=== clock_period_meter ===
[src/rtl/clock_period_meter_pkg.sv]
// Shared definitions for the clock period meter: FSM encoding and default limits.
`timescale 1ns/1ps
package clock_period_meter_pkg;

  typedef enum logic [1:0] {
    ST_IDLE    = 2'd0,
    ST_ARM     = 2'd1,
    ST_MEASURE = 2'd2
  } meter_state_t;

  localparam int unsigned DEFAULT_TIMEOUT_CYCLES = 1000000;
  localparam int unsigned MIN_SYNC_STAGES        = 2;

endpackage

[src/rtl/clock_period_meter_sync_edge_detect.sv]
// Synchronizes an asynchronous level into the local clock domain and flags its edges.
`timescale 1ns/1ps
module sync_edge_detect
  import clock_period_meter_pkg::*;
#(
  parameter int unsigned SYNC_STAGES = 2
) (
  input  logic i_clk,
  input  logic i_rst_n,
  input  logic i_sig,
  output logic o_level,
  output logic o_rise,
  output logic o_fall
);

  logic [SYNC_STAGES-1:0] r_sync;
  logic                   r_prev;
  logic                   w_level;

  if (SYNC_STAGES < MIN_SYNC_STAGES) begin : g_bad_sync
    $error("sync_edge_detect: SYNC_STAGES must be at least 2");
  end

  always_ff @(posedge i_clk or negedge i_rst_n) begin
    if (!i_rst_n) begin
      r_sync <= '0;
      r_prev <= 1'b0;
    end else begin
      r_sync <= {r_sync[SYNC_STAGES-2:0], i_sig};
      r_prev <= r_sync[SYNC_STAGES-1];
    end
  end

  assign w_level = r_sync[SYNC_STAGES-1];
  assign o_level = w_level;
  assign o_rise  = w_level & ~r_prev;
  assign o_fall  = ~w_level & r_prev;

endmodule

[src/rtl/clock_period_meter.sv]
// Measures period and high time of a slow asynchronous signal in clk_in cycles.
`timescale 1ns/1ps
module clock_period_meter
  import clock_period_meter_pkg::*;
#(
  parameter int unsigned COUNT_WIDTH    = 32,
  parameter int unsigned SYNC_STAGES    = 2,
  parameter int unsigned TIMEOUT_CYCLES = DEFAULT_TIMEOUT_CYCLES
) (
  input  logic                   clk_in,
  input  logic                   rst_n,
  input  logic                   sig_in,
  input  logic                   enable,
  output logic [COUNT_WIDTH-1:0] period_out,
  output logic [COUNT_WIDTH-1:0] high_out,
  output logic                   period_valid,
  output logic                   timeout
);

  localparam logic [COUNT_WIDTH-1:0] TO_VAL = COUNT_WIDTH'(TIMEOUT_CYCLES);

  // The counters must reach the timeout value before they could wrap.
  if ((COUNT_WIDTH < 64) && (64'(TIMEOUT_CYCLES) >= (64'd1 << COUNT_WIDTH))) begin : g_bad_timeout
    $error("clock_period_meter: TIMEOUT_CYCLES must be below 2**COUNT_WIDTH");
  end

  meter_state_t           r_state;
  meter_state_t           w_state_next;
  logic [COUNT_WIDTH-1:0] r_cnt;
  logic [COUNT_WIDTH-1:0] r_high_cnt;
  logic [COUNT_WIDTH-1:0] r_period;
  logic [COUNT_WIDTH-1:0] r_high;
  logic                   r_valid;
  logic                   r_timeout;
  logic                   w_level;
  logic                   w_rise;
  logic                   w_fall;
  logic                   w_expired;

  sync_edge_detect #(
    .SYNC_STAGES (SYNC_STAGES)
  ) u_sync (
    .i_clk   (clk_in),
    .i_rst_n (rst_n),
    .i_sig   (sig_in),
    .o_level (w_level),
    .o_rise  (w_rise),
    .o_fall  (w_fall)
  );

  assert property (@(posedge clk_in) disable iff (!rst_n) !(w_rise && w_fall));

  assign w_expired = (r_cnt == TO_VAL);

  always_ff @(posedge clk_in or negedge rst_n) begin
    if (!rst_n) r_state <= ST_IDLE;
    else        r_state <= w_state_next;
  end

  always_comb begin
    w_state_next = r_state;
    if (!enable) begin
      w_state_next = ST_IDLE;
    end else begin
      unique case (r_state)
        ST_IDLE:    w_state_next = ST_ARM;
        ST_ARM:     if (w_rise) w_state_next = ST_MEASURE;
        ST_MEASURE: if (!w_rise && w_expired) w_state_next = ST_ARM;
        default:    w_state_next = ST_IDLE;
      endcase
    end
  end

  // A rise always takes priority over the timeout; disable overrides both.
  always_ff @(posedge clk_in or negedge rst_n) begin
    if (!rst_n) begin
      r_cnt      <= '0;
      r_high_cnt <= '0;
      r_period   <= '0;
      r_high     <= '0;
      r_valid    <= 1'b0;
      r_timeout  <= 1'b0;
    end else begin
      r_valid <= 1'b0;
      if (!enable) begin
        r_cnt      <= '0;
        r_high_cnt <= '0;
        r_timeout  <= 1'b0;
      end else begin
        unique case (r_state)
          ST_ARM: begin
            if (w_rise) begin
              r_cnt      <= COUNT_WIDTH'(1);
              r_high_cnt <= COUNT_WIDTH'(1);
            end
          end
          ST_MEASURE: begin
            if (w_rise) begin
              r_period   <= r_cnt;
              r_high     <= r_high_cnt;
              r_valid    <= 1'b1;
              r_timeout  <= 1'b0;
              r_cnt      <= COUNT_WIDTH'(1);
              r_high_cnt <= COUNT_WIDTH'(1);
            end else if (w_expired) begin
              r_timeout  <= 1'b1;
              r_cnt      <= '0;
              r_high_cnt <= '0;
            end else begin
              r_cnt <= r_cnt + COUNT_WIDTH'(1);
              if (w_level) r_high_cnt <= r_high_cnt + COUNT_WIDTH'(1);
            end
          end
          default: begin
            r_cnt      <= '0;
            r_high_cnt <= '0;
          end
        endcase
      end
    end
  end

  assign period_out   = r_period;
  assign high_out     = r_high;
  assign period_valid = r_valid;
  assign timeout      = r_timeout;

endmodule
[config.mk]
export PLATFORM = sky130hd
export DESIGN_NAME = clock_period_meter
export DESIGN_NICKNAME = d
export VERILOG_FILES = /design/src/rtl/clock_period_meter_pkg.sv /design/src/rtl/clock_period_meter_sync_edge_detect.sv /design/src/rtl/clock_period_meter.sv
export SDC_FILE = /design/constraint.sdc
export NUM_CORES = 1
export LEC_CHECK = 0
export CAP_MARGIN = 10
export CELL_PAD_IN_SITES_DETAIL_PLACEMENT = 2
export CELL_PAD_IN_SITES_GLOBAL_PLACEMENT = 2
export CORE_UTILIZATION = 37
export CTS_BUF_LIST = sky130_fd_sc_hd__clkbuf_16
export CTS_CLUSTER_SIZE = 12
export DETAILED_ROUTE_END_ITERATION = 16
export PLACE_DENSITY_LB_ADDON = 0.1
export SKIP_CTS_REPAIR_TIMING = 1
export SLEW_MARGIN = 40
export SYNTH_ARGS = -nofsm -noshare
export SYNTH_HDL_FRONTEND = slang
export SYNTH_SLANG_ARGS = --single-unit
[constraint.sdc]
create_clock -name clk_in -period 3.23 [get_ports clk_in]
set_clock_uncertainty 0.2 [all_clocks]
set_input_delay 0.646 -clock clk_in [delete_from_list [all_inputs] [get_ports clk_in]]
set_output_delay 0.646 -clock clk_in [all_outputs]
set_load 0.01 [all_outputs]
Fig. 1: clock_period_meter, the metal 1 layer
Bar = 50 um.
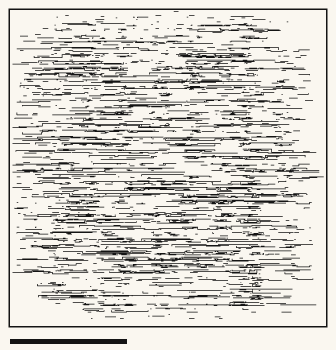
The layer holds 46% of the routed length. The layer carries 9080 um of wire. 653 nets have wire on it.

Fig. 2: clock_period_meter, M2 wires
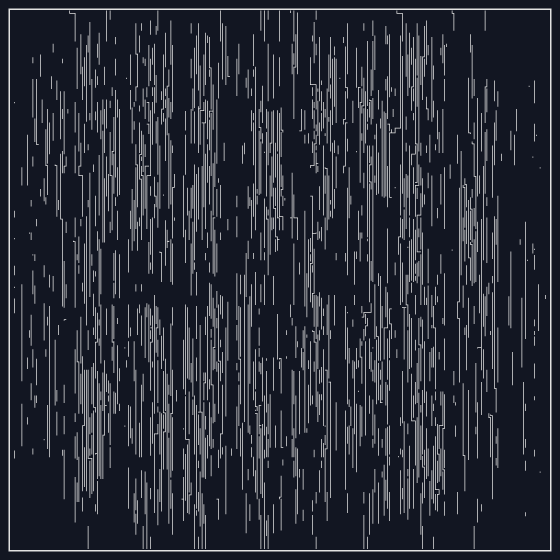
The layer carries 9640 um of wire. 673 nets have wire on it. The longest straight run is 43.0 um.

Fig. 3: clock_period_meter, M3 wires
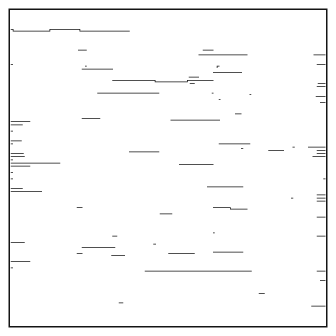
The longest straight run is 45.5 um. The layer carries 564 um of wire.

==> flow_metrics.py <==
# Synthesis and PnR figures
metrics = {
    "final_timing": {
        "layout_min_cycle_time_ns": 2.792,
        "hold_violations": 0,
        "tns_ns": 0,
    },
    "logic_synthesis": {
        "synthMuxAreaShare_pct": 11.92,
        "area_leaders": "dfrtp_1, mux2_2, nand3_1",
        "top_area_cell": "dfrtp_1",
        "edf_count": 0,
    },
    "finish": {
        "num_antenna_cells": 0,
        "largest_class": "flip-flops and latches",
        "num-multi-input-gates": 438,
    },
    "floorplan": {
        "coreArea_um2": 17300,
    },
    "routing": {
        "drt_wl_total_um": 19590,
        "first_iter_violations": 216,
    },
    "power_and_ir_drop": {
        "p_leak_uw": 0.003501,
    },
    "global_route": {
        "grt_pass1_wl_um": 32820,
        "gr-usage-met2_pct": 37.49,
        "grt_pass1_vias": 5983,
    },
    "setup_path": {
        "crit_path_max_incr_delay_ns": 0.42,
        "cp-end-kind": "register",
    },
    "cts": {
        "cts_tree": "yes",
    },
    "outcome": {
        "status": "complete, no violations",
    },
}
==> sequential cells by signal, summed over array words and instances (netlist names), 2 cells and up <==
name           cells
r_high_cnt        32
period_out        32
u_sync.r_sync      2
r_cnt             32
high_out          32
r_state            2
==> critical path, delay by kind of cell (launching register included) <==
family	cells	cell delay (ns)
buffers and inverters	2	0.42
AND/OR/NAND/NOR	3	0.96
flip-flops	1	0.41
adder cells (fa/ha/maj)	1	0.16
AND-OR/OR-AND	2	0.50
==> report_power, final <==
part	leakage [uW]	switching, uW	internal [uW]
Sequential	0.00188	11.3	1700
Clock	0.000272	736	1110
Combinational	0.00135	146	56.8
==> final timing paths <==
kind	slack, ns	depth (start not counted)	to
setup / recovery	0.44	8	r_high_cnt[15]
hold / removal	0.01	1	high_out[7]
setup reg to reg	0.44	8	r_high_cnt[15]
hold reg to reg	0.16	0	u_sync.r_sync[1]
max in group asynchronous	2.08	2	r_high_cnt[30]
min in group clk_in	0.16	0	u_sync.r_sync[1]
==> per-stage QoR <==
step / instance area, um2 / setup slack, ns
finish: 8258 / 0.4382
global route: 8258 / 0.2590
CTS: 8247 / 0.4109
detailed placement: 7701 / 0.1794
global placement: 7701 / 0.2827
floorplan: 6560 / 0.6144

=== pdp_burst_reader ===
Fig. 4: pdp_burst_reader, the metal 1 layer
Bar = 50 um.
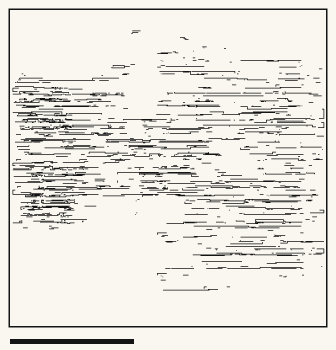
Fig. 5: pdp_burst_reader, M2 wires
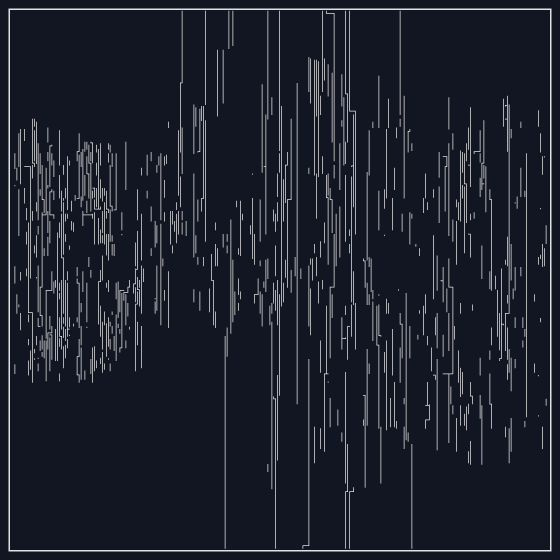
===== src/rtl/pdp_pkg.sv =====
// Shared definitions for the pseudo-dual-port RAM burst reader.
// Latency: n/a (types, constants and constant functions only).
// Backpressure: n/a.
package pdp_pkg;

  // Width of the saturating ECC event counters.
  localparam int SAT_CNT_W = 16;

  typedef enum logic [1:0] {
    IDLE  = 2'd0,
    ISSUE = 2'd1,
    DRAIN = 2'd2
  } rd_state_e;

  function automatic int clog2(input int value);
    int w;
    w = 0;
    while ((1 << w) < value) w++;
    return w;
  endfunction

  // RAM read latency in cycles: the output register adds one.
  function automatic int rd_latency(input string regmode);
    return (regmode == "reg") ? 2 : 1;
  endfunction

endpackage


===== src/rtl/pdp_rd_fifo.sv =====
// Synchronous return-data FIFO with occupancy count; any depth >= 2.
// Latency: a pushed entry is visible at the head the cycle after the push.
// Backpressure: none internally; the producer must only push when room exists.
// Ports: rd_clk_i/rst_i (async, active-high) clock and reset; push_vld/push_dat
// write side; pop_rdy pops the head when head_vld; head_dat is 0 when empty;
// count is the current occupancy.
module pdp_rd_fifo import pdp_pkg::*; #(
  parameter int WIDTH = 19,
  parameter int DEPTH = 4,
  localparam int PW = (DEPTH > 1) ? clog2(DEPTH) : 1,
  localparam int CW = clog2(DEPTH + 1)
) (
  input  logic             rd_clk_i,
  input  logic             rst_i,
  input  logic             push_vld,
  input  logic [WIDTH-1:0] push_dat,
  input  logic             pop_rdy,
  output logic             head_vld,
  output logic [WIDTH-1:0] head_dat,
  output logic [CW-1:0]    count
);

  logic [WIDTH-1:0] mem [DEPTH];
  logic [PW-1:0]    wr_ptr;
  logic [PW-1:0]    rd_ptr;
  logic [CW-1:0]    cnt;
  logic             do_pop;

  assign head_vld = (cnt != '0);
  assign do_pop   = pop_rdy & head_vld;
  // Gate the head so an empty FIFO presents zero rather than stale storage.
  assign head_dat = head_vld ? mem[rd_ptr] : '0;
  assign count    = cnt;

  // Pointers wrap explicitly so non-power-of-2 depths work.
  always_ff @(posedge rd_clk_i or posedge rst_i) begin
    if (rst_i) begin
      wr_ptr <= '0;
      rd_ptr <= '0;
      cnt    <= '0;
    end else begin
      if (push_vld) begin
        wr_ptr <= (wr_ptr == PW'(DEPTH - 1)) ? '0 : wr_ptr + PW'(1);
      end
      if (do_pop) begin
        rd_ptr <= (rd_ptr == PW'(DEPTH - 1)) ? '0 : rd_ptr + PW'(1);
      end
      // Push and pop together (including when full) leave the count unchanged.
      case ({push_vld, do_pop})
        2'b10:   cnt <= cnt + CW'(1);
        2'b01:   cnt <= cnt - CW'(1);
        default: cnt <= cnt;
      endcase
    end
  end

  always_ff @(posedge rd_clk_i) begin
    if (push_vld) mem[wr_ptr] <= push_dat;
  end

endmodule


===== src/rtl/pdp_burst_reader.sv =====
// Burst read engine for the PDP RAM read port with a credit-protected return buffer.
// Latency: first beat LAT+1 cycles after the accept edge (LAT = 2 "reg", 1 "noreg"); then 1 beat/cycle.
// Backpressure: dout_ready_i low stalls reads once in-flight + buffered beats reach FIFO_DEPTH; no beat is lost.
// Ports: req_* burst request (addr, beats-1); rd_* RAM read port and clock enables;
// rd_data_i RAM data; dout_* return stream with last flag; busy_o burst in progress.
// Optional macro PDP_BURST_READER_ECC_STATUS_EN carries one/two-bit ECC flags with
// each beat (dout_err1_o/dout_err2_o) and counts popped flagged beats (ecc_*_cnt_o).
module pdp_burst_reader import pdp_pkg::*; #(
  parameter int    RADDR_DEPTH = 1024,
  parameter int    RADDR_WIDTH = clog2(RADDR_DEPTH),
  parameter int    RDATA_WIDTH = 18,
  parameter string REGMODE     = "reg",
  parameter int    LEN_WIDTH   = 8,
  parameter int    FIFO_DEPTH  = 4
) (
  input  logic                   rd_clk_i,
  input  logic                   rst_i,
  input  logic                   req_valid_i,
  output logic                   req_ready_o,
  input  logic [RADDR_WIDTH-1:0] req_addr_i,
  input  logic [LEN_WIDTH-1:0]   req_len_i,
  output logic                   rd_en_o,
  output logic [RADDR_WIDTH-1:0] rd_addr_o,
  output logic                   rd_clk_en_o,
  output logic                   rd_out_clk_en_o,
  input  logic [RDATA_WIDTH-1:0] rd_data_i,
  input  logic                   one_err_det_i,
  input  logic                   two_err_det_i,
  output logic                   dout_valid_o,
  output logic [RDATA_WIDTH-1:0] dout_data_o,
  output logic                   dout_last_o,
  input  logic                   dout_ready_i,
  output logic                   busy_o
`ifdef PDP_BURST_READER_ECC_STATUS_EN
  ,
  output logic                   dout_err1_o,
  output logic                   dout_err2_o,
  output logic [SAT_CNT_W-1:0]   ecc_one_cnt_o,
  output logic [SAT_CNT_W-1:0]   ecc_two_cnt_o
`endif
);

  localparam int LAT = rd_latency(REGMODE);
  localparam int CW  = clog2(FIFO_DEPTH + 1);
`ifdef PDP_BURST_READER_ECC_STATUS_EN
  localparam int FW  = RDATA_WIDTH + 3;
`else
  localparam int FW  = RDATA_WIDTH + 1;
`endif

  if (FIFO_DEPTH < LAT + 1) begin : g_bad_depth
    $error("pdp_burst_reader: FIFO_DEPTH must be at least read latency + 1");
  end

  rd_state_e            state_q, state_d;
  logic                 run_q;
  logic [LEN_WIDTH-1:0] rem_q;
  logic [LAT-1:0]       pipe_vld_q;
  logic [LAT-1:0]       pipe_last_q;
  logic [CW-1:0]        fifo_cnt;
  logic [FW-1:0]        push_dat;
  logic [FW-1:0]        head_dat;
  logic                 head_vld;
  logic                 push;
  logic                 pop;
  logic                 issue;
  logic                 credit;
  logic                 accept;
  int                   in_flight;

  assign accept    = req_valid_i & req_ready_o;
  assign in_flight = $countones(pipe_vld_q);
  // Every outstanding read already owns a FIFO slot, so pushes can never overflow.
  assign credit    = (in_flight + int'(fifo_cnt)) < FIFO_DEPTH;

  always_comb begin
    state_d     = state_q;
    req_ready_o = 1'b0;
    issue       = 1'b0;
    case (state_q)
      IDLE: begin
        // run_q keeps ready low while reset is held and for the release edge.
        req_ready_o = run_q;
        if (req_valid_i && run_q) state_d = ISSUE;
      end
      ISSUE: begin
        issue = credit;
        if (credit && rem_q == '0) state_d = DRAIN;
      end
      DRAIN: begin
        if (pop && dout_last_o) state_d = IDLE;
      end
      default: state_d = IDLE;
    endcase
  end

  always_ff @(posedge rd_clk_i or posedge rst_i) begin
    if (rst_i) begin
      state_q <= IDLE;
      run_q   <= 1'b0;
    end else begin
      state_q <= state_d;
      run_q   <= 1'b1;
    end
  end

  always_ff @(posedge rd_clk_i or posedge rst_i) begin
    if (rst_i) begin
      rd_addr_o <= '0;
      rem_q     <= '0;
    end else if (accept) begin
      rd_addr_o <= req_addr_i;
      rem_q     <= req_len_i;
    end else if (issue) begin
      rd_addr_o <= (rd_addr_o == RADDR_WIDTH'(RADDR_DEPTH - 1)) ? '0 : rd_addr_o + RADDR_WIDTH'(1);
      if (rem_q != '0) rem_q <= rem_q - LEN_WIDTH'(1);
    end
  end

  // Latency pipe: stage LAT-1 lines up with the RAM data for that read.
  always_ff @(posedge rd_clk_i or posedge rst_i) begin
    if (rst_i) begin
      pipe_vld_q  <= '0;
      pipe_last_q <= '0;
    end else begin
      pipe_vld_q[0]  <= issue;
      pipe_last_q[0] <= issue & (rem_q == '0);
      for (int i = 1; i < LAT; i++) begin
        pipe_vld_q[i]  <= pipe_vld_q[i-1];
        pipe_last_q[i] <= pipe_last_q[i-1];
      end
    end
  end

  assign rd_en_o         = issue;
  assign rd_out_clk_en_o = issue | pipe_vld_q[0];
  assign rd_clk_en_o     = (LAT == 2) ? rd_out_clk_en_o : issue;
  assign busy_o          = (state_q != IDLE);

  assign push = pipe_vld_q[LAT-1];
  assign pop  = head_vld & dout_ready_i;

`ifdef PDP_BURST_READER_ECC_STATUS_EN
  assign push_dat = {two_err_det_i, one_err_det_i, pipe_last_q[LAT-1], rd_data_i};
`else
  assign push_dat = {pipe_last_q[LAT-1], rd_data_i};
  logic unused_ecc;
  assign unused_ecc = one_err_det_i ^ two_err_det_i;
`endif

  pdp_rd_fifo #(
    .WIDTH (FW),
    .DEPTH (FIFO_DEPTH)
  ) u_fifo (
    .rd_clk_i (rd_clk_i),
    .rst_i    (rst_i),
    .push_vld (push),
    .push_dat (push_dat),
    .pop_rdy  (dout_ready_i),
    .head_vld (head_vld),
    .head_dat (head_dat),
    .count    (fifo_cnt)
  );

  assign dout_valid_o = head_vld;
  assign dout_data_o  = head_dat[RDATA_WIDTH-1:0];
  assign dout_last_o  = head_dat[RDATA_WIDTH];

`ifdef PDP_BURST_READER_ECC_STATUS_EN
  assign dout_err1_o = head_dat[RDATA_WIDTH+1];
  assign dout_err2_o = head_dat[RDATA_WIDTH+2];

  // Counts only beats actually handed to the consumer.
  always_ff @(posedge rd_clk_i or posedge rst_i) begin
    if (rst_i) begin
      ecc_one_cnt_o <= '0;
      ecc_two_cnt_o <= '0;
    end else if (pop) begin
      if (dout_err1_o && ecc_one_cnt_o != '1) ecc_one_cnt_o <= ecc_one_cnt_o + SAT_CNT_W'(1);
      if (dout_err2_o && ecc_two_cnt_o != '1) ecc_two_cnt_o <= ecc_two_cnt_o + SAT_CNT_W'(1);
    end
  end
`endif

endmodule


===== config.mk =====
export PLATFORM = sky130hd
export DESIGN_NAME = pdp_burst_reader
export DESIGN_NICKNAME = d
export VERILOG_FILES = /design/src/rtl/pdp_pkg.sv /design/src/rtl/pdp_rd_fifo.sv /design/src/rtl/pdp_burst_reader.sv
export SDC_FILE = /design/constraint.sdc
export NUM_CORES = 1
export LEC_CHECK = 0
export ABC_AREA = 0
export CORE_UTILIZATION = 30
export DETAILED_ROUTE_END_ITERATION = 7
export DONT_BUFFER_PORTS = 1
export SYNTH_ARGS = -nofsm -noshare
export SYNTH_HDL_FRONTEND = slang
export SYNTH_HIERARCHICAL = 1
export SYNTH_SLANG_ARGS = --single-unit

===== constraint.sdc =====
create_clock -name rd_clk_i -period 5.45 [get_ports rd_clk_i]
set_input_delay 1.09 -clock rd_clk_i [delete_from_list [all_inputs] [get_ports rd_clk_i]]
set_output_delay 1.09 -clock rd_clk_i [all_outputs]
set_load 0.03 [all_outputs]

==> flow_metrics.py <==
# Synthesis and PnR figures
metrics = {
    "outcome": {
        "status": "complete, no violations",
    },
    "logic_synthesis": {
        "synth.distinct_cells": 57,
        "area_leaders": "edfxtp_1, dfrtp_1, mux4_2",
        "yosysCellCount": 316,
        "synth.cellmix.compoundShare_pct": 6.633,
        "syn_inst": 316,
        "yosys.area.top_type_share_pct": 48.20,
        "ys_seq_share_pct": 65.12,
    },
    "finish": {
        "lay_top_count": "edfxtp_1",
        "nonClockInverterCount": 14,
        "nClkBuffers": 9,
        "largest_register": "u_fifo/mem",
        "flops": 108,
    },
    "cts": {
        "hold_buffers": 0,
    },
    "final_timing": {
        "slew_headroom_pct": 26.81,
        "fin_ws_ns": 1.855,
    },
    "global_route": {
        "grt_pass1_vias": 2796,
        "met3_usage_pct": 4.983,
        "grt_max_degree": 27,
    },
    "routing": {
        "dr_wl_met3_um": 823,
    },
    "setup_path": {
        "cp_top_family": "AND-OR/OR-AND gates",
        "worstPathRequired_ns": 4.36,
    },
    "place": {
        "place.gp.congestion": 0.7915,
    },
    "floorplan": {
        "die_y_um": 127.6,
        "rows": 45,
    },
    "min_path": {
        "holdPathStages": 0,
    },
    "job": {
        "warning_count": 32,
    },
}
Notes on Fig. 4 above:
The longest straight run is 44.2 um. The wires run mostly horizontal. The layer holds 42% of the routed length.
via count: 2634
GR Util met1: 14.84%
final wirelength: 9229 um

Notes on Fig. 5 above:
The longest straight run is 75.8 um. The layer carries 4400 um of wire.
GRT met2 Usage: 19.96%

==> worst max-delay path by stage <==
| stage | endpoint | slack, ns | cells after the start |
|---|---|---|---|
| after floorplan | rd_out_clk_en_o | 2.45 | 6 |
| after global placement | rd_clk_en_o | 2.26 | 4 |
| after detailed placement | rd_clk_en_o | 2.24 | 4 |
| after CTS | rd_clk_en_o | 1.84 | 4 |
| after global routing | rd_clk_en_o | 1.71 | 4 |
| final | rd_clk_en_o | 1.85 | 4 |
==> stage by stage <==
| stage | cell area [um2] | util [%] | instances |
|---|---|---|---|
| after floorplan | 4735 | - | 316 |
| after global placement | 4930 | 32.19 | 513 |
| after detailed placement | 4930 | 32.19 | 513 |
| after CTS | 5245 | 34.25 | 529 |
| after global routing | 5245 | 34.25 | 529 |
| final | 5245 | 34.25 | 529 |
==> power by group <==
| part | internal (uW) | leakage (uW) | switching [uW] |
|---|---|---|---|
| clock network | 370 | 0.000156 | 311 |
| registers | 1110 | 0.00108 | 246 |
| logic | 383 | 0.000589 | 681 |
| total | 1860 | 0.00183 | 1240 |

=== alu_serial_ctrl ===
$ cat config.mk
export PLATFORM = sky130hd
export DESIGN_NAME = alu_serial_ctrl
export DESIGN_NICKNAME = d
export VERILOG_FILES = /design/src/rtl/alu_serial_ctrl.sv
export SDC_FILE = /design/constraint.sdc
export NUM_CORES = 1
export LEC_CHECK = 0
export CAP_MARGIN = 20
export CORE_ASPECT_RATIO = 1.4
export CORE_MARGIN = 2
export CORE_UTILIZATION = 44
export CTS_BUF_LIST = sky130_fd_sc_hd__clkbuf_8
export CTS_CLUSTER_DIAMETER = 150
export DETAILED_ROUTE_END_ITERATION = 8
export GPL_TIMING_DRIVEN = 0
export PLACE_DENSITY = 0.73
export SLEW_MARGIN = 10
export SYNTH_ARGS = -nofsm -noshare
export SYNTH_HDL_FRONTEND = slang
export SYNTH_SLANG_ARGS = --single-unit
$ cat constraint.sdc
create_clock -name clk -period 2 [get_ports clk]
set_clock_uncertainty 0.15 [all_clocks]
set_input_delay 0.4 -clock clk [delete_from_list [all_inputs] [get_ports clk]]
set_output_delay 0.4 -clock clk [all_outputs]
set_load 0.1 [all_outputs]
$ cat src/rtl/alu_serial_ctrl.sv
// Bit-serial ALU sequencer: drives one external 1-bit slice LSB first, WIDTH+1 cycles per op.
// Optional signed-overflow flag enabled by defining ALU_SERIAL_OVF_EN.
module alu_serial_ctrl #(
    parameter int unsigned WIDTH = 32
) (
    input  logic             clk,
    input  logic             rst_n,
    input  logic             start,
    input  logic [WIDTH-1:0] a,
    input  logic [WIDTH-1:0] b,
    input  logic [2:0]       op,
    output logic             busy,
    output logic             done,
    output logic [WIDTH-1:0] result,
    output logic             zero,
    output logic             c_out,
    output logic             err,
    output logic             ovf,
    output logic             slice_a,
    output logic             slice_b,
    output logic             slice_cin,
    output logic [2:0]       slice_ctr,
    input  logic             slice_r,
    input  logic             slice_cout
);

    localparam int unsigned CW = $clog2(WIDTH);
    localparam logic [CW-1:0] CNT_LAST = CW'(WIDTH - 1);

    localparam logic [2:0] OP_AND = 3'b000;
    localparam logic [2:0] OP_OR  = 3'b001;
    localparam logic [2:0] OP_ADD = 3'b010;
    localparam logic [2:0] OP_SUB = 3'b110;
    localparam logic [2:0] OP_XOR = 3'b111;

    typedef enum logic [1:0] {S_IDLE, S_RUN, S_DONE} state_t;

    state_t           state_q, state_d;
    logic [WIDTH-1:0] a_sh_q, a_sh_d;
    logic [WIDTH-1:0] b_sh_q, b_sh_d;
    logic [WIDTH-1:0] r_sh_q, r_sh_d;
    logic [CW-1:0]    cnt_q, cnt_d;
    logic             carry_q, carry_d;
    logic [2:0]       op_q, op_d;
    logic [WIDTH-1:0] result_q, result_d;
    logic             zero_q, zero_d;
    logic             c_out_q, c_out_d;
    logic             err_q, err_d;
    logic             op_legal;
    logic             op_arith;
`ifdef ALU_SERIAL_OVF_EN
    logic             ovf_q, ovf_d;
`endif

    assign op_legal = (op == OP_AND) || (op == OP_OR) || (op == OP_ADD) ||
                      (op == OP_SUB) || (op == OP_XOR);
    assign op_arith = (op_q == OP_ADD) || (op_q == OP_SUB);

    always_comb begin
        state_d  = state_q;
        a_sh_d   = a_sh_q;
        b_sh_d   = b_sh_q;
        r_sh_d   = r_sh_q;
        cnt_d    = cnt_q;
        carry_d  = carry_q;
        op_d     = op_q;
        result_d = result_q;
        zero_d   = zero_q;
        c_out_d  = c_out_q;
        err_d    = err_q;
`ifdef ALU_SERIAL_OVF_EN
        ovf_d    = ovf_q;
`endif
        case (state_q)
            S_IDLE: begin
                if (start) begin
                    a_sh_d  = a;
                    b_sh_d  = b;
                    op_d    = op;
                    r_sh_d  = '0;
                    cnt_d   = '0;
                    carry_d = (op == OP_SUB);
                    if (op_legal) begin
                        state_d = S_RUN;
                    end else begin
                        state_d  = S_DONE;
                        result_d = '0;
                        zero_d   = 1'b1;
                        c_out_d  = 1'b0;
                        err_d    = 1'b1;
`ifdef ALU_SERIAL_OVF_EN
                        ovf_d    = 1'b0;
`endif
                    end
                end
            end
            S_RUN: begin
                r_sh_d  = {slice_r, r_sh_q[WIDTH-1:1]};
                a_sh_d  = a_sh_q >> 1;
                b_sh_d  = b_sh_q >> 1;
                carry_d = slice_cout;
                // Results latch on the final RUN edge so they appear together with done.
                if (cnt_q == CNT_LAST) begin
                    state_d  = S_DONE;
                    result_d = r_sh_d;
                    zero_d   = (r_sh_d == '0);
                    c_out_d  = op_arith ? slice_cout : 1'b0;
                    err_d    = 1'b0;
`ifdef ALU_SERIAL_OVF_EN
                    ovf_d    = op_arith ? (carry_q ^ slice_cout) : 1'b0;
`endif
                end else begin
                    cnt_d = cnt_q + CW'(1);
                end
            end
            S_DONE: begin
                state_d = S_IDLE;
            end
            default: begin
                state_d = S_IDLE;
            end
        endcase
    end

    always_ff @(posedge clk) begin
        if (!rst_n) begin
            state_q  <= S_IDLE;
            a_sh_q   <= '0;
            b_sh_q   <= '0;
            r_sh_q   <= '0;
            cnt_q    <= '0;
            carry_q  <= 1'b0;
            op_q     <= '0;
            result_q <= '0;
            zero_q   <= 1'b0;
            c_out_q  <= 1'b0;
            err_q    <= 1'b0;
`ifdef ALU_SERIAL_OVF_EN
            ovf_q    <= 1'b0;
`endif
        end else begin
            state_q  <= state_d;
            a_sh_q   <= a_sh_d;
            b_sh_q   <= b_sh_d;
            r_sh_q   <= r_sh_d;
            cnt_q    <= cnt_d;
            carry_q  <= carry_d;
            op_q     <= op_d;
            result_q <= result_d;
            zero_q   <= zero_d;
            c_out_q  <= c_out_d;
            err_q    <= err_d;
`ifdef ALU_SERIAL_OVF_EN
            ovf_q    <= ovf_d;
`endif
        end
    end

    assign busy      = (state_q != S_IDLE);
    assign done      = (state_q == S_DONE);
    assign result    = result_q;
    assign zero      = zero_q;
    assign c_out     = c_out_q;
    assign err       = err_q;
`ifdef ALU_SERIAL_OVF_EN
    assign ovf       = ovf_q;
`else
    assign ovf       = 1'b0;
`endif
    assign slice_a   = (state_q == S_RUN) ? a_sh_q[0] : 1'b0;
    assign slice_b   = (state_q == S_RUN) ? b_sh_q[0] : 1'b0;
    assign slice_cin = (state_q == S_RUN) ? carry_q   : 1'b0;
    assign slice_ctr = (state_q == S_RUN) ? op_q      : 3'b000;

endmodule
==> flow_metrics.py <==
# Synthesis and PnR figures
metrics = {
    "min_path": {
        "min-delay-start": "result[20]",
        "hold_end": "result[20]",
    },
    "outcome": {
        "status": "finished, violations left",
        "violations": "setup timing",
    },
    "finish": {
        "drive_above_1_share_pct": 20.38,
        "num_antenna_cells": 0,
    },
    "setup_path": {
        "slowest_stage": "or4_1",
        "cp-endpoint": "c_out",
        "cp-end-kind": "register",
    },
    "final_timing": {
        "finalSetupViolCount": 36,
        "fin_ws_ns": -0.1345,
    },
    "logic_synthesis": {
        "yosys_warnings": 0,
        "synth-async-reset-ratio_pct": 0,
        "synth.distinct_cells": 33,
    },
    "routing": {
        "post_drt_wl_per_cell_um": 14.87,
        "highest_layer": "met4",
        "first_iter_violations": 252,
    },
    "global_route": {
        "grt_max_degree": 17,
    },
}
[cells by family (layout without fill, tap and decap cells)]
family | Yosys count | count (layout) | synth area share (%)
simple gates | 370 | 370 | 27.73
flops | 141 | 141 | 49.86
buf+inv | 64 | 233 | 4.751
fa+ha+maj | 2 | 2 | 0.4419
compound gates | 139 | 139 | 16.84
xor+xnor | 2 | 2 | 0.3094
other cells | 1 | 1 | 0.06623
[power groups by stage]
stage                     logic (uW)  registers [uW]  clock network, uW
final                           1170            3090               2800
after global routing            1270            3110               2950
after CTS                       1140            3090               2820
after detailed placement        1010            3150                  0
after global placement           980            3140                  0
after floorplan                  630            3160                  0
[area by class of cell]
type,instances,area [um2]
Inverter,5,18.77
Clock inverter,11,210.2
Buffer,58,340.3
Multi-Input combinational cell,514,2774
Clock buffer,21,289.0
Fill cell,1040,4566
Timing Repair Buffer,138,1474
Tap cell,153,191.4
Sequential cell,141,2828
[metal layers]
metal	global-route usage (%)	vias to the layer above
met2	40.08	157
met5	0	-
met4	9.733	0
met1	24.41	2591
met3	5.662	26
li1	-	2745
Fig. 6: alu_serial_ctrl, the metal 1 layer
Bar = 20 um.
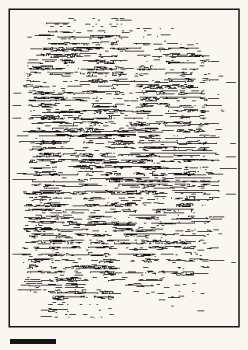
The layer carries 5980 um of wire. The longest straight run is 37.7 um. The layer holds 39% of the routed length. The wires run mostly horizontal. 869 nets have wire on it.
via count: 5519
GR Util met1: 24.41%
final wirelength: 15480 um

Fig. 7: alu_serial_ctrl, M2 wires
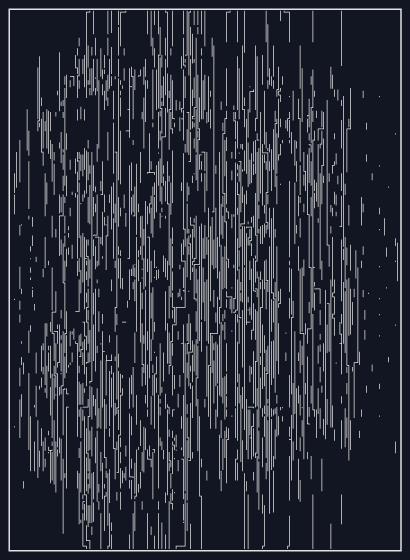
The longest straight run is 68.3 um. 808 nets have wire on it.
GRT met2 Usage: 40.08%

Fig. 8: alu_serial_ctrl, M3 wires
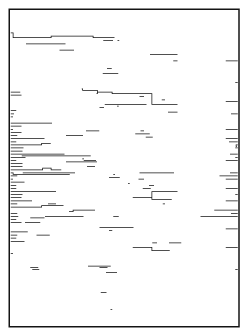
The layer carries 833 um of wire. The layer holds 5.4% of the routed length. The longest straight run is 29.9 um. The wires run mostly horizontal. 101 nets have wire on it.


=== gshare_predictor ===
$ cat config.mk
export PLATFORM = sky130hd
export DESIGN_NAME = gshare_predictor
export DESIGN_NICKNAME = d
export VERILOG_FILES = /design/src/rtl/gshare_predictor_pkg.sv /design/src/rtl/gshare_predictor_sat_counter_next.sv /design/src/rtl/gshare_predictor.sv
export SDC_FILE = /design/constraint.sdc
export NUM_CORES = 2
export LEC_CHECK = 0
export CAP_MARGIN = 15
export CORE_MARGIN = 2
export CORE_UTILIZATION = 40
export CTS_BUF_LIST = sky130_fd_sc_hd__clkbuf_8
export CTS_CLUSTER_SIZE = 25
export DETAILED_ROUTE_END_ITERATION = 7
export PLACE_DENSITY = 0.56
export SYNTH_ARGS = -nofsm -noshare
export SYNTH_HDL_FRONTEND = slang
export SYNTH_HIERARCHICAL = 1
export SYNTH_SLANG_ARGS = --single-unit
$ cat constraint.sdc
create_clock -name clk -period 24.8 [get_ports clk]
set_input_delay 6.2 -clock clk [delete_from_list [all_inputs] [get_ports clk]]
set_output_delay 6.2 -clock clk [all_outputs]
set_load 0.01 [all_outputs]
$ cat src/rtl/gshare_predictor_pkg.sv
// Shared basic types for the branch-prediction slice, plus the gshare mode
// selector, FSM states and the default counter initialisation value.
package gshare_predictor_pkg;

  localparam int ADDR_WIDTH = 32;

  typedef logic [ADDR_WIDTH-1:0] Addr;

  typedef struct packed {
    logic valid;
    Addr  pc;
    logic taken;
  } BrInfo;

  typedef enum logic {
    GSHARE_HIST_ONLY = 1'b0,
    GSHARE_XOR       = 1'b1
  } GshareMode;

  typedef enum logic {
    ST_INIT  = 1'b0,
    ST_READY = 1'b1
  } GshareState;

  // Weakly not-taken: one below the counter midpoint.
  function automatic int ctr_init_default(int width_ctr);
    return (1 << (width_ctr - 1)) - 1;
  endfunction

  localparam int CTR_INIT_DEFAULT = ctr_init_default(2);

endpackage

$ cat src/rtl/gshare_predictor_sat_counter_next.sv
// Next-value logic for an up/down saturating counter: moves one step toward
// the branch outcome and holds at either bound.
module sat_counter_next #(
  parameter int WIDTH_CTR = 2
) (
  input  logic [WIDTH_CTR-1:0] ctr,
  input  logic                 taken,
  output logic [WIDTH_CTR-1:0] ctr_next
);

  always_comb begin
    ctr_next = ctr;
    if (taken && (ctr != '1)) begin
      ctr_next = ctr + WIDTH_CTR'(1);
    end else if (!taken && (ctr != '0)) begin
      ctr_next = ctr - WIDTH_CTR'(1);
    end
  end

endmodule

$ cat src/rtl/gshare_predictor.sv
// Gshare branch predictor: saturating counters indexed by fetch PC hashed with
// speculative global history, trained and repaired from resolved branches.
module gshare_predictor
  import gshare_predictor_pkg::*;
#(
  parameter int WIDTH_INDEX = 10,
  parameter int WIDTH_HIST  = 10,
  parameter int WIDTH_CTR   = 2,
  parameter int MODE        = 1,
  parameter int CTR_INIT    = ctr_init_default(WIDTH_CTR)
) (
  input  logic                  clk,
  input  logic                  rst_n,
  input  Addr                   pc,
  input  logic                  pred_req,
  output logic                  pred_taken,
  output logic [WIDTH_HIST-1:0] pred_hist,
  output logic                  ready,
  input  BrInfo                 brinfo,
  input  logic [WIDTH_HIST-1:0] br_hist,
  input  logic                  br_mispred
);

  localparam int ENTRIES = 2 ** WIDTH_INDEX;

  if (WIDTH_HIST > WIDTH_INDEX) begin : g_bad_hist
    $error("gshare_predictor: WIDTH_HIST must not exceed WIDTH_INDEX");
  end
  if ((WIDTH_CTR < 1) || (WIDTH_CTR > 4)) begin : g_bad_ctr
    $error("gshare_predictor: WIDTH_CTR must be in 1..4");
  end

  GshareState             state;
  logic [WIDTH_INDEX-1:0] init_ptr;
  logic [WIDTH_HIST-1:0]  spec_hist;
  logic [WIDTH_CTR-1:0]   pht [ENTRIES];
  logic [WIDTH_INDEX-1:0] lookup_idx, update_idx, pht_waddr;
  logic [WIDTH_CTR-1:0]   lookup_ctr, update_ctr, update_next, pht_wdata;
  logic                   pht_we;
  logic [WIDTH_HIST:0]    shift_ext, repair_ext;
  logic                   unused_bits;

  function automatic logic [WIDTH_INDEX-1:0] make_index(Addr addr, logic [WIDTH_HIST-1:0] hist);
    logic [WIDTH_INDEX-1:0] hist_ext;
    hist_ext = WIDTH_INDEX'(hist);
    if (MODE == int'(GSHARE_XOR)) begin
      return addr[WIDTH_INDEX+1:2] ^ hist_ext;
    end
    return hist_ext;
  endfunction

  assign lookup_idx = make_index(pc, spec_hist);
  assign update_idx = make_index(brinfo.pc, br_hist);

  // Fetch lookup and the resolving branch's read-modify-write each get a read.
  assign lookup_ctr = pht[lookup_idx];
  assign update_ctr = pht[update_idx];

  sat_counter_next #(
    .WIDTH_CTR(WIDTH_CTR)
  ) u_sat_counter_next (
    .ctr      (update_ctr),
    .taken    (brinfo.taken),
    .ctr_next (update_next)
  );

  assign pred_taken  = ready & lookup_ctr[WIDTH_CTR-1];
  assign pred_hist   = spec_hist;
  assign shift_ext   = {spec_hist, pred_taken};
  assign repair_ext  = {br_hist, brinfo.taken};
  assign unused_bits = ^{pc, brinfo.pc, shift_ext[WIDTH_HIST], repair_ext[WIDTH_HIST], lookup_ctr};

  // INIT sweeps one entry per cycle; READY is left only through reset.
  always_ff @(posedge clk or negedge rst_n) begin
    if (!rst_n) begin
      state    <= ST_INIT;
      init_ptr <= '0;
      ready    <= 1'b0;
    end else if (state == ST_INIT) begin
      if (&init_ptr) begin
        state <= ST_READY;
        ready <= 1'b1;
      end else begin
        init_ptr <= init_ptr + WIDTH_INDEX'(1);
      end
    end
  end

  // A mispredict repair wins over the speculative shift of the same cycle.
  always_ff @(posedge clk or negedge rst_n) begin
    if (!rst_n) begin
      spec_hist <= '0;
    end else if (ready) begin
      if (brinfo.valid && br_mispred) begin
        spec_hist <= repair_ext[WIDTH_HIST-1:0];
      end else if (pred_req) begin
        spec_hist <= shift_ext[WIDTH_HIST-1:0];
      end
    end
  end

  always_comb begin
    pht_we    = 1'b0;
    pht_waddr = init_ptr;
    pht_wdata = WIDTH_CTR'(CTR_INIT);
    if (state == ST_INIT) begin
      pht_we = 1'b1;
    end else if (brinfo.valid) begin
      pht_we    = 1'b1;
      pht_waddr = update_idx;
      pht_wdata = update_next;
    end
  end

  // Contents are deliberately not reset so the table maps onto RAM.
  always_ff @(posedge clk) begin
    if (pht_we) begin
      pht[pht_waddr] <= pht_wdata;
    end
  end

endmodule

Fig. 9: gshare_predictor, the metal 1 layer
Bar = 100 um.
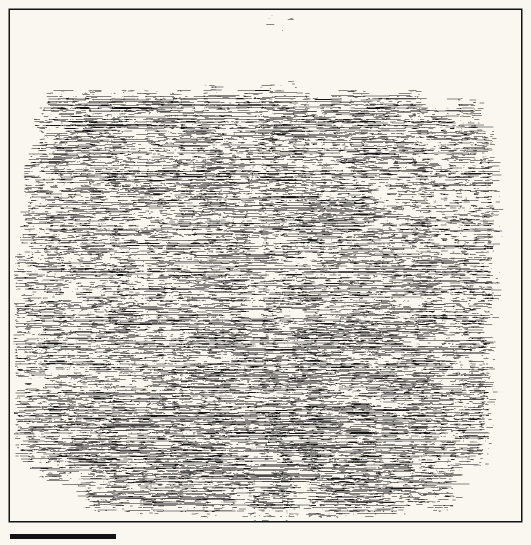
The layer holds 38% of the routed length. The wires run mostly horizontal. The layer carries 104 mm of wire. 5101 nets have wire on it. The longest straight run is 107 um.

==> flow_metrics.py <==
# Synthesis and PnR figures
metrics = {
    "cts": {
        "hold_buffers": 0,
        "htree_levels": 5,
    },
    "outcome": {
        "status": "complete, no violations",
    },
    "global_route": {
        "grt_pass1_vias": 52650,
    },
    "finish": {
        "n_fill_cell": 19680,
    },
    "place": {
        "placed_cell_area_um2": 95590,
    },
    "final_timing": {
        "rsz0062_at_grt": "false",
        "timing.fmax_ghz": 0.05443,
    },
    "logic_synthesis": {
        "flop_cell": "edfxtp_1",
        "synth.most_common_cell": "edfxtp_1",
        "ys_chip_area_um2": 91670,
    },
    "floorplan": {
        "die_y_um": 482.7,
        "dieArea_um2": 233000,
    },
    "power_and_ir_drop": {
        "p_clk_share_pct": 39.9,
        "pg_comb_uw": 399,
    },
    "setup_path": {
        "crit_chain": "clkdlybuf4s50_1 > xor2_4 > buf_12 > buf_4 > mux4_2 > a22oi_1 > a21oi_1 > o41ai_1 > nand3_1 > nor3_1 > a211o_1 > nor3b_1 > clkdlybuf4s50_1",
    },
}
[layout by cell type, fill, tap and decap left out, drive strengths merged, types with 4 or more instances in the layout]
| cell type | count |
|---|---|
| a21oi | 47 |
| a221oi | 24 |
| a22o | 16 |
| a22oi | 120 |
| a31oi | 4 |
| a41oi | 20 |
| buf | 130 |
| bufinv | 6 |
| clkbuf | 360 |
| clkdlybuf4s50 | 47 |
| clkinv | 127 |
| dfrtp | 22 |
| edfxtp | 2048 |
| inv | 104 |
| mux2i | 15 |
| mux4 | 896 |
| nand2 | 198 |
| nand2b | 6 |
| nand3 | 11 |
| nor2 | 1056 |
| nor3 | 7 |
| nor3b | 5 |
| nor4 | 12 |
| o21ai | 14 |
| o22ai | 10 |
| o31ai | 7 |
| o41ai | 5 |
| xnor2 | 23 |
| xor2 | 18 |
[state kept, by name, indices dropped and copies added, names as in the netlist]
register	count
pht	2048
init_ptr	10
pred_hist	10
ready	1
state	1
[metal layers]
| metal | part of all wire, % | track usage (%) |
|---|---|---|
| met2 | 50 | 39.87 |
| met3 | 7.6 | 4.141 |
| met1 | 38 | 30.28 |
| met4 | 4.4 | 10.36 |
| met5 | 0.0047 | 0 |

=== rr_merge2 ===
Fig. 10: rr_merge2, the metal 1 layer
Bar = 20 um.
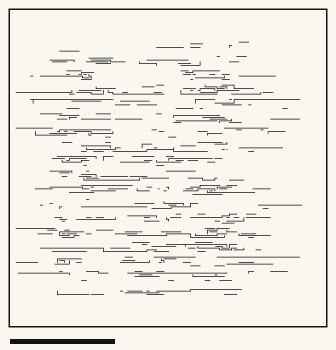
Fig. 11: rr_merge2, M2 wires
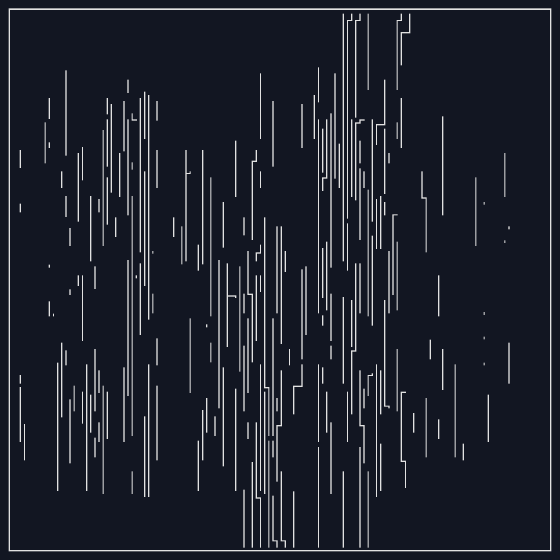
File: src/rtl/rr_merge2.sv
// ----------------------------------------------------------------------------
// rr_merge2 : two-input round-robin stream merger with a registered output.
//
// Merges two independent valid/ready producers (A and B) into one ordered
// stream at one beat per cycle. When both sources are valid, the source not
// granted last time wins. The output register carries the payload and its
// origin (y_src), which selects the downstream 2:1 stage.
//
// Ports:
//   clk              rising-edge clock
//   rst_n            asynchronous active-low reset
//   a_valid/a_ready  source A handshake, a_data payload
//   b_valid/b_ready  source B handshake, b_data payload
//   y_valid/y_ready  output handshake, y_data payload, y_src origin (0=A,1=B)
//   cnt_a, cnt_b     wrapping counts of beats accepted from A and B
// ----------------------------------------------------------------------------
module rr_merge2 #(
    parameter int WIDTH = 8,
    parameter int CNT_W = 8
) (
    input  logic             clk,
    input  logic             rst_n,
    input  logic             a_valid,
    output logic             a_ready,
    input  logic [WIDTH-1:0] a_data,
    input  logic             b_valid,
    output logic             b_ready,
    input  logic [WIDTH-1:0] b_data,
    output logic             y_valid,
    input  logic             y_ready,
    output logic [WIDTH-1:0] y_data,
    output logic             y_src,
    output logic [CNT_W-1:0] cnt_a,
    output logic [CNT_W-1:0] cnt_b
);

    logic             r_y_valid;
    logic [WIDTH-1:0] r_y_data;
    logic             r_y_src;
    logic [CNT_W-1:0] r_cnt_a;
    logic [CNT_W-1:0] r_cnt_b;
    logic             r_prio;     // 0: A preferred on a tie, 1: B preferred

    logic             w_accept;
    logic             w_gnt_a;
    logic             w_gnt_b;

    // Output register can take a beat when empty or draining this cycle.
    assign w_accept = !r_y_valid || y_ready;

    // A wins if it is alone, or on a tie while A holds priority; B symmetric.
    assign w_gnt_a = a_valid && (!b_valid || !r_prio);
    assign w_gnt_b = b_valid && (!a_valid ||  r_prio);

    assign a_ready = w_accept && w_gnt_a;
    assign b_ready = w_accept && w_gnt_b;

    always_ff @(posedge clk or negedge rst_n) begin
        if (!rst_n) begin
            r_y_valid <= 1'b0;
            r_y_data  <= '0;
            r_y_src   <= 1'b0;
            r_cnt_a   <= '0;
            r_cnt_b   <= '0;
            r_prio    <= 1'b0;
        end else if (w_accept) begin
            if (w_gnt_a) begin
                r_y_valid <= 1'b1;
                r_y_data  <= a_data;
                r_y_src   <= 1'b0;
                r_prio    <= 1'b1;
                r_cnt_a   <= r_cnt_a + 1'b1;
            end else if (w_gnt_b) begin
                r_y_valid <= 1'b1;
                r_y_data  <= b_data;
                r_y_src   <= 1'b1;
                r_prio    <= 1'b0;
                r_cnt_b   <= r_cnt_b + 1'b1;
            end else begin
                // Drain with nothing to load: payload and origin are kept.
                r_y_valid <= 1'b0;
            end
        end
    end

    assign y_valid = r_y_valid;
    assign y_data  = r_y_data;
    assign y_src   = r_y_src;
    assign cnt_a   = r_cnt_a;
    assign cnt_b   = r_cnt_b;

endmodule

File: config.mk
export PLATFORM = sky130hd
export DESIGN_NAME = rr_merge2
export DESIGN_NICKNAME = d
export VERILOG_FILES = /design/src/rtl/rr_merge2.sv
export SDC_FILE = /design/constraint.sdc
export NUM_CORES = 1
export LEC_CHECK = 0
export CORE_MARGIN = 4
export CORE_UTILIZATION = 45
export DETAILED_ROUTE_END_ITERATION = 8
export GPL_TIMING_DRIVEN = 0
export PLACE_DENSITY = 0.85
export SYNTH_ARGS = -nofsm -noshare
export SYNTH_HDL_FRONTEND = slang
export SYNTH_SLANG_ARGS = --single-unit
export TNS_END_PERCENT = 1
File: constraint.sdc
create_clock -name clk -period 2.7 [get_ports clk]
set_input_delay 0.27 -clock clk [delete_from_list [all_inputs] [get_ports clk]]
set_output_delay 0.27 -clock clk [all_outputs]
set_load 0.1 [all_outputs]
==> flow_metrics.py <==
# Synthesis and PnR figures
metrics = {
    "finish": {
        "nonClockInverterCount": 2,
        "seq_area_um2": 675.6,
        "drive_above_1_share_pct": 7.843,
    },
    "logic_synthesis": {
        "syn-cell-area_um2": 1216,
        "yosys.area.top_type_share_pct": 55.56,
        "ys_seq_share_pct": 55.56,
        "synth-async-reset-ratio_pct": 100.0,
    },
    "setup_path": {
        "rr_startpoint": "r_prio",
        "critPathMaxFanout": 10,
        "reg2regPathDepth": 4,
    },
    "global_route": {
        "overflow": 0,
        "track_usage_pct": 16.56,
    },
    "final_timing": {
        "timing.fmax_ghz": 0.4007,
        "rsz0062_at_grt": "false",
        "clock_skew_ns": 0.002455,
        "hold_violations": 0,
    },
    "cts": {
        "clk_latency_ns": 0.31,
        "htree_levels": 1,
        "clk_path_buf_depth": 2,
        "cts.sinks": 27,
    },
    "outcome": {
        "status": "complete, no violations",
    },
    "power_and_ir_drop": {
        "vdd_drop_max_mv": 0.8439,
        "comb_power_share_pct": 60.7,
        "pg_seq_uw": 628,
    },
    "place": {
        "port_buffers": 48,
    },
    "floorplan": {
        "fp_util_pct": 48.21,
    },
}
Notes on Fig. 10 above:
The layer holds 39% of the routed length. The wires run mostly horizontal. The longest straight run is 18.9 um. The layer carries 1070 um of wire.
GR Util met1: 17.91%
via count: 924
final wirelength: 2711 um

Notes on Fig. 11 above:
The longest straight run is 27.4 um. The wires run mostly vertical. The layer carries 1350 um of wire. The layer holds 50% of the routed length.

==> registers in the layout, summed over array words and instances, names as in the netlist <==
signal   flops
y_src        1
r_prio       1
cnt_a        8
cnt_b        8
y_valid      1
y_data       8
==> logic make-up after synthesis <==
kind of cell / synth area share, %
mux: 8.436
compound gates: 5.144
xor+xnor: 10.08
simple gates: 16.56
fa+ha+maj: 2.057
flops: 55.56
buf+inv: 2.160
==> timing repair <==
action                                  CTS  global route
hold buffers                              0             0
endpoints found under the setup margin    1             1
gates resized                             1             1
==> per-layer routing <==
metal,up-vias,global-route usage (%),wire length [um]
li1,455,-,-
met1,431,17.91,1066
met2,34,29.48,1353
met3,4,5.832,246
met4,0,6.013,44
met5,-,0,0
==> layout by cell type (no fill, tap or decap), drive strengths merged, types with 2 or more instances in the layout <==
cell type      count
nand3              3
nand2              5
buf                2
dfrtp             27
nand4              7
clkdlybuf4s50     46
and3               2
inv                2
mux2               2
clkbuf             4
mux2i              8
ha                 2
xnor2             13
a21oi              8
nor2              11
==> metrics by stage <==
step	hold WS (ns)	instances
finish	0.4809	183
global placement	0.4592	179
floorplan	-0.02559	101
detailed placement	0.4741	179
CTS	0.4930	183
global route	0.5261	183

=== led_pattern_engine ===
Fig. 12: led_pattern_engine, the metal 1 layer
Bar = 20 um.
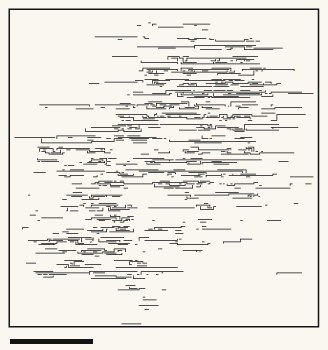
`src/rtl/led_pattern_engine_pkg.sv`:
```
// Shared mode encodings, widths and pattern helpers for led_pattern_engine.
package led_pattern_pkg;

    typedef enum logic [2:0] {
        MODE_OFF    = 3'd0,
        MODE_SCAN   = 3'd1,
        MODE_BAR    = 3'd2,
        MODE_FLASH  = 3'd3,
        MODE_BOUNCE = 3'd4
    } mode_e;

    typedef enum logic {
        DIR_RIGHT = 1'b0,
        DIR_LEFT  = 1'b1
    } dir_e;

    localparam int BURST_W = 8;
    localparam int MAX_LED = 64;

    // Pattern A: MSB set, bits alternating downward (1010... for width 10).
    function automatic logic [MAX_LED-1:0] alt_pattern(input int width);
        logic [MAX_LED-1:0] p;
        p = '0;
        for (int i = 0; i < MAX_LED; i++)
            if (i < width && ((width - 1 - i) % 2) == 0) p[i] = 1'b1;
        return p;
    endfunction

endpackage

```
`src/rtl/led_pattern_engine_tick_prescaler.sv`:
```
// Free-running step generator: step is high for one cycle every TICK_DIV cycles.
module tick_prescaler #(
    parameter int TICK_DIV = 4
) (
    input  logic clock,
    input  logic resetn,
    input  logic clear,
    output logic step
);
    localparam int CW = (TICK_DIV > 1) ? $clog2(TICK_DIV) : 1;
    localparam logic [CW-1:0] LAST = CW'(TICK_DIV - 1);

    logic [CW-1:0] count;

    assign step = (count == LAST);

    always_ff @(posedge clock or negedge resetn) begin
        if (!resetn)
            count <= '0;
        else if (clear || step)
            count <= '0;
        else
            count <= count + 1'b1;
    end
endmodule

```
`src/rtl/led_pattern_engine.sv`:
```
// Multi-mode LED animator (OFF/SCAN/BAR/FLASH, plus BOUNCE when
// LED_PATTERN_BOUNCE_EN is defined) with an internal step prescaler.
module led_pattern_engine
    import led_pattern_pkg::*;
#(
    parameter  int N_LED    = 10,
    parameter  int TICK_DIV = 4,
    localparam int LW       = $clog2(N_LED + 1)
) (
    input  logic               clock,
    input  logic               resetn,
    input  logic [2:0]         mode,
    input  logic               mode_load,
    input  logic [LW-1:0]      level,
    input  logic [BURST_W-1:0] burst_count,
    output logic [N_LED-1:0]   led,
    output logic               busy,
    output logic               done
);
    localparam int PW = $clog2(N_LED);
    localparam logic [PW-1:0]      POS_TOP  = PW'(N_LED - 1);
    localparam logic [MAX_LED-1:0] PAT_FULL = alt_pattern(N_LED);
    localparam logic [N_LED-1:0]   PAT_A    = PAT_FULL[N_LED-1:0];
    localparam logic [N_LED-1:0]   SPOT_TOP = {1'b1, {(N_LED-1){1'b0}}};
    localparam logic [N_LED-1:0]   ONE      = N_LED'(1);

    mode_e              cur_mode, load_mode;
    logic [PW-1:0]      pos, pos_nxt;
    logic [BURST_W-1:0] remaining;
    logic [N_LED-1:0]   bar;
    logic               step;
`ifdef LED_PATTERN_BOUNCE_EN
    dir_e               dir, dir_nxt;
`endif

    tick_prescaler #(.TICK_DIV(TICK_DIV)) u_prescaler (
        .clock  (clock),
        .resetn (resetn),
        .clear  (mode_load),
        .step   (step)
    );

    // Unsupported encodings collapse to OFF at load time.
    always_comb begin
        case (mode)
            MODE_SCAN:   load_mode = MODE_SCAN;
            MODE_BAR:    load_mode = MODE_BAR;
            MODE_FLASH:  load_mode = MODE_FLASH;
`ifdef LED_PATTERN_BOUNCE_EN
            MODE_BOUNCE: load_mode = MODE_BOUNCE;
`endif
            default:     load_mode = MODE_OFF;
        endcase
    end

    always_comb begin
        bar = '0;
        for (int i = 0; i < N_LED; i++)
            bar[i] = (int'(level) >= N_LED - i);
    end

    always_comb begin
        pos_nxt = (pos == '0) ? POS_TOP : pos - 1'b1;
`ifdef LED_PATTERN_BOUNCE_EN
        dir_nxt = dir;
        if (cur_mode == MODE_BOUNCE) begin
            if (dir == DIR_RIGHT) begin
                if (pos == '0) begin
                    pos_nxt = PW'(1);
                    dir_nxt = DIR_LEFT;
                end
            end else if (pos == POS_TOP) begin
                pos_nxt = POS_TOP - 1'b1;
                dir_nxt = DIR_RIGHT;
            end else begin
                pos_nxt = pos + 1'b1;
            end
        end
`endif
    end

    always_ff @(posedge clock or negedge resetn) begin
        if (!resetn) begin
            cur_mode  <= MODE_OFF;
            led       <= '0;
            busy      <= 1'b0;
            done      <= 1'b0;
            pos       <= POS_TOP;
            remaining <= '0;
`ifdef LED_PATTERN_BOUNCE_EN
            dir       <= DIR_RIGHT;
`endif
        end else begin
            done <= 1'b0;
            if (mode_load) begin
                // A load outranks any step pending in the same cycle.
                cur_mode  <= load_mode;
                pos       <= POS_TOP;
                remaining <= burst_count;
                busy      <= (load_mode != MODE_OFF);
`ifdef LED_PATTERN_BOUNCE_EN
                dir       <= DIR_RIGHT;
`endif
                case (load_mode)
                    MODE_SCAN, MODE_BOUNCE: led <= SPOT_TOP;
                    MODE_BAR:               led <= bar;
                    MODE_FLASH:             led <= PAT_A;
                    default:                led <= '0;
                endcase
            end else begin
                case (cur_mode)
                    MODE_SCAN, MODE_BOUNCE: begin
                        if (step) begin
                            pos <= pos_nxt;
                            led <= ONE << pos_nxt;
`ifdef LED_PATTERN_BOUNCE_EN
                            dir <= dir_nxt;
`endif
                        end
                    end
                    MODE_BAR: led <= bar;
                    MODE_FLASH: begin
                        if (step) begin
                            if (remaining == BURST_W'(1)) begin
                                cur_mode  <= MODE_OFF;
                                led       <= '0;
                                busy      <= 1'b0;
                                done      <= 1'b1;
                                remaining <= '0;
                            end else begin
                                led <= ~led;
                                if (remaining != '0) remaining <= remaining - 1'b1;
                            end
                        end
                    end
                    default: begin
                        led  <= '0;
                        busy <= 1'b0;
                    end
                endcase
            end
        end
    end
endmodule

```
`config.mk`:
```
export PLATFORM = sky130hd
export DESIGN_NAME = led_pattern_engine
export DESIGN_NICKNAME = d
export VERILOG_FILES = /design/src/rtl/led_pattern_engine_pkg.sv /design/src/rtl/led_pattern_engine_tick_prescaler.sv /design/src/rtl/led_pattern_engine.sv
export SDC_FILE = /design/constraint.sdc
export NUM_CORES = 1
export LEC_CHECK = 0
export CORE_AREA = 2 2 72 74
export CTS_CLUSTER_SIZE = 25
export DETAILED_ROUTE_END_ITERATION = 10
export DIE_AREA = 0 0 74 76
export PLACE_DENSITY = 0.72
export SLEW_MARGIN = 10
export SYNTH_ARGS = -nofsm -noshare
export SYNTH_HDL_FRONTEND = slang
export SYNTH_SLANG_ARGS = --single-unit
export TNS_END_PERCENT = 30
```
`constraint.sdc`:
```
create_clock -name clock -period 2.6 [get_ports clock]
set_clock_uncertainty 0.1 [all_clocks]
set_input_delay 0.65 -clock clock [delete_from_list [all_inputs] [get_ports clock]]
set_output_delay 0.65 -clock clock [all_outputs]
set_load 0.02 [all_outputs]
```
==> flow_metrics.py <==
# Synthesis and PnR figures
metrics = {
    "outcome": {
        "status": "complete, no violations",
    },
    "setup_path": {
        "cp_data_arrival_time_ns": 2.41,
        "worstSetupPathType": "register to register",
        "rr_startpoint": "remaining[1]",
        "slowest_stage": "or4b_1",
    },
    "routing": {
        "firstDrtPassIters": 4,
        "drt_wl_total_um": 4516,
    },
    "final_timing": {
        "rsz0062_at_grt": "false",
        "finalClockPeriodUsage_pct": 90.07,
    },
    "global_route": {
        "grt_max_degree": 29,
    },
    "finish": {
        "sh_comb_area_pct": 45.98,
        "buf_share_pct": 16.08,
    },
    "logic_synthesis": {
        "yosys.area.top_type_share_pct": 34.90,
        "synthXorXnorAreaFrac_pct": 0.9396,
    },
    "place": {
        "port_buffers": 29,
    },
    "floorplan": {
        "taps": 70,
    },
    "cts": {
        "cts_made_buffers": 3,
    },
}
Notes on Fig. 12 above:
The longest straight run is 24.8 um. 231 nets have wire on it.

## placed cells by master, fill, tap and decap left out, types with 8 or more instances in the layout
| cell type | Yosys | routed |
|---|---|---|
| ha_1 | 8 | 8 |
| o21ai_0 | 13 | 13 |
| buf_4 | 0 | 11 |
| nand2_1 | 17 | 17 |
| clkdlybuf4s50_1 | 0 | 29 |
| inv_1 | 9 | 9 |
| dfrtp_1 | 26 | 26 |
| nor2_1 | 17 | 17 |
| a21oi_1 | 9 | 9 |
## flip-flops by register name, indices dropped and copies added, names as in the netlist
signal	cells
remaining	8
led	10
cur_mode	2
pos	4
done	1
u_prescaler.count	2
busy	1
## how the worst max path moves through the flow
stage | start | end | slack (ns) | cells past startpoint
after floorplan | remaining[1] | led[6] | 0.49 | 7
after global placement | level[1] | led[7] | 0.27 | 6
after detailed placement | level[0] | led[9] | 0.24 | 5
after CTS | remaining[1] | remaining[1] | 0.26 | 6
after global routing | remaining[1] | remaining[1] | 0.04 | 6
final | remaining[1] | led[1] | 0.26 | 6
## layer usage
metal	GRT usage (%)	share of wire, %	vias up
met2	28.93	50	46
li1	-	-	853
met1	25.15	44	831
met3	2.116	4.7	7
met5	0	0	-
met4	5.273	1.2	0

=== mem_router ===
## config.mk

```make
export PLATFORM = sky130hd
export DESIGN_NAME = mem_router
export DESIGN_NICKNAME = d
export VERILOG_FILES = /design/src/rtl/mem_router.sv
export SDC_FILE = /design/constraint.sdc
export NUM_CORES = 1
export LEC_CHECK = 0
export CORE_ASPECT_RATIO = 1.5
export CORE_MARGIN = 10
export CORE_UTILIZATION = 46
export DETAILED_ROUTE_END_ITERATION = 7
export GPL_ROUTABILITY_DRIVEN = 0
export PLACE_DENSITY = 0.84
export SETUP_SLACK_MARGIN = 0.2
export SKIP_CTS_REPAIR_TIMING = 1
export SYNTH_ARGS = -nofsm -noshare
export SYNTH_HDL_FRONTEND = slang
export SYNTH_SLANG_ARGS = --single-unit
```

## constraint.sdc

```tcl
create_clock -name clock -period 3.75 [get_ports clock]
set_input_delay 1.125 -clock clock [delete_from_list [all_inputs] [get_ports clock]]
set_output_delay 1.125 -clock clock [all_outputs]
set_load 0.05 [all_outputs]
```

## src/rtl/mem_router.sv

```systemverilog
`default_nettype none
// ============================================================================
// Module   : mem_router
// Function : Single-outstanding router from one master port to NUM_REGIONS
//            address-decoded slave regions, with alignment and timeout errors.
// Revision : 1.0
// ============================================================================
module mem_router #(
    parameter int          NUM_REGIONS                    = 2,
    parameter logic [31:0] REGION_BEGIN [NUM_REGIONS-1:0] = '{32'h8000_0000, 32'h0040_0000},
    parameter int          REGION_BITS  [NUM_REGIONS-1:0] = '{17, 16},
    parameter int          TIMEOUT_CYCLES                 = 255
) (
    input  logic                      clock,
    input  logic                      reset,
    input  logic                      req_valid,
    output logic                      req_ready,
    input  logic [31:0]               req_addr,
    input  logic                      req_write,
    input  logic [1:0]                req_size,
    input  logic [31:0]               req_wdata,
    input  logic [3:0]                req_wmask,
    output logic                      rsp_valid,
    output logic [31:0]               rsp_rdata,
    output logic                      rsp_error,
    output logic [NUM_REGIONS-1:0]    s_req_valid,
    input  logic [NUM_REGIONS-1:0]    s_req_ready,
    output logic [31:0]               s_addr,
    output logic                      s_write,
    output logic [31:0]               s_wdata,
    output logic [3:0]                s_wmask,
    input  logic [NUM_REGIONS-1:0]    s_rsp_valid,
    input  logic [32*NUM_REGIONS-1:0] s_rsp_rdata
);

    localparam int c_SEL_W = (NUM_REGIONS > 1) ? $clog2(NUM_REGIONS) : 1;

    localparam logic [1:0] c_IDLE  = 2'd0;
    localparam logic [1:0] c_ISSUE = 2'd1;
    localparam logic [1:0] c_WAIT  = 2'd2;
    localparam logic [1:0] c_RESP  = 2'd3;

    logic [1:0]         r_state;
    logic [31:0]        r_addr;
    logic               r_write;
    logic [31:0]        r_wdata;
    logic [3:0]         r_wmask;
    logic [c_SEL_W-1:0] r_sel;
    logic [31:0]        r_cnt;
    logic [31:0]        r_rdata;
    logic               r_err;

    logic [NUM_REGIONS-1:0] w_hit;
    logic [c_SEL_W-1:0]     w_sel;
    logic                   w_mapped;
    logic                   w_misaligned;
    logic [31:0]            w_base;
    logic                   w_sel_ready;
    logic                   w_sel_rsp;
    logic [31:0]            w_sel_rdata;
    logic [NUM_REGIONS-1:0] w_s_req_valid;
    logic [31:0]            w_cnt_next;
    logic                   w_timeout;

    // A region hits when the offset from its base fits in REGION_BITS bits.
    for (genvar g = 0; g < NUM_REGIONS; g++) begin : g_match
        if (REGION_BITS[g] >= 32) begin : g_full
            assign w_hit[g] = (req_addr >= REGION_BEGIN[g]);
        end else begin : g_part
            logic [31:0] w_off;
            assign w_off    = req_addr - REGION_BEGIN[g];
            assign w_hit[g] = (req_addr >= REGION_BEGIN[g]) && ((w_off >> REGION_BITS[g]) == 32'd0);
        end
    end

    always_comb begin
        w_sel    = '0;
        w_mapped = 1'b0;
        for (int i = NUM_REGIONS - 1; i >= 0; i--) begin
            if (w_hit[i]) begin
                w_sel    = c_SEL_W'(i);
                w_mapped = 1'b1;
            end
        end
    end

    assign w_misaligned = (req_size == 2'd3) ||
                          ((req_size == 2'd1) && req_addr[0]) ||
                          ((req_size == 2'd2) && (req_addr[1:0] != 2'b00));

    always_comb begin
        w_base        = '0;
        w_sel_ready   = 1'b0;
        w_sel_rsp     = 1'b0;
        w_sel_rdata   = '0;
        w_s_req_valid = '0;
        for (int i = 0; i < NUM_REGIONS; i++) begin
            if (r_sel == c_SEL_W'(i)) begin
                w_base           = REGION_BEGIN[i];
                w_sel_ready      = s_req_ready[i];
                w_sel_rsp        = s_rsp_valid[i];
                w_sel_rdata      = s_rsp_rdata[i*32 +: 32];
                w_s_req_valid[i] = (r_state == c_ISSUE);
            end
        end
    end

    assign w_cnt_next = r_cnt + 32'd1;
    assign w_timeout  = (w_cnt_next == 32'(TIMEOUT_CYCLES));

    always_ff @(posedge clock) begin
        if (reset) begin
            r_state <= c_IDLE;
            r_addr  <= '0;
            r_write <= 1'b0;
            r_wdata <= '0;
            r_wmask <= '0;
            r_sel   <= '0;
            r_cnt   <= '0;
            r_rdata <= '0;
            r_err   <= 1'b0;
        end else begin
            case (r_state)
                c_IDLE: begin
                    if (req_valid) begin
                        r_addr  <= req_addr;
                        r_write <= req_write;
                        r_wdata <= req_wdata;
                        r_wmask <= req_wmask;
                        r_sel   <= w_sel;
                        r_cnt   <= '0;
                        r_rdata <= '0;
                        if (!w_mapped || w_misaligned) begin
                            r_err   <= 1'b1;
                            r_state <= c_RESP;
                        end else begin
                            r_err   <= 1'b0;
                            r_state <= c_ISSUE;
                        end
                    end
                end
                c_ISSUE: begin
                    r_cnt <= w_cnt_next;
                    if (w_timeout) begin
                        r_err   <= 1'b1;
                        r_rdata <= '0;
                        r_state <= c_RESP;
                    end else if (w_sel_ready) begin
                        r_state <= c_WAIT;
                    end
                end
                c_WAIT: begin
                    r_cnt <= w_cnt_next;
                    // A response arriving on the timeout cycle takes priority.
                    if (w_sel_rsp) begin
                        r_rdata <= w_sel_rdata;
                        r_err   <= 1'b0;
                        r_state <= c_RESP;
                    end else if (w_timeout) begin
                        r_err   <= 1'b1;
                        r_rdata <= '0;
                        r_state <= c_RESP;
                    end
                end
                c_RESP: begin
                    r_state <= c_IDLE;
                end
                default: begin
                    r_state <= c_IDLE;
                end
            endcase
        end
    end

    assign req_ready   = (r_state == c_IDLE);
    assign rsp_valid   = (r_state == c_RESP);
    assign rsp_rdata   = r_rdata;
    assign rsp_error   = r_err;
    assign s_req_valid = w_s_req_valid;
    assign s_addr      = r_addr - w_base;
    assign s_write     = r_write;
    assign s_wdata     = r_wdata;
    assign s_wmask     = r_wmask;

endmodule
`default_nettype wire

```

==> flow_metrics.py <==
# Synthesis and PnR figures
metrics = {
    "outcome": {
        "status": "complete, no violations",
    },
    "job": {
        "warning_count": 31,
    },
    "setup_path": {
        "critPathMaxFanout": 2,
        "reg2reg_to": "rsp_rdata[0]",
        "startpoint": "r_addr[22]",
        "crit_chain": "inv_1 > ha_1 > ha_1 > nand2_1 > xnor2_1 > clkdlybuf4s50_1",
        "worstSetupStartpointType": "register",
    },
    "final_timing": {
        "finalSetupViolCount": 0,
        "timing.fmax_ghz": 0.2931,
        "fin_ws_ns": 0.3385,
    },
    "logic_synthesis": {
        "synth.cellmix.compoundShare_pct": 21.64,
        "syn-cell-area_um2": 7094,
        "synthMuxAreaShare_pct": 5.362,
        "syn_inst": 857,
        "numSynthFlops": 137,
    },
    "power_and_ir_drop": {
        "maxPowerGroup": "combinational cells",
    },
    "routing": {
        "drcViolationCount": 0,
        "firstDrtPassIters": 5,
    },
    "min_path": {
        "hold_end": "s_wdata[16]",
    },
    "cts": {
        "cts_tree": "yes",
    },
}
-- routing by layer --
metal	track usage [%]	share of wire, %	vias to the layer above
met5	0	0	-
met3	3.329	4.7	43
met1	22.77	38	3249
li1	-	-	3385
met4	8.112	2.6	0
met2	39.23	55	248
-- cell usage in the layout, fill, tap and decap left out, drive strengths merged, types with 4 or more instances in the layout --
cell type and n:
xnor2 9, clkinvlp 4, clkdlybuf4s50 241, a21oi 104, a31oi 6, nor4 18
and2 4, nand2 176, a22oi 6, nand4 17, nor2 57, or3 6
o21ai 24, xor2 7, nor3 24, a211oi 4, o2bb2ai 32, mux2i 38
and3 7, buf 17, nand3 17, clkbuf 18, inv 23, dfxtp 137
ha 9, a311oi 6
-- final cells by class --
class                   instances  area (um2)  area share (%)
clock buffers                  18       429.2           4.237
clock inverters                14       161.4           1.593
inverters                      17       63.81          0.6299
multi-input cells             617        3876           38.27
flip-flops and latches        137        2744           27.09
well taps                     199       249.0           2.458
repair buffers                260        2606           25.73
-- worst reg2reg max path: cells and delay by family (launching register included) --
kind | cells | cell delay (ns)
simple gates | 5 | 1.51
compound gates | 3 | 0.99
flops | 1 | 0.49
fa+ha+maj | 1 | 0.30
Fig. 13: mem_router, M2 wires
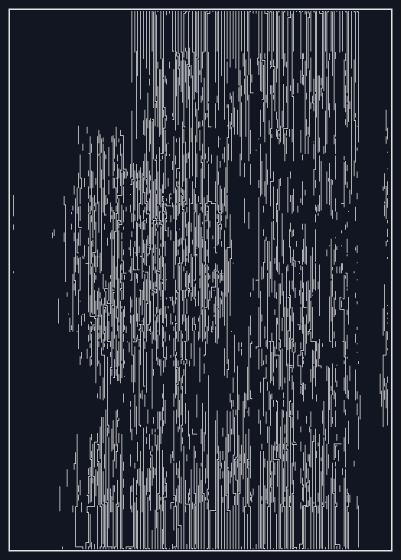
The layer holds 55% of the routed length. The longest straight run is 41.5 um. The layer carries 12600 um of wire.

Fig. 14: mem_router, congestion heat map
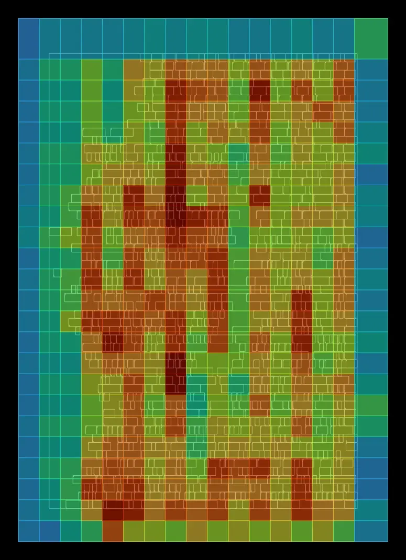
GR Util met1: 22.77%
grt met3 use: 3.329%


=== adc_uart_reporter_flat ===
<file path="config.mk">
export PLATFORM = sky130hd
export DESIGN_NAME = adc_uart_reporter_flat
export DESIGN_NICKNAME = d
export VERILOG_FILES = /design/src/rtl/adc_uart_reporter_pkg.sv /design/src/rtl/adc_uart_reporter_if.sv /design/src/rtl/adc_uart_reporter_tx.sv /design/src/rtl/adc_uart_reporter.sv /design/src/flat_wrapper.sv
export SDC_FILE = /design/constraint.sdc
export NUM_CORES = 1
export LEC_CHECK = 0
export CAP_MARGIN = 20
export CORE_ASPECT_RATIO = 1.25
export CORE_UTILIZATION = 50
export DETAILED_ROUTE_END_ITERATION = 7
export PLACE_DENSITY = 0.8
export SLEW_MARGIN = 20
export SYNTH_ARGS = -nofsm -noshare
export SYNTH_HDL_FRONTEND = slang
export SYNTH_SLANG_ARGS = --single-unit
</file>
<file path="constraint.sdc">
create_clock -name SBCLKi -period 2.6 [get_ports SBCLKi]
set_input_delay 0.52 -clock SBCLKi [delete_from_list [all_inputs] [get_ports SBCLKi]]
set_output_delay 0.52 -clock SBCLKi [all_outputs]
set_load 0.005 [all_outputs]
</file>
<file path="src/rtl/adc_uart_reporter_pkg.sv">
// Shared constants, state types and the hex-digit formatter for the ADC UART reporter.
package adc_uart_reporter_pkg;

  localparam logic [7:0] ASCII_CR    = 8'h0D;
  localparam logic [7:0] ASCII_LF    = 8'h0A;
  localparam logic [7:0] ASCII_0     = 8'h30;
  localparam logic [7:0] ASCII_A_M10 = 8'h37;
  localparam int         FRAME_CHARS = 6;

  // Character sequencer: wait for a sample, present one char, wait for the byte to finish.
  typedef enum logic [1:0] {FR_IDLE, FR_LOAD, FR_SEND} frame_state_e;

  // Byte serialiser: START / DATA / STOP, each bit lasting CLKS_PER_BIT cycles.
  typedef enum logic [1:0] {TX_IDLE, TX_START, TX_DATA, TX_STOP} tx_state_e;

  // Upper-case ASCII for one nibble.
  function automatic logic [7:0] hex_ascii(input logic [3:0] n);
    return (n < 4'd10) ? ASCII_0 + {4'h0, n} : ASCII_A_M10 + {4'h0, n};
  endfunction

endpackage

</file>
<file path="src/rtl/adc_uart_reporter_if.sv">
// Sample input and UART/status outputs of the reporter, bundled for port connection.
interface adc_uart_reporter_if;
  logic [15:0] sample_in;
  logic        sample_vld;
  logic        uart_txd;
  logic        busy;
  logic        frame_done;
  logic [7:0]  overrun_cnt;

  modport master (output sample_in, sample_vld,
                  input  uart_txd, busy, frame_done, overrun_cnt);
  modport slave  (input  sample_in, sample_vld,
                  output uart_txd, busy, frame_done, overrun_cnt);
endinterface

</file>
<file path="src/rtl/adc_uart_reporter_tx.sv">
// 8N1 byte serialiser (LSB first). byte_rdy is high when idle and in the final
// cycle of the stop bit, so the sequencer learns of completion without a dead cycle.
module uart_tx_byte
  import adc_uart_reporter_pkg::*;
#(
  parameter int CLKS_PER_BIT = 434
) (
  input  logic       SBCLKi,
  input  logic       RST_N,
  input  logic [7:0] byte_in,
  input  logic       byte_vld,
  output logic       byte_rdy,
  output logic       txd
);

  tx_state_e   r_st, w_st_nxt;
  logic [15:0] r_cnt;
  logic [2:0]  r_bit;
  logic [7:0]  r_byte;
  logic        w_tick;

  assign w_tick = (r_cnt == 16'(CLKS_PER_BIT - 1));

  // state register
  always_ff @(posedge SBCLKi or negedge RST_N)
    if (!RST_N) r_st <= TX_IDLE;
    else        r_st <= w_st_nxt;

  // next-state: each bit period ends on the baud tick
  always_comb begin
    w_st_nxt = r_st;
    case (r_st)
      TX_IDLE:  if (byte_vld) w_st_nxt = TX_START;
      TX_START: if (w_tick) w_st_nxt = TX_DATA;
      TX_DATA:  if (w_tick && r_bit == 3'd7) w_st_nxt = TX_STOP;
      TX_STOP:  if (w_tick) w_st_nxt = byte_vld ? TX_START : TX_IDLE;
      default:  w_st_nxt = TX_IDLE;
    endcase
  end

  // outputs: line level and ready, decoded from state so reset forces the line high at once
  always_comb begin
    txd      = 1'b1;
    byte_rdy = 1'b0;
    case (r_st)
      TX_IDLE:  byte_rdy = 1'b1;
      TX_START: txd      = 1'b0;
      TX_DATA:  txd      = r_byte[r_bit];
      TX_STOP:  byte_rdy = w_tick;
      default:  ;
    endcase
  end

  // baud counter (restarts on every state entry and every bit), bit index, byte latch
  always_ff @(posedge SBCLKi or negedge RST_N)
    if (!RST_N) begin
      r_cnt  <= '0;
      r_bit  <= '0;
      r_byte <= '0;
    end else begin
      if (w_tick || w_st_nxt != r_st) r_cnt <= '0;
      else if (r_st != TX_IDLE)       r_cnt <= r_cnt + 16'd1;
      if (r_st != TX_DATA) r_bit <= '0;
      else if (w_tick)     r_bit <= r_bit + 3'd1;
      if (byte_rdy && byte_vld) r_byte <= byte_in;
    end

endmodule

</file>
<file path="src/rtl/adc_uart_reporter.sv">
// ADC sample -> "HHHH\r\n" UART reporter. One holding register decouples the
// ADC readout from the UART so the readout is never stalled; overwrites are counted.
module adc_uart_reporter
  import adc_uart_reporter_pkg::*;
#(
  parameter int          CLKS_PER_BIT = 434,
  parameter logic [15:0] DATA_MASK    = 16'h0FFF
) (
  input  logic               SBCLKi,
  input  logic               RST_N,
  adc_uart_reporter_if.slave bus
);

  frame_state_e r_st, w_st_nxt;
  logic [15:0]  r_hold_q, r_frame_q;
  logic         r_hold_full, r_busy;
  logic [2:0]   r_char_idx;
  logic [7:0]   r_ovr, w_char;
  logic         w_consume, w_last_char, w_byte_vld, w_byte_rdy, w_frame_done, w_txd;

  assign w_consume   = (r_st == FR_IDLE) && r_hold_full;
  assign w_last_char = (r_char_idx == 3'(FRAME_CHARS - 1));

  // holding register and saturating overrun counter; a capture coinciding with consume is not an overrun
  always_ff @(posedge SBCLKi or negedge RST_N)
    if (!RST_N) begin
      r_hold_q    <= '0;
      r_hold_full <= 1'b0;
      r_ovr       <= '0;
    end else begin
      if (bus.sample_vld) begin
        r_hold_q    <= bus.sample_in & DATA_MASK;
        r_hold_full <= 1'b1;
        if (r_hold_full && !w_consume && r_ovr != 8'hFF) r_ovr <= r_ovr + 8'd1;
      end else if (w_consume) begin
        r_hold_full <= 1'b0;
      end
    end

  // char formatter: four hex digits then CR LF
  always_comb begin
    w_char = ASCII_LF;
    case (r_char_idx)
      3'd0:    w_char = hex_ascii(r_frame_q[15:12]);
      3'd1:    w_char = hex_ascii(r_frame_q[11:8]);
      3'd2:    w_char = hex_ascii(r_frame_q[7:4]);
      3'd3:    w_char = hex_ascii(r_frame_q[3:0]);
      3'd4:    w_char = ASCII_CR;
      default: w_char = ASCII_LF;
    endcase
  end

  // sequencer state register
  always_ff @(posedge SBCLKi or negedge RST_N)
    if (!RST_N) r_st <= FR_IDLE;
    else        r_st <= w_st_nxt;

  // sequencer next-state
  always_comb begin
    w_st_nxt = r_st;
    case (r_st)
      FR_IDLE: if (r_hold_full) w_st_nxt = FR_LOAD;
      FR_LOAD: w_st_nxt = FR_SEND;
      FR_SEND: if (w_byte_rdy) w_st_nxt = w_last_char ? FR_IDLE : FR_LOAD;
      default: w_st_nxt = FR_IDLE;
    endcase
  end

  // sequencer outputs: hand the byte over in LOAD, flag the end of the LF stop bit
  always_comb begin
    w_byte_vld   = (r_st == FR_LOAD);
    w_frame_done = (r_st == FR_SEND) && w_byte_rdy && w_last_char;
  end

  // frame latch, char index and busy flag
  always_ff @(posedge SBCLKi or negedge RST_N)
    if (!RST_N) begin
      r_frame_q  <= '0;
      r_char_idx <= '0;
      r_busy     <= 1'b0;
    end else begin
      if (w_consume) begin
        r_frame_q  <= r_hold_q;
        r_char_idx <= '0;
        r_busy     <= 1'b1;
      end else if (r_st == FR_SEND && w_byte_rdy && !w_last_char) begin
        r_char_idx <= r_char_idx + 3'd1;
      end
      if (w_frame_done) r_busy <= 1'b0;
    end

  uart_tx_byte #(.CLKS_PER_BIT(CLKS_PER_BIT)) u_tx (
    .SBCLKi   (SBCLKi),
    .RST_N    (RST_N),
    .byte_in  (w_char),
    .byte_vld (w_byte_vld),
    .byte_rdy (w_byte_rdy),
    .txd      (w_txd)
  );

  assign bus.uart_txd    = w_txd;
  assign bus.busy        = r_busy;
  assign bus.frame_done  = w_frame_done;
  assign bus.overrun_cnt = r_ovr;

endmodule

</file>
<file path="src/flat_wrapper.sv">
// flat-port wrapper written by rule: the top's interface ports become plain ports
module adc_uart_reporter_flat import adc_uart_reporter_pkg::*;
#(
  parameter int          CLKS_PER_BIT = 434,
  parameter logic [15:0] DATA_MASK    = 16'h0FFF
)
  (SBCLKi, RST_N, bus_sample_in, bus_sample_vld, bus_uart_txd, bus_busy, bus_frame_done, bus_overrun_cnt);
  adc_uart_reporter_if bus_i ();
  input  logic SBCLKi;
  input  logic RST_N;
  input wire logic [$bits(bus_i.sample_in)-1:0] bus_sample_in;
  input wire logic [$bits(bus_i.sample_vld)-1:0] bus_sample_vld;
  output wire logic [$bits(bus_i.uart_txd)-1:0] bus_uart_txd;
  output wire logic [$bits(bus_i.busy)-1:0] bus_busy;
  output wire logic [$bits(bus_i.frame_done)-1:0] bus_frame_done;
  output wire logic [$bits(bus_i.overrun_cnt)-1:0] bus_overrun_cnt;
  assign bus_i.sample_in = bus_sample_in;
  assign bus_i.sample_vld = bus_sample_vld;
  assign bus_uart_txd = bus_i.uart_txd;
  assign bus_busy = bus_i.busy;
  assign bus_frame_done = bus_i.frame_done;
  assign bus_overrun_cnt = bus_i.overrun_cnt;
  adc_uart_reporter #(.CLKS_PER_BIT(CLKS_PER_BIT), .DATA_MASK(DATA_MASK)) u_core (.SBCLKi(SBCLKi), .RST_N(RST_N), .bus(bus_i));
endmodule
</file>
Fig. 15: adc_uart_reporter_flat, M2 wires
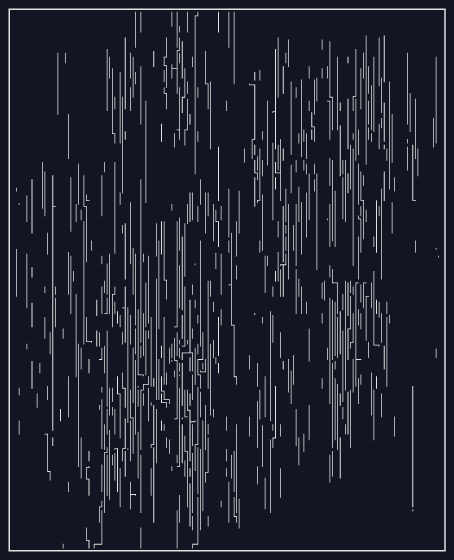
The layer holds 49% of the routed length. The layer carries 3210 um of wire. The wires run mostly vertical.

==> flow_metrics.py <==
# Synthesis and PnR figures
metrics = {
    "outcome": {
        "status": "complete, no violations",
    },
    "logic_synthesis": {
        "yosys.area.top_type_share_pct": 47.53,
        "top_cells_by_count": "dfrtp_1, nor2_1, nand2_1",
        "ys_chip_area_um2": 3527,
        "synth-async-reset-ratio_pct": 100.0,
        "simple_gate_area_share_pct": 16.50,
        "synthMuxAreaShare_pct": 10.36,
        "syn_inst": 334,
    },
    "power_and_ir_drop": {
        "p_leak_uw": 0.001859,
        "power.total_uw": 2387,
        "p_sw_uw": 566.4,
        "vdd_drop_max_mv": 0.3596,
    },
    "floorplan": {
        "taps": 87,
        "ios": 30,
    },
    "final_timing": {
        "rsz0062_at_grt": "true",
        "finalSetupViolCount": 0,
    },
    "cts": {
        "path_clk_slew_ns": 0.07,
        "cts.sinks": 67,
    },
    "global_route": {
        "grt_max_degree": 30,
    },
    "routing": {
        "drt-vias-per-instance": 5.393,
    },
    "place": {
        "port_buffers": 25,
    },
}
-- registers in the layout, summed over array words and instances (netlist names) --
| register | count |
|---|---|
| u_core.u_tx.r_st | 2 |
| u_core.bus.overrun_cnt | 8 |
| u_core.r_hold_full | 1 |
| u_core.bus.busy | 1 |
| u_core.r_hold_q | 12 |
| u_core.r_frame_q | 12 |
| u_core.u_tx.r_cnt | 16 |
| u_core.r_st | 2 |
| u_core.u_tx.r_byte | 7 |
| u_core.u_tx.r_bit | 3 |
| u_core.r_char_idx | 3 |
-- path summary, 6_finish.rpt --
check                                           from                   endpoint  slack, ns  cells past startpoint
worst min register to register    u_core.r_hold_q[9]        u_core.r_frame_q[9]       0.49                      2
worst max register to register   u_core.u_tx.r_st[0]       u_core.u_tx.r_cnt[9]       0.52                      8
worst min-delay path                           RST_N        u_core.u_tx.r_st[0]       0.20                      1
max in group asynchronous                      RST_N  u_core.bus.overrun_cnt[5]       1.69                      2
worst max-delay path            u_core.u_tx.r_bit[0]               bus_uart_txd       0.13                      4
min in group SBCLKi               u_core.r_hold_q[9]        u_core.r_frame_q[9]       0.49                      2

=== scene_fade_ctrl ===
Fig. 16: scene_fade_ctrl, M3 wires
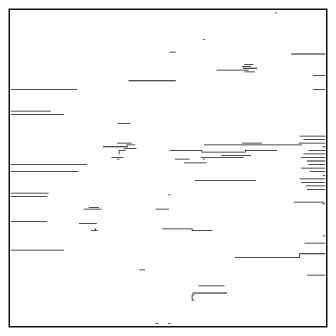
Fig. 17: scene_fade_ctrl, M2 wires
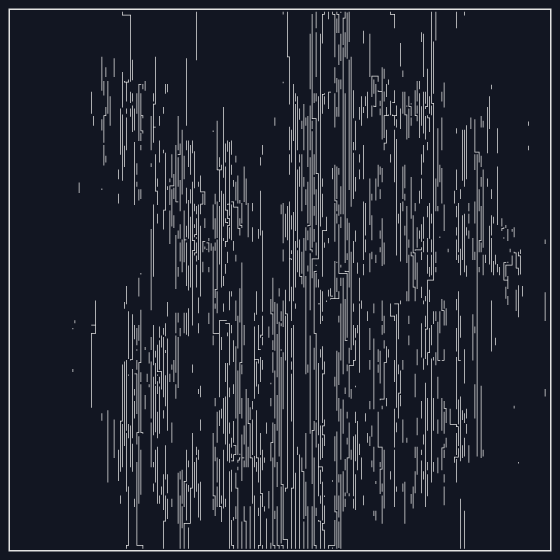
### src/rtl/scene_fade_ctrl_pkg.sv
// Shared types for the scene sequencer: FSM states, packed pixel struct and level sizing.
package scene_pkg;

  typedef enum logic [2:0] {
    MENU,
    FADE_OUT,
    HOLD,
    START_MAIN,
    FADE_IN,
    RUN
  } state_t;

  typedef struct packed {
    logic [7:0] r;
    logic [7:0] b;
    logic [7:0] g;
  } rgb_t;

  // Level spans 0..fade_steps inclusive, so one bit more than log2.
  function automatic int level_width(input int fade_steps);
    return $clog2(fade_steps) + 1;
  endfunction

endpackage

### src/rtl/scene_fade_ctrl_color_scaler.sv
// Combinational per-channel brightness scaling: (c * level) >> SHIFT.
module color_scaler
  import scene_pkg::*;
#(
  parameter int LW    = 5,
  parameter int SHIFT = 4
) (
  input  rgb_t            color,
  input  logic [LW-1:0]   level,
  output rgb_t            scaled
);

  logic [23:0] color_flat;
  logic [23:0] scaled_flat;

  assign color_flat = color;

  generate
    for (genvar gi = 0; gi < 3; gi++) begin : g_chan
      logic [8+LW-1:0] prod;
      assign prod = {{LW{1'b0}}, color_flat[gi*8 +: 8]} * {8'b0, level};
      // level never exceeds 2**SHIFT, so the shifted product always fits in 8 bits.
      assign scaled_flat[gi*8 +: 8] = 8'(prod >> SHIFT);
    end
  endgenerate

  assign scaled = scaled_flat;

endmodule

### src/rtl/scene_fade_ctrl.sv
// Menu -> black -> game scene sequencer with fade, start handshake and final pixel mux.
module scene_fade_ctrl
  import scene_pkg::*;
#(
  parameter int          FADE_STEPS      = 16,
  parameter int          FRAMES_PER_STEP = 2,
  parameter int          HOLD_FRAMES     = 60,
  parameter logic [23:0] BG_COLOR        = 24'h00FFFF
) (
  input  logic        i_clk_pix,
  input  logic        i_rst_n,
  input  logic        i_frame,
  input  logic        i_start,
  input  logic        i_main_ready,
  input  logic        i_menu_drawing,
  input  logic [23:0] i_menu_color,
  input  logic        i_main_drawing,
  input  logic [23:0] i_main_color,
  output logic        o_main_start,
  output logic        o_menu_active,
  output logic [4:0]  o_fade_level,
  output logic [7:0]  o_red,
  output logic [7:0]  o_blue,
  output logic [7:0]  o_green
);

  localparam int LW    = level_width(FADE_STEPS);
  localparam int SHIFT = $clog2(FADE_STEPS);
  localparam int SCW   = (FRAMES_PER_STEP > 1) ? $clog2(FRAMES_PER_STEP) : 1;
  localparam int HCW   = $clog2(HOLD_FRAMES + 1);
  localparam logic [LW-1:0]  LVL_MAX  = LW'(FADE_STEPS);
  localparam logic [SCW-1:0] STEP_END = SCW'(FRAMES_PER_STEP - 1);
  localparam logic [HCW-1:0] HOLD_MAX = HCW'(HOLD_FRAMES);
  localparam logic [HCW-1:0] HOLD_END = HCW'(HOLD_FRAMES - 1);

  state_t          state_reg, state_next;
  logic [LW-1:0]   level_reg, level_next;
  logic [SCW-1:0]  step_cnt_reg, step_cnt_next;
  logic [HCW-1:0]  hold_cnt_reg, hold_cnt_next;
  logic            start_q_reg;
  logic            main_start_reg;
  rgb_t            color_reg;

  logic            start_rise;
  logic            tick;
  logic            use_main;
  rgb_t            src_color;
  rgb_t            scaled_color;

  assign start_rise = i_start && !start_q_reg;
  assign tick       = i_frame && (step_cnt_reg == STEP_END);

  always_comb begin
    state_next    = state_reg;
    level_next    = level_reg;
    step_cnt_next = step_cnt_reg;
    hold_cnt_next = hold_cnt_reg;

    case (state_reg)
      MENU: begin
        level_next = LVL_MAX;
        if (start_rise) state_next = FADE_OUT;
      end
      FADE_OUT: begin
        if (tick) begin
          level_next = level_reg - 1'b1;
          if (level_reg == LW'(1)) state_next = HOLD;
        end
      end
      HOLD: begin
        level_next = '0;
        if (i_frame && (hold_cnt_reg >= HOLD_END) && i_main_ready) state_next = START_MAIN;
      end
      START_MAIN: begin
        level_next = '0;
        state_next = FADE_IN;
      end
      FADE_IN: begin
        if (tick) begin
          level_next = level_reg + 1'b1;
          if (level_reg == LVL_MAX - 1'b1) state_next = RUN;
        end
      end
      RUN: begin
        level_next = LVL_MAX;
      end
      default: begin
        state_next = MENU;
        level_next = LVL_MAX;
      end
    endcase

    // A frame strobe landing on a state entry is swallowed by the clear.
    if (state_next != state_reg) begin
      step_cnt_next = '0;
      hold_cnt_next = '0;
    end else begin
      if (tick)         step_cnt_next = '0;
      else if (i_frame) step_cnt_next = step_cnt_reg + 1'b1;
      if (state_reg == HOLD && i_frame && hold_cnt_reg != HOLD_MAX)
        hold_cnt_next = hold_cnt_reg + 1'b1;
    end
  end

  always_ff @(posedge i_clk_pix) begin
    if (!i_rst_n) begin
      state_reg      <= MENU;
      level_reg      <= LVL_MAX;
      step_cnt_reg   <= '0;
      hold_cnt_reg   <= '0;
      start_q_reg    <= 1'b1;
      main_start_reg <= 1'b0;
      color_reg      <= '0;
    end else begin
      state_reg      <= state_next;
      level_reg      <= level_next;
      step_cnt_reg   <= step_cnt_next;
      hold_cnt_reg   <= hold_cnt_next;
      start_q_reg    <= i_start;
      main_start_reg <= (state_next == START_MAIN);
      color_reg      <= scaled_color;
    end
  end

  assign use_main  = (state_reg == START_MAIN) || (state_reg == FADE_IN) || (state_reg == RUN);
  assign src_color = use_main ? (i_main_drawing ? rgb_t'(i_main_color) : rgb_t'(BG_COLOR))
                              : (i_menu_drawing ? rgb_t'(i_menu_color) : rgb_t'(BG_COLOR));

  color_scaler #(
    .LW    (LW),
    .SHIFT (SHIFT)
  ) u_scaler (
    .color  (src_color),
    .level  (level_reg),
    .scaled (scaled_color)
  );

  assign o_main_start  = main_start_reg;
  assign o_menu_active = (state_reg == MENU) || (state_reg == FADE_OUT);
  assign o_fade_level  = 5'(level_reg);
  assign o_red         = color_reg.r;
  assign o_blue        = color_reg.b;
  assign o_green       = color_reg.g;

endmodule

### config.mk
export PLATFORM = sky130hd
export DESIGN_NAME = scene_fade_ctrl
export DESIGN_NICKNAME = d
export VERILOG_FILES = /design/src/rtl/scene_fade_ctrl_pkg.sv /design/src/rtl/scene_fade_ctrl_color_scaler.sv /design/src/rtl/scene_fade_ctrl.sv
export SDC_FILE = /design/constraint.sdc
export NUM_CORES = 1
export LEC_CHECK = 0
export CAP_MARGIN = 15
export CORE_MARGIN = 3
export CORE_UTILIZATION = 40
export DETAILED_ROUTE_END_ITERATION = 10
export DONT_BUFFER_PORTS = 1
export PLACE_DENSITY = 0.62
export REMOVE_ABC_BUFFERS = 1
export SLEW_MARGIN = 20
export SYNTH_ARGS = -nofsm -noshare
export SYNTH_HDL_FRONTEND = slang
export SYNTH_SLANG_ARGS = --single-unit
export TNS_END_PERCENT = 50
### constraint.sdc
create_clock -name i_clk_pix -period 14.45 [get_ports i_clk_pix]
set_clock_uncertainty 0.15 [all_clocks]
set_input_delay 2.89 -clock i_clk_pix [delete_from_list [all_inputs] [get_ports i_clk_pix]]
set_output_delay 2.89 -clock i_clk_pix [all_outputs]
set_load 0.01 [all_outputs]
==> flow_metrics.py <==
# Synthesis and PnR figures
metrics = {
    "outcome": {
        "status": "complete, no violations",
    },
    "logic_synthesis": {
        "fa_ha_area_share_pct": 32.66,
        "synth.distinct_cells": 59,
        "top_area_cell": "fa_1",
        "syn-cell-area_um2": 5241,
        "synth.most_common_cell": "inv_1",
        "synthMuxAreaShare_pct": 0.5968,
        "yosys_warnings": 0,
    },
    "final_timing": {
        "finalSetupViolCount": 0,
    },
    "routing": {
        "drcViolationCount": 0,
        "dr_wl_met3_um": 678,
        "firstDrtPassIters": 5,
        "antenna_left": 0,
        "first_iter_violations": 261,
    },
    "floorplan": {
        "coreArea_um2": 12720,
        "ios": 86,
    },
    "finish": {
        "drive_above_1_share_pct": 3.566,
    },
    "setup_path": {
        "regToRegSetupSlack_ns": 8.54,
    },
    "place": {
        "place.gp.congestion": 0.8072,
        "dp.cells": 781,
    },
    "global_route": {
        "antenna_found_initial": 0,
    },
    "power_and_ir_drop": {
        "vdd_drop_max_mv": 0.04151,
    },
    "min_path": {
        "hp-class": "register to register",
    },
    "cts": {
        "post_cts_resize_count": 0,
    },
}
Notes on Fig. 16 above:
The layer holds 5.4% of the routed length. The layer carries 679 um of wire.

Notes on Fig. 17 above:
643 nets have wire on it. The wires run mostly vertical. The longest straight run is 67.3 um. The layer holds 48% of the routed length. The layer carries 5990 um of wire.
via count: 4235
final wirelength: 12480 um
GRT met2 Usage: 30.91%

-- metrics by stage --
stage	utilization, %	worst slack, ns
3_3_place_gp	42.15	7.097
4_1_cts	43.50	7.257
6_report	43.50	7.232
5_1_grt	43.50	6.906
2_1_floorplan	-	7.379
3_5_place_dp	42.15	6.945
-- layout make-up --
cell class                 count  area share (%)
sequential                    41           14.83
tap                          172           3.889
timing repair buffer           3          0.4070
inverter                      84           5.697
multi-input combinational    481           72.08
clock inverter                 3          0.8365
clock buffer                   5           2.261
-- where the power goes --
part	total, uW	switching (uW)	internal (uW)	leakage [uW]
sequential	138	13.2	125	0.000338
combinational	119	67.8	51.2	0.00222
clock	133	51.3	81.9	0.0000800
total	390	132	258	0.00264
-- cells by family (layout without fill, tap and decap cells) --
logic type	count (synthesis)	after routing
and+or+nand+nor	237	237
AOI/OAI and AO/OA	110	110
buffers and inverters	110	95
adders and majority gates	108	108
DFF	41	41
xor gates and xnor gates	23	23
muxes	3	3
-- worst max-delay path, delay by kind of cell --
family,cells,cell delay (ns)
compound gates,6,1.42
fa+ha+maj,4,1.92
buf+inv,2,0.09
mux,1,0.27
simple gates,2,0.66

=== cache_arbiter ===
Fig. 18: cache_arbiter, the metal 1 layer
Bar = 100 um.
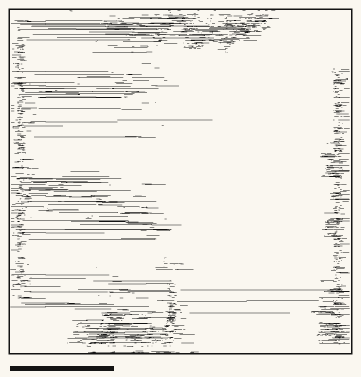
Fig. 19: cache_arbiter, M2 wires
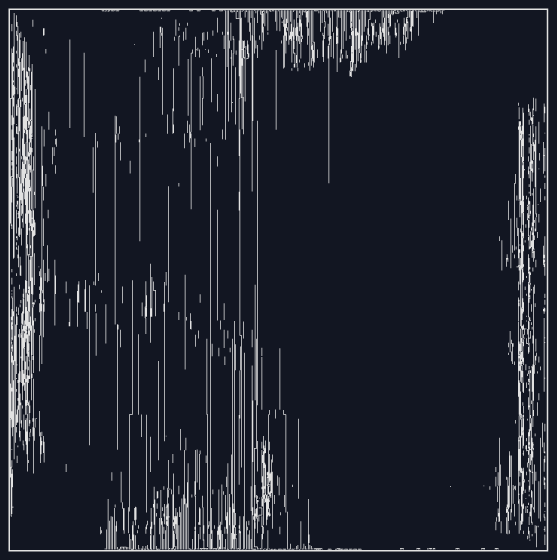
$ cat src/rtl/cache_arbiter.sv
// cache_arbiter: shares the single line-wide memory port between the L1
// I-cache and D-cache. One line transaction at a time, round-robin on
// contention, response routed only to the cache that owns the transfer.
//
// state   | meaning
// --------+-------------------------------------------------------------
// IDLE    | no owner; pick the next requester (also the inter-grant bubble)
// SERVE_I | memory port owned by the I-cache until pmem_resp
// SERVE_D | memory port owned by the D-cache until pmem_resp
module cache_arbiter #(
  parameter int ADDR_WIDTH = 16,
  parameter int LINE_WIDTH = 128
) (
  input  logic                  clk,
  input  logic                  rst,
  input  logic                  i_read,
  input  logic                  i_write,
  input  logic [ADDR_WIDTH-1:0] i_address,
  input  logic [LINE_WIDTH-1:0] i_wdata,
  output logic                  i_resp,
  output logic [LINE_WIDTH-1:0] i_rdata,
  input  logic                  d_read,
  input  logic                  d_write,
  input  logic [ADDR_WIDTH-1:0] d_address,
  input  logic [LINE_WIDTH-1:0] d_wdata,
  output logic                  d_resp,
  output logic [LINE_WIDTH-1:0] d_rdata,
  output logic                  pmem_read,
  output logic                  pmem_write,
  output logic [ADDR_WIDTH-1:0] pmem_address,
  output logic [LINE_WIDTH-1:0] pmem_wdata,
  input  logic                  pmem_resp,
  input  logic [LINE_WIDTH-1:0] pmem_rdata
);

  typedef enum logic [1:0] {
    IDLE    = 2'd0,
    SERVE_I = 2'd1,
    SERVE_D = 2'd2
  } state_t;

  state_t state_q;
  logic   last_grant_q;  // 0 = I-cache, 1 = D-cache

  logic i_req;
  logic d_req;

  assign i_req = i_read | i_write;
  assign d_req = d_read | d_write;

  // Grant sequencing: decide in IDLE, hold ownership until memory completes.
  // Returning to IDLE after every transfer gives the requester one cycle to
  // drop its request before anything is sampled again.
  always_ff @(posedge clk) begin
    if (rst) begin
      state_q      <= IDLE;
      last_grant_q <= 1'b0;
    end else begin
      case (state_q)
        IDLE: begin
          if (i_req && d_req) begin
            state_q <= last_grant_q ? SERVE_I : SERVE_D;
          end else if (i_req) begin
            state_q <= SERVE_I;
          end else if (d_req) begin
            state_q <= SERVE_D;
          end
        end
        SERVE_I: begin
          if (pmem_resp) begin
            last_grant_q <= 1'b0;
            state_q      <= IDLE;
          end
        end
        SERVE_D: begin
          if (pmem_resp) begin
            last_grant_q <= 1'b1;
            state_q      <= IDLE;
          end
        end
        default: state_q <= IDLE;
      endcase
    end
  end

  // Port routing: memory side follows the owning cache; a pmem_resp seen
  // while idle has no owner and is dropped.
  always_comb begin
    pmem_read    = 1'b0;
    pmem_write   = 1'b0;
    pmem_address = '0;
    pmem_wdata   = '0;
    i_resp       = 1'b0;
    d_resp       = 1'b0;
    case (state_q)
      SERVE_I: begin
        pmem_read    = i_read;
        pmem_write   = i_write;
        pmem_address = i_address;
        pmem_wdata   = i_wdata;
        i_resp       = pmem_resp;
      end
      SERVE_D: begin
        pmem_read    = d_read;
        pmem_write   = d_write;
        pmem_address = d_address;
        pmem_wdata   = d_wdata;
        d_resp       = pmem_resp;
      end
      default: ;
    endcase
  end

  // Read data is broadcast; each cache qualifies it with its own resp.
  assign i_rdata = pmem_rdata;
  assign d_rdata = pmem_rdata;

endmodule

$ cat config.mk
export PLATFORM = sky130hd
export DESIGN_NAME = cache_arbiter
export DESIGN_NICKNAME = d
export VERILOG_FILES = /design/src/rtl/cache_arbiter.sv
export SDC_FILE = /design/constraint.sdc
export NUM_CORES = 1
export LEC_CHECK = 0
export CAP_MARGIN = 0
export CELL_PAD_IN_SITES_DETAIL_PLACEMENT = 1
export CELL_PAD_IN_SITES_GLOBAL_PLACEMENT = 1
export CORE_AREA = 3 3 325 327
export DETAILED_ROUTE_END_ITERATION = 16
export DIE_AREA = 0 0 328 330
export PLACE_DENSITY = 0.4
export SYNTH_ARGS = -nofsm -noshare
export SYNTH_HDL_FRONTEND = slang
export SYNTH_SLANG_ARGS = --single-unit
$ cat constraint.sdc
create_clock -name clk -period 2.09 [get_ports clk]
set_input_delay 0.418 -clock clk [delete_from_list [all_inputs] [get_ports clk]]
set_output_delay 0.418 -clock clk [all_outputs]
set_load 0.03 [all_outputs]
==> flow_metrics.py <==
# Synthesis and PnR figures
metrics = {
    "outcome": {
        "status": "finished, violations left",
        "violations": "setup timing",
    },
    "setup_path": {
        "cp-end-kind": "output port",
        "rr_startpoint": "state_q[1]",
        "cp_num_buf_inv": 4,
        "slowest_stage": "dfxtp_2",
    },
    "routing": {
        "firstDrtPassIters": 4,
        "drt-vias-per-instance": 2.392,
        "drt_wl_total_um": 38170,
    },
    "final_timing": {
        "finalSetupViolCount": 135,
        "fin_ws_ns": -0.1597,
    },
    "global_route": {
        "antenna_found_initial": 18,
        "grt_max_degree": 52,
    },
    "cts": {
        "cts_tree": "yes",
        "cts.sinks": 3,
        "path_clk_slew_ns": 0.03,
    },
    "finish": {
        "finalNetCount": 1279,
    },
}
## Picture notes: Fig. 18
The layer carries 13800 um of wire. The layer holds 36% of the routed length. The longest straight run is 150 um. The wires run mostly horizontal. 973 nets have wire on it.

## Picture notes: Fig. 19
The layer holds 46% of the routed length. The longest straight run is 248 um. The layer carries 17600 um of wire.

power breakdown:
group          switching (uW)  total [uW]  internal, uW
logic                    1860        4110          2250
clock network            54.3         306           252
registers                8.65        75.5          66.9
cell type report:
cell class,instances,share of cell area (%)
flip-flops and latches,3,0.5954
inverters,4,0.1603
multi-input cells,313,26.34
well taps,1380,15.80
clock buffers,4,0.7214
repair buffers,527,56.27
diodes,5,0.1145
synthesized netlist by cell type:
master     number  area share (%)
buf_4         256              44
a22oi_1       146              25
nor2b_1       146              21
buf_2          32             3.7
clkbuf_1       16             1.4
ha_1            4             1.1
inv_1           4            0.34
dfxtp_1         3             1.4
a31oi_1         2            0.29
and2_1          2            0.29
nand2_1         2            0.17
nand3_1         2            0.23
nor2_1          2            0.17
a2111o_1        1            0.26
a2bb2oi_1       1            0.20
and2b_1         1            0.17
nand2b_1        1            0.14
nor4_1          1            0.14
o2111ai_1       1            0.20
or2_1           1            0.14
sequential cells by signal, indices dropped and copies added, names as in the netlist:
register and flops:
state_q 2, last_grant_q 1
worst reg2reg max path: stages, from the launching register on:
cell	delay, ns
dfxtp_4	0.37
inv_4	0.05
ha_4	0.27
buf_12	0.17
and2b_1	0.23
a2111o_1	0.39
a31oi_1	0.12

=== branch_control_unit ===
File: src/rtl/branch_control_unit.sv
// Fetch-and-steer controller: fetches at PcValue, decodes control-flow opcodes and steers the PC.
// Optional return-address stack for CALL/RET is compiled in with BCU_CALL_STACK_EN.
module branch_control_unit #(
  parameter int STACK_DEPTH = 4
) (
  input  logic              Clock,
  input  logic              Reset,
  input  logic [15:0]       PcValue,
  input  logic              ZeroFlag,
  output logic              InstrReq,
  output logic [15:0]       InstrAddr,
  input  logic              InstrReady,
  input  logic [15:0]       InstrData,
  output logic [15:0]       LoadValue,
  output logic              LoadEnable,
  output logic signed [8:0] Offset,
  output logic              OffsetEnable,
  output logic [15:0]       InstrOut,
  output logic              InstrValid,
  output logic              Halted,
  output logic              StackError
);

  typedef enum logic {
    FETCH,
    HALTED
  } state_t;

  state_t state, next_state;

  logic [3:0]  opcode;
  logic        is_halt;
  logic        forward;
  logic        push;
  logic        pop;
  logic        stack_fault;
  logic [15:0] return_addr;

  assign opcode      = InstrData[15:12];
  assign is_halt     = (InstrData == 16'hFFFF);
  assign return_addr = PcValue + 16'd1;
  assign InstrAddr   = PcValue;
  assign Halted      = (state == HALTED);

`ifdef BCU_CALL_STACK_EN
  localparam int PTR_W = $clog2(STACK_DEPTH);

  logic [15:0]    stack_mem [STACK_DEPTH];
  logic [PTR_W:0] stack_ptr;
  logic [PTR_W:0] top_ptr;
  logic           stack_full;
  logic           stack_empty;
  logic [15:0]    stack_top;

  assign stack_full  = (stack_ptr == (PTR_W + 1)'(STACK_DEPTH));
  assign stack_empty = (stack_ptr == '0);
  assign top_ptr     = stack_ptr - 1'b1;
  assign stack_top   = stack_mem[top_ptr[PTR_W-1:0]];

  // Push/pop only commit on an accepting edge; the decode qualifies them.
  always_ff @(posedge Clock) begin
    if (Reset) begin
      stack_ptr <= '0;
    end else if (push) begin
      stack_mem[stack_ptr[PTR_W-1:0]] <= return_addr;
      stack_ptr <= stack_ptr + 1'b1;
    end else if (pop) begin
      stack_ptr <= top_ptr;
    end
  end
`endif

  always_ff @(posedge Clock) begin
    if (Reset) begin
      state      <= FETCH;
      InstrOut   <= 16'h0000;
      InstrValid <= 1'b0;
      StackError <= 1'b0;
    end else begin
      state      <= next_state;
      InstrValid <= forward;
      if (forward)
        InstrOut <= InstrData;
      if (stack_fault)
        StackError <= 1'b1;
    end
  end

  // Combinational PC steering; no register sits in the PC control loop.
  always_comb begin
    next_state   = state;
    InstrReq     = 1'b0;
    LoadEnable   = 1'b0;
    LoadValue    = PcValue;
    OffsetEnable = 1'b0;
    Offset       = '0;
    forward      = 1'b0;
    push         = 1'b0;
    pop          = 1'b0;
    stack_fault  = 1'b0;

    if (!Reset) begin
      unique case (state)
        FETCH: begin
          InstrReq = 1'b1;
          if (!InstrReady) begin
            LoadEnable = 1'b1;
          end else if (is_halt) begin
            LoadEnable = 1'b1;
            next_state = HALTED;
          end else begin
            case (opcode)
              4'hA: begin
                OffsetEnable = 1'b1;
                Offset       = InstrData[8:0];
              end
              4'hB: begin
                if (ZeroFlag) begin
                  OffsetEnable = 1'b1;
                  Offset       = InstrData[8:0];
                end else begin
                  forward = 1'b1;
                end
              end
              4'hC: begin
                LoadEnable = 1'b1;
                LoadValue  = {4'h0, InstrData[11:0]};
              end
`ifdef BCU_CALL_STACK_EN
              4'hD: begin
                LoadEnable = 1'b1;
                LoadValue  = {4'h0, InstrData[11:0]};
                if (stack_full)
                  stack_fault = 1'b1;
                else
                  push = 1'b1;
              end
              // An empty-stack RET lets the PC step on without forwarding.
              4'hE: begin
                if (stack_empty) begin
                  stack_fault = 1'b1;
                end else begin
                  LoadEnable = 1'b1;
                  LoadValue  = stack_top;
                  pop        = 1'b1;
                end
              end
`endif
              default: forward = 1'b1;
            endcase
          end
        end
        HALTED: begin
          LoadEnable = 1'b1;
        end
        default: next_state = FETCH;
      endcase
    end
  end

endmodule

File: config.mk
export PLATFORM = sky130hd
export DESIGN_NAME = branch_control_unit
export DESIGN_NICKNAME = d
export VERILOG_FILES = /design/src/rtl/branch_control_unit.sv
export SDC_FILE = /design/constraint.sdc
export NUM_CORES = 1
export LEC_CHECK = 0
export ABC_AREA = 1
export CORE_AREA = 2 2 63 65
export CTS_CLUSTER_DIAMETER = 80
export DETAILED_ROUTE_END_ITERATION = 7
export DIE_AREA = 0 0 65 67
export GPL_ROUTABILITY_DRIVEN = 0
export GPL_TIMING_DRIVEN = 0
export HOLD_SLACK_MARGIN = 0.02
export PLACE_DENSITY_LB_ADDON = 0.25
export SYNTH_ARGS = -nofsm -noshare
export SYNTH_HDL_FRONTEND = slang
export SYNTH_SLANG_ARGS = --single-unit
File: constraint.sdc
create_clock -name Clock -period 4.2 [get_ports Clock]
set_input_delay 1.26 -clock Clock [delete_from_list [all_inputs] [get_ports Clock]]
set_output_delay 1.26 -clock Clock [all_outputs]
set_load 0.02 [all_outputs]
Fig. 20: branch_control_unit, the metal 1 layer
Bar = 20 um.
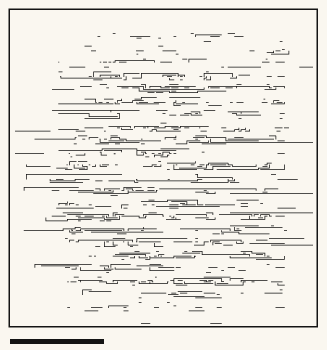
The wires run mostly horizontal. The layer carries 1600 um of wire. The longest straight run is 21.6 um.

==> flow_metrics.py <==
# Synthesis and PnR figures
metrics = {
    "outcome": {
        "status": "complete, no violations",
    },
    "logic_synthesis": {
        "ys_seq_share_pct": 28.35,
        "avgSynthCellArea_um2": 5.968,
        "syn_inst": 213,
        "ys_chip_area_um2": 1271,
        "top_cells_by_count": "nand2_1, inv_1, nor2_1",
    },
    "setup_path": {
        "crit_path_max_incr_delay_ns": 0.58,
        "reg2regPathDepth": 6,
        "critPathMaxFanout": 10,
    },
    "min_path": {
        "hp-class": "register to register",
    },
    "power_and_ir_drop": {
        "comb_power_share_pct": 37.5,
        "power.total_uw": 531.4,
        "pwr-share-seq_pct": 35.3,
    },
    "cts": {
        "clk_path_buf_depth": 2,
        "hold_buffers": 0,
        "postCtsSetupRepairBufs": 1,
    },
    "final_timing": {
        "tns_ns": 0,
        "finalClockPeriodUsage_pct": 97.48,
        "clock_skew_ns": 0.003949,
    },
    "routing": {
        "drt_wl_total_um": 3911,
    },
    "floorplan": {
        "ios": 99,
        "die_y_um": 67,
    },
    "place": {
        "dp.cells": 357,
    },
}
Fig. 21: branch_control_unit, M2 wires
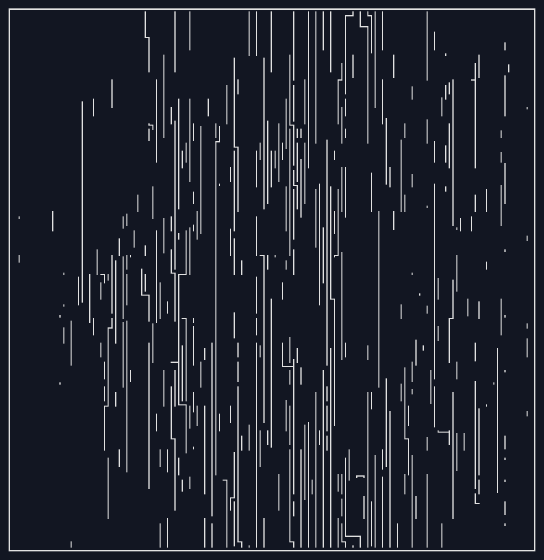
The layer holds 46% of the routed length. The layer carries 1790 um of wire. The wires run mostly vertical.

cell type report:
type | instances | area, um2 | share of cell area, %
timing repair buffer | 97 | 938.4 | 40.09
multi-input combinational | 131 | 588.1 | 25.12
clock buffer | 4 | 55.05 | 2.352
inverter | 39 | 146.4 | 6.253
buffer | 25 | 192.7 | 8.231
sequential | 18 | 360.3 | 15.39
tap | 48 | 60.06 | 2.565
metal layers:
metal / up-vias / wire length [um] / GRT usage, %
met5: - / 0 / 0
met4: 0 / 65 / 7.979
met3: 4 / 454 / 4.392
met2: 70 / 1786 / 31.44
met1: 632 / 1604 / 22.60
li1: 814 / - / -
cells in the final DEF, fill, tap and decap left out, types with 3 or more instances in the layout:
cell / n
buf_4: 20
dfxtp_1: 18
clkbuf_8: 4
clkdlybuf4s15_2: 11
dlygate4sd2_1: 7
a21oi_1: 3
nand2_1: 61
clkdlybuf4s50_1: 67
clkbuf_2: 7
o21ai_1: 9
nor2_1: 38
buf_6: 3
nand4_1: 3
inv_1: 38
nor3_1: 9
power groups by stage:
stage	clock network, uW	logic, uW	registers [uW]
5_1_grt	154	218	189
2_1_floorplan	0	87.3	205
3_3_place_gp	0	204	191
4_1_cts	147	202	188
6_report	145	199	188
3_5_place_dp	0	207	191

=== pong_game_ctrl ===
[src/rtl/pong_game_ctrl.sv]
// Pong match sequencer: start synchronizer, serve/play/point/over flow, scoring and LCD refresh pulse.
// All outputs registered; start edge is only honoured once iniciar has been seen low after reset.
module pong_game_ctrl #(
  parameter int SERVE_FRAMES = 60,
  parameter int POINT_FRAMES = 30,
  parameter int WIN_SCORE    = 7
) (
  input  logic       Clock,
  input  logic       Reset_n,
  input  logic       iniciar,
  input  logic       frame_tick,
  input  logic       miss_l,
  input  logic       miss_r,
  input  logic [7:0] rand_num,
  output logic       ball_en,
  output logic       ball_load,
  output logic [1:0] serve_dir,
  output logic [3:0] score_l,
  output logic [3:0] score_r,
  output logic [1:0] winner,
  output logic [2:0] state,
  output logic       lcd_update
);

  localparam int CNT_MAX = (SERVE_FRAMES > POINT_FRAMES) ? SERVE_FRAMES : POINT_FRAMES;
  localparam int CNT_W   = $clog2(CNT_MAX + 1);
  localparam logic [CNT_W-1:0] SERVE_LAST = CNT_W'(SERVE_FRAMES - 1);
  localparam logic [CNT_W-1:0] POINT_LAST = CNT_W'(POINT_FRAMES - 1);
  localparam logic [3:0]       WIN        = 4'(WIN_SCORE);

  typedef enum logic [2:0] {
    IDLE  = 3'd0,
    SERVE = 3'd1,
    PLAY  = 3'd2,
    POINT = 3'd3,
    OVER  = 3'd4
  } state_t;

  state_t           state_q, state_d;
  logic [CNT_W-1:0] cnt_q, cnt_d;
  logic [3:0]       score_l_d, score_r_d;
  logic [1:0]       winner_d;
  logic             load_d;
  logic             chg_q;

  logic [1:0] sync_q;
  logic [1:0] fill_q;
  logic       armed_q;
  logic       start;
  logic       unused_rand;

  assign unused_rand = ^rand_num[7:2];

  function automatic logic [3:0] sat_inc(input logic [3:0] v);
    return (v == 4'hF) ? v : v + 4'd1;
  endfunction

  // armed_q only rises after the pipeline holds real samples and shows a low,
  // so iniciar held high through reset release never looks like an edge.
  always_ff @(posedge Clock or negedge Reset_n) begin
    if (!Reset_n) begin
      sync_q  <= 2'b00;
      fill_q  <= 2'd0;
      armed_q <= 1'b0;
    end else begin
      sync_q  <= {sync_q[0], iniciar};
      fill_q  <= (fill_q == 2'd2) ? fill_q : fill_q + 2'd1;
      armed_q <= (fill_q == 2'd2) && !sync_q[1];
    end
  end

  assign start = armed_q && sync_q[1];

  always_comb begin
    state_d   = state_q;
    cnt_d     = cnt_q;
    score_l_d = score_l;
    score_r_d = score_r;
    winner_d  = winner;
    load_d    = 1'b0;
    unique case (state_q)
      IDLE, OVER: begin
        if (start) begin
          state_d   = SERVE;
          score_l_d = 4'd0;
          score_r_d = 4'd0;
          winner_d  = 2'b00;
          load_d    = 1'b1;
        end
      end
      SERVE: begin
        if (frame_tick) begin
          if (cnt_q == SERVE_LAST) state_d = PLAY;
          else                     cnt_d   = cnt_q + 1'b1;
        end
      end
      PLAY: begin
        if (miss_l && !miss_r) score_r_d = sat_inc(score_r);
        if (miss_r && !miss_l) score_l_d = sat_inc(score_l);
        if (miss_l || miss_r)  state_d   = POINT;
      end
      POINT: begin
        if (frame_tick) begin
          if (cnt_q == POINT_LAST) begin
            if (score_l == WIN) begin
              state_d  = OVER;
              winner_d = 2'b01;
            end else if (score_r == WIN) begin
              state_d  = OVER;
              winner_d = 2'b10;
            end else begin
              state_d = SERVE;
              load_d  = 1'b1;
            end
          end else begin
            cnt_d = cnt_q + 1'b1;
          end
        end
      end
      default: state_d = IDLE;
    endcase
    if (state_d != state_q) cnt_d = '0;
  end

  always_ff @(posedge Clock or negedge Reset_n) begin
    if (!Reset_n) begin
      state_q    <= IDLE;
      cnt_q      <= '0;
      score_l    <= 4'd0;
      score_r    <= 4'd0;
      winner     <= 2'b00;
      ball_en    <= 1'b0;
      ball_load  <= 1'b0;
      serve_dir  <= 2'b00;
      chg_q      <= 1'b0;
      lcd_update <= 1'b0;
    end else begin
      state_q   <= state_d;
      cnt_q     <= cnt_d;
      score_l   <= score_l_d;
      score_r   <= score_r_d;
      winner    <= winner_d;
      ball_en   <= (state_d == PLAY);
      ball_load <= load_d;
      if (load_d) serve_dir <= rand_num[1:0];
      // lcd_update trails the visible register change by one cycle
      chg_q      <= (score_l_d != score_l) || (score_r_d != score_r) || (winner_d != winner);
      lcd_update <= chg_q;
    end
  end

  assign state = state_q;

endmodule

[config.mk]
export PLATFORM = sky130hd
export DESIGN_NAME = pong_game_ctrl
export DESIGN_NICKNAME = d
export VERILOG_FILES = /design/src/rtl/pong_game_ctrl.sv
export SDC_FILE = /design/constraint.sdc
export NUM_CORES = 1
export LEC_CHECK = 0
export CAP_MARGIN = 10
export CORE_ASPECT_RATIO = 1.4
export CORE_MARGIN = 1
export CORE_UTILIZATION = 28
export CTS_BUF_LIST = sky130_fd_sc_hd__clkbuf_4
export DETAILED_ROUTE_END_ITERATION = 7
export HOLD_SLACK_MARGIN = 0.05
export PLACE_DENSITY = 0.53
export SLEW_MARGIN = 20
export SYNTH_ARGS = -nofsm -noshare
export SYNTH_HDL_FRONTEND = slang
export SYNTH_SLANG_ARGS = --single-unit
[constraint.sdc]
create_clock -name Clock -period 4.3 [get_ports Clock]
set_input_delay 0.86 -clock Clock [delete_from_list [all_inputs] [get_ports Clock]]
set_output_delay 0.86 -clock Clock [all_outputs]
set_load 0.05 [all_outputs]
Fig. 22: pong_game_ctrl, the metal 1 layer
Bar = 20 um.
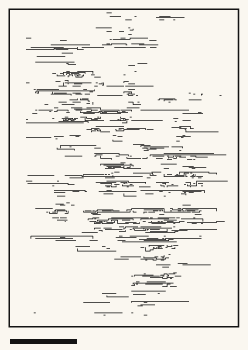
The longest straight run is 22.5 um. The layer carries 1660 um of wire. 196 nets have wire on it. The wires run mostly horizontal. The layer holds 42% of the routed length.

==> flow_metrics.py <==
# Synthesis and PnR figures
metrics = {
    "setup_path": {
        "cp_top_family": "buffers and inverters",
        "reg2reg_to": "cnt_q[1]",
        "worstSetupStartpointType": "register",
        "cp_num_buf_inv": 1,
        "critPathMaxFanout": 14,
    },
    "global_route": {
        "grt_use_met1_pct": 16.08,
        "track_usage_pct": 13.73,
    },
    "cts": {
        "path_clk_slew_ns": 0.09,
        "clockRootBuffer": "clkbuf_4",
        "postCtsSetupRepairBufs": 0,
    },
    "floorplan": {
        "coreArea_um2": 5822,
        "dieArea_um2": 6347,
    },
    "min_path": {
        "holdPathStages": 0,
    },
    "job": {
        "warning_count": 33,
    },
    "final_timing": {
        "layout_min_cycle_time_ns": 2.705,
        "fin_ws_ns": 1.595,
    },
    "logic_synthesis": {
        "simple_gate_area_share_pct": 28.69,
    },
    "routing": {
        "dr_wl_met3_um": 164,
    },
    "outcome": {
        "status": "complete, no violations",
    },
}
[where the power goes]
group          internal [uW]  total [uW]  switching (uW)
clock                   67.6         167            99.8
combinational           81.1         196             115
sequential               315         361            45.4
[final cells by class]
class	instances	area, um2
Fill cell	608	3752
Multi-Input combinational cell	135	889.6
Sequential cell	30	750.7
Timing Repair Buffer	26	257.7
Tap cell	70	87.58
Clock buffer	6	45.04
Inverter	8	30.03
Clock inverter	2	8.758
[flip-flops by register name, indices dropped and copies added (netlist names), 2 cells and up]
signal / count
winner: 2
sync_q: 2
score_l: 4
serve_dir: 2
state: 3
cnt_q: 6
score_r: 4
fill_q: 2
[worst reg2reg max path, stage by stage (launching register included)]
cell	delay, ns
dfrtp_1	0.43
inv_1	0.07
ha_1	0.13
and4b_1	0.25
or3b_4	0.43
o32a_1	0.17
a221o_1	0.47
a211oi_2	0.17
[per-stage QoR]
| step | instance area (um2) | instances | util (%) |
|---|---|---|---|
| detailed placement | 2016 | 269 | 34.62 |
| finish | 2069 | 277 | 35.55 |
| CTS | 2069 | 277 | 35.55 |
| floorplan | 1688 | 177 | - |
| global placement | 2016 | 269 | 34.62 |
| global route | 2069 | 277 | 35.55 |


==> notes/layouts.md <==
Pictures saved along the way, in no particular order.

Port wiring.
(a)
Bar = 50 um.
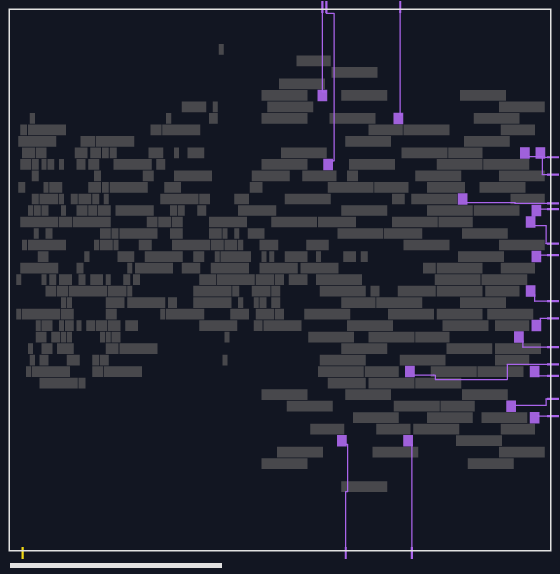
(b)
Bar = 20 um.
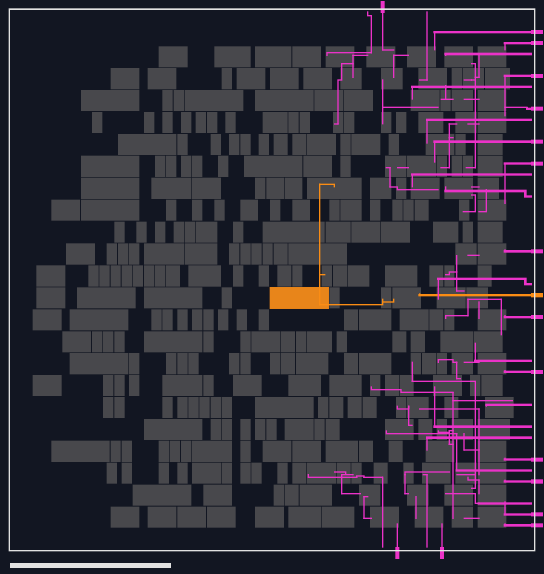
(c)
Bar = 20 um.
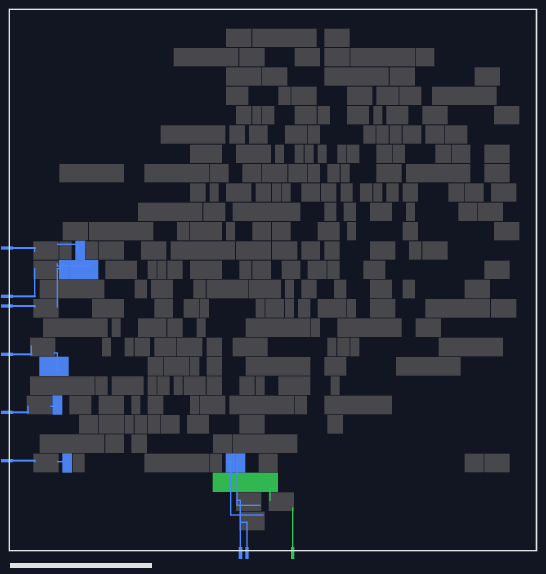
(d)
Bar = 20 um.
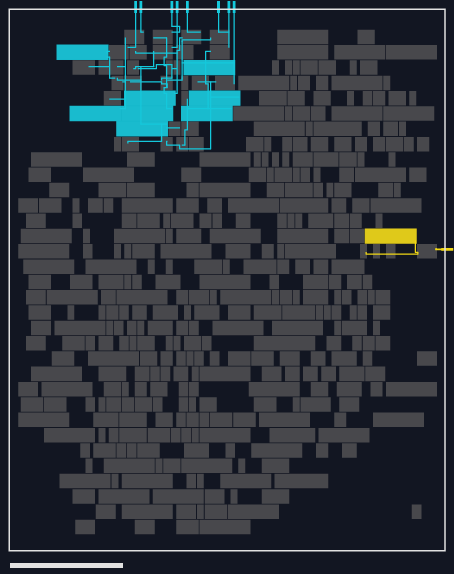
(e)
Bar = 20 um.
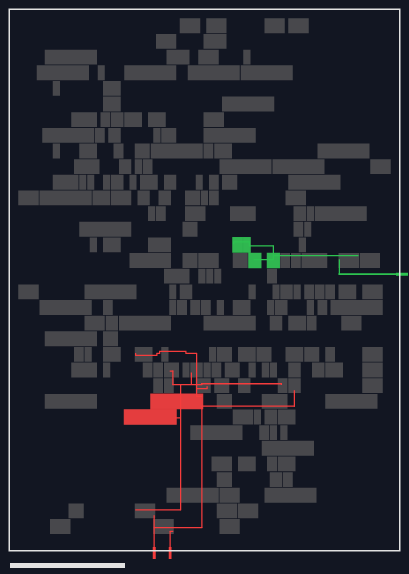
(f)
Bar = 20 um.
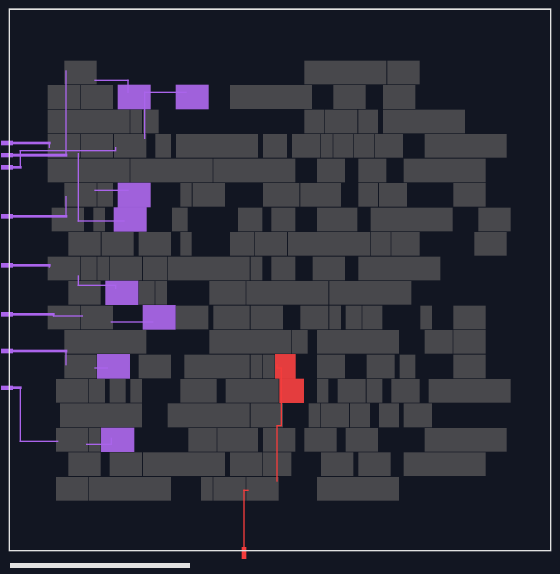
| from | picture |
|---|---|
| pong_game_ctrl | (e) |
| pdp_burst_reader | (a) |
| led_pattern_engine | (c) |
| rr_merge2 | (f) |
| adc_uart_reporter_flat | (d) |
| branch_control_unit | (b) |

Key to (d):
Key: bus_busy = yellow [bits 1, direction output, end cells 1, buffers 1, wire 13.7 um]; bus_overrun_cnt = cyan [bits 8, direction output, end cells 8, buffers 8, wire 260 um]


==> screenshots <==
M3 wires.
picture 1
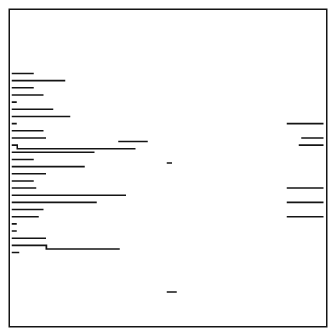
picture 2
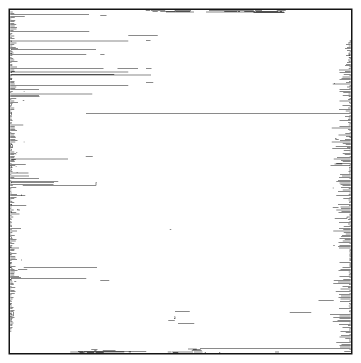
picture 3
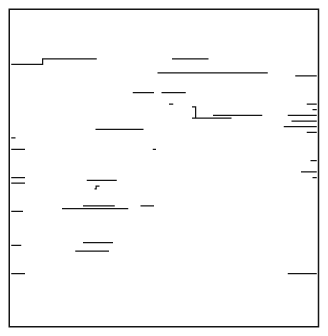
picture 4
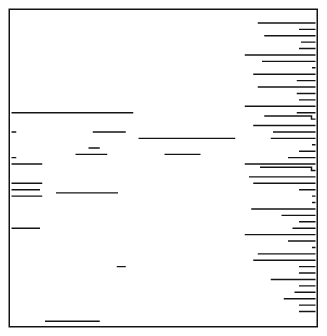
picture 5
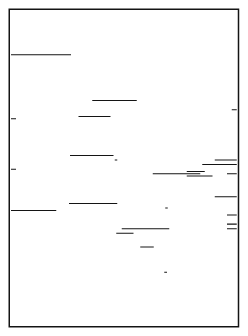
picture 6
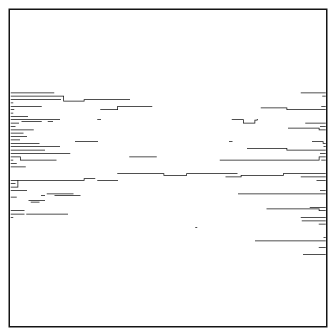
picture 1 -> rr_merge2
picture 2 -> cache_arbiter
picture 4 -> branch_control_unit
picture 3 -> led_pattern_engine
picture 5 -> pong_game_ctrl
picture 6 -> pdp_burst_reader

Key to picture 6:
63 nets have wire on it. The layer carries 824 um of wire. The layer holds 8.9% of the routed length. The longest straight run is 40.0 um. The wires run mostly horizontal.

Power and IR drop assume default switching activity.
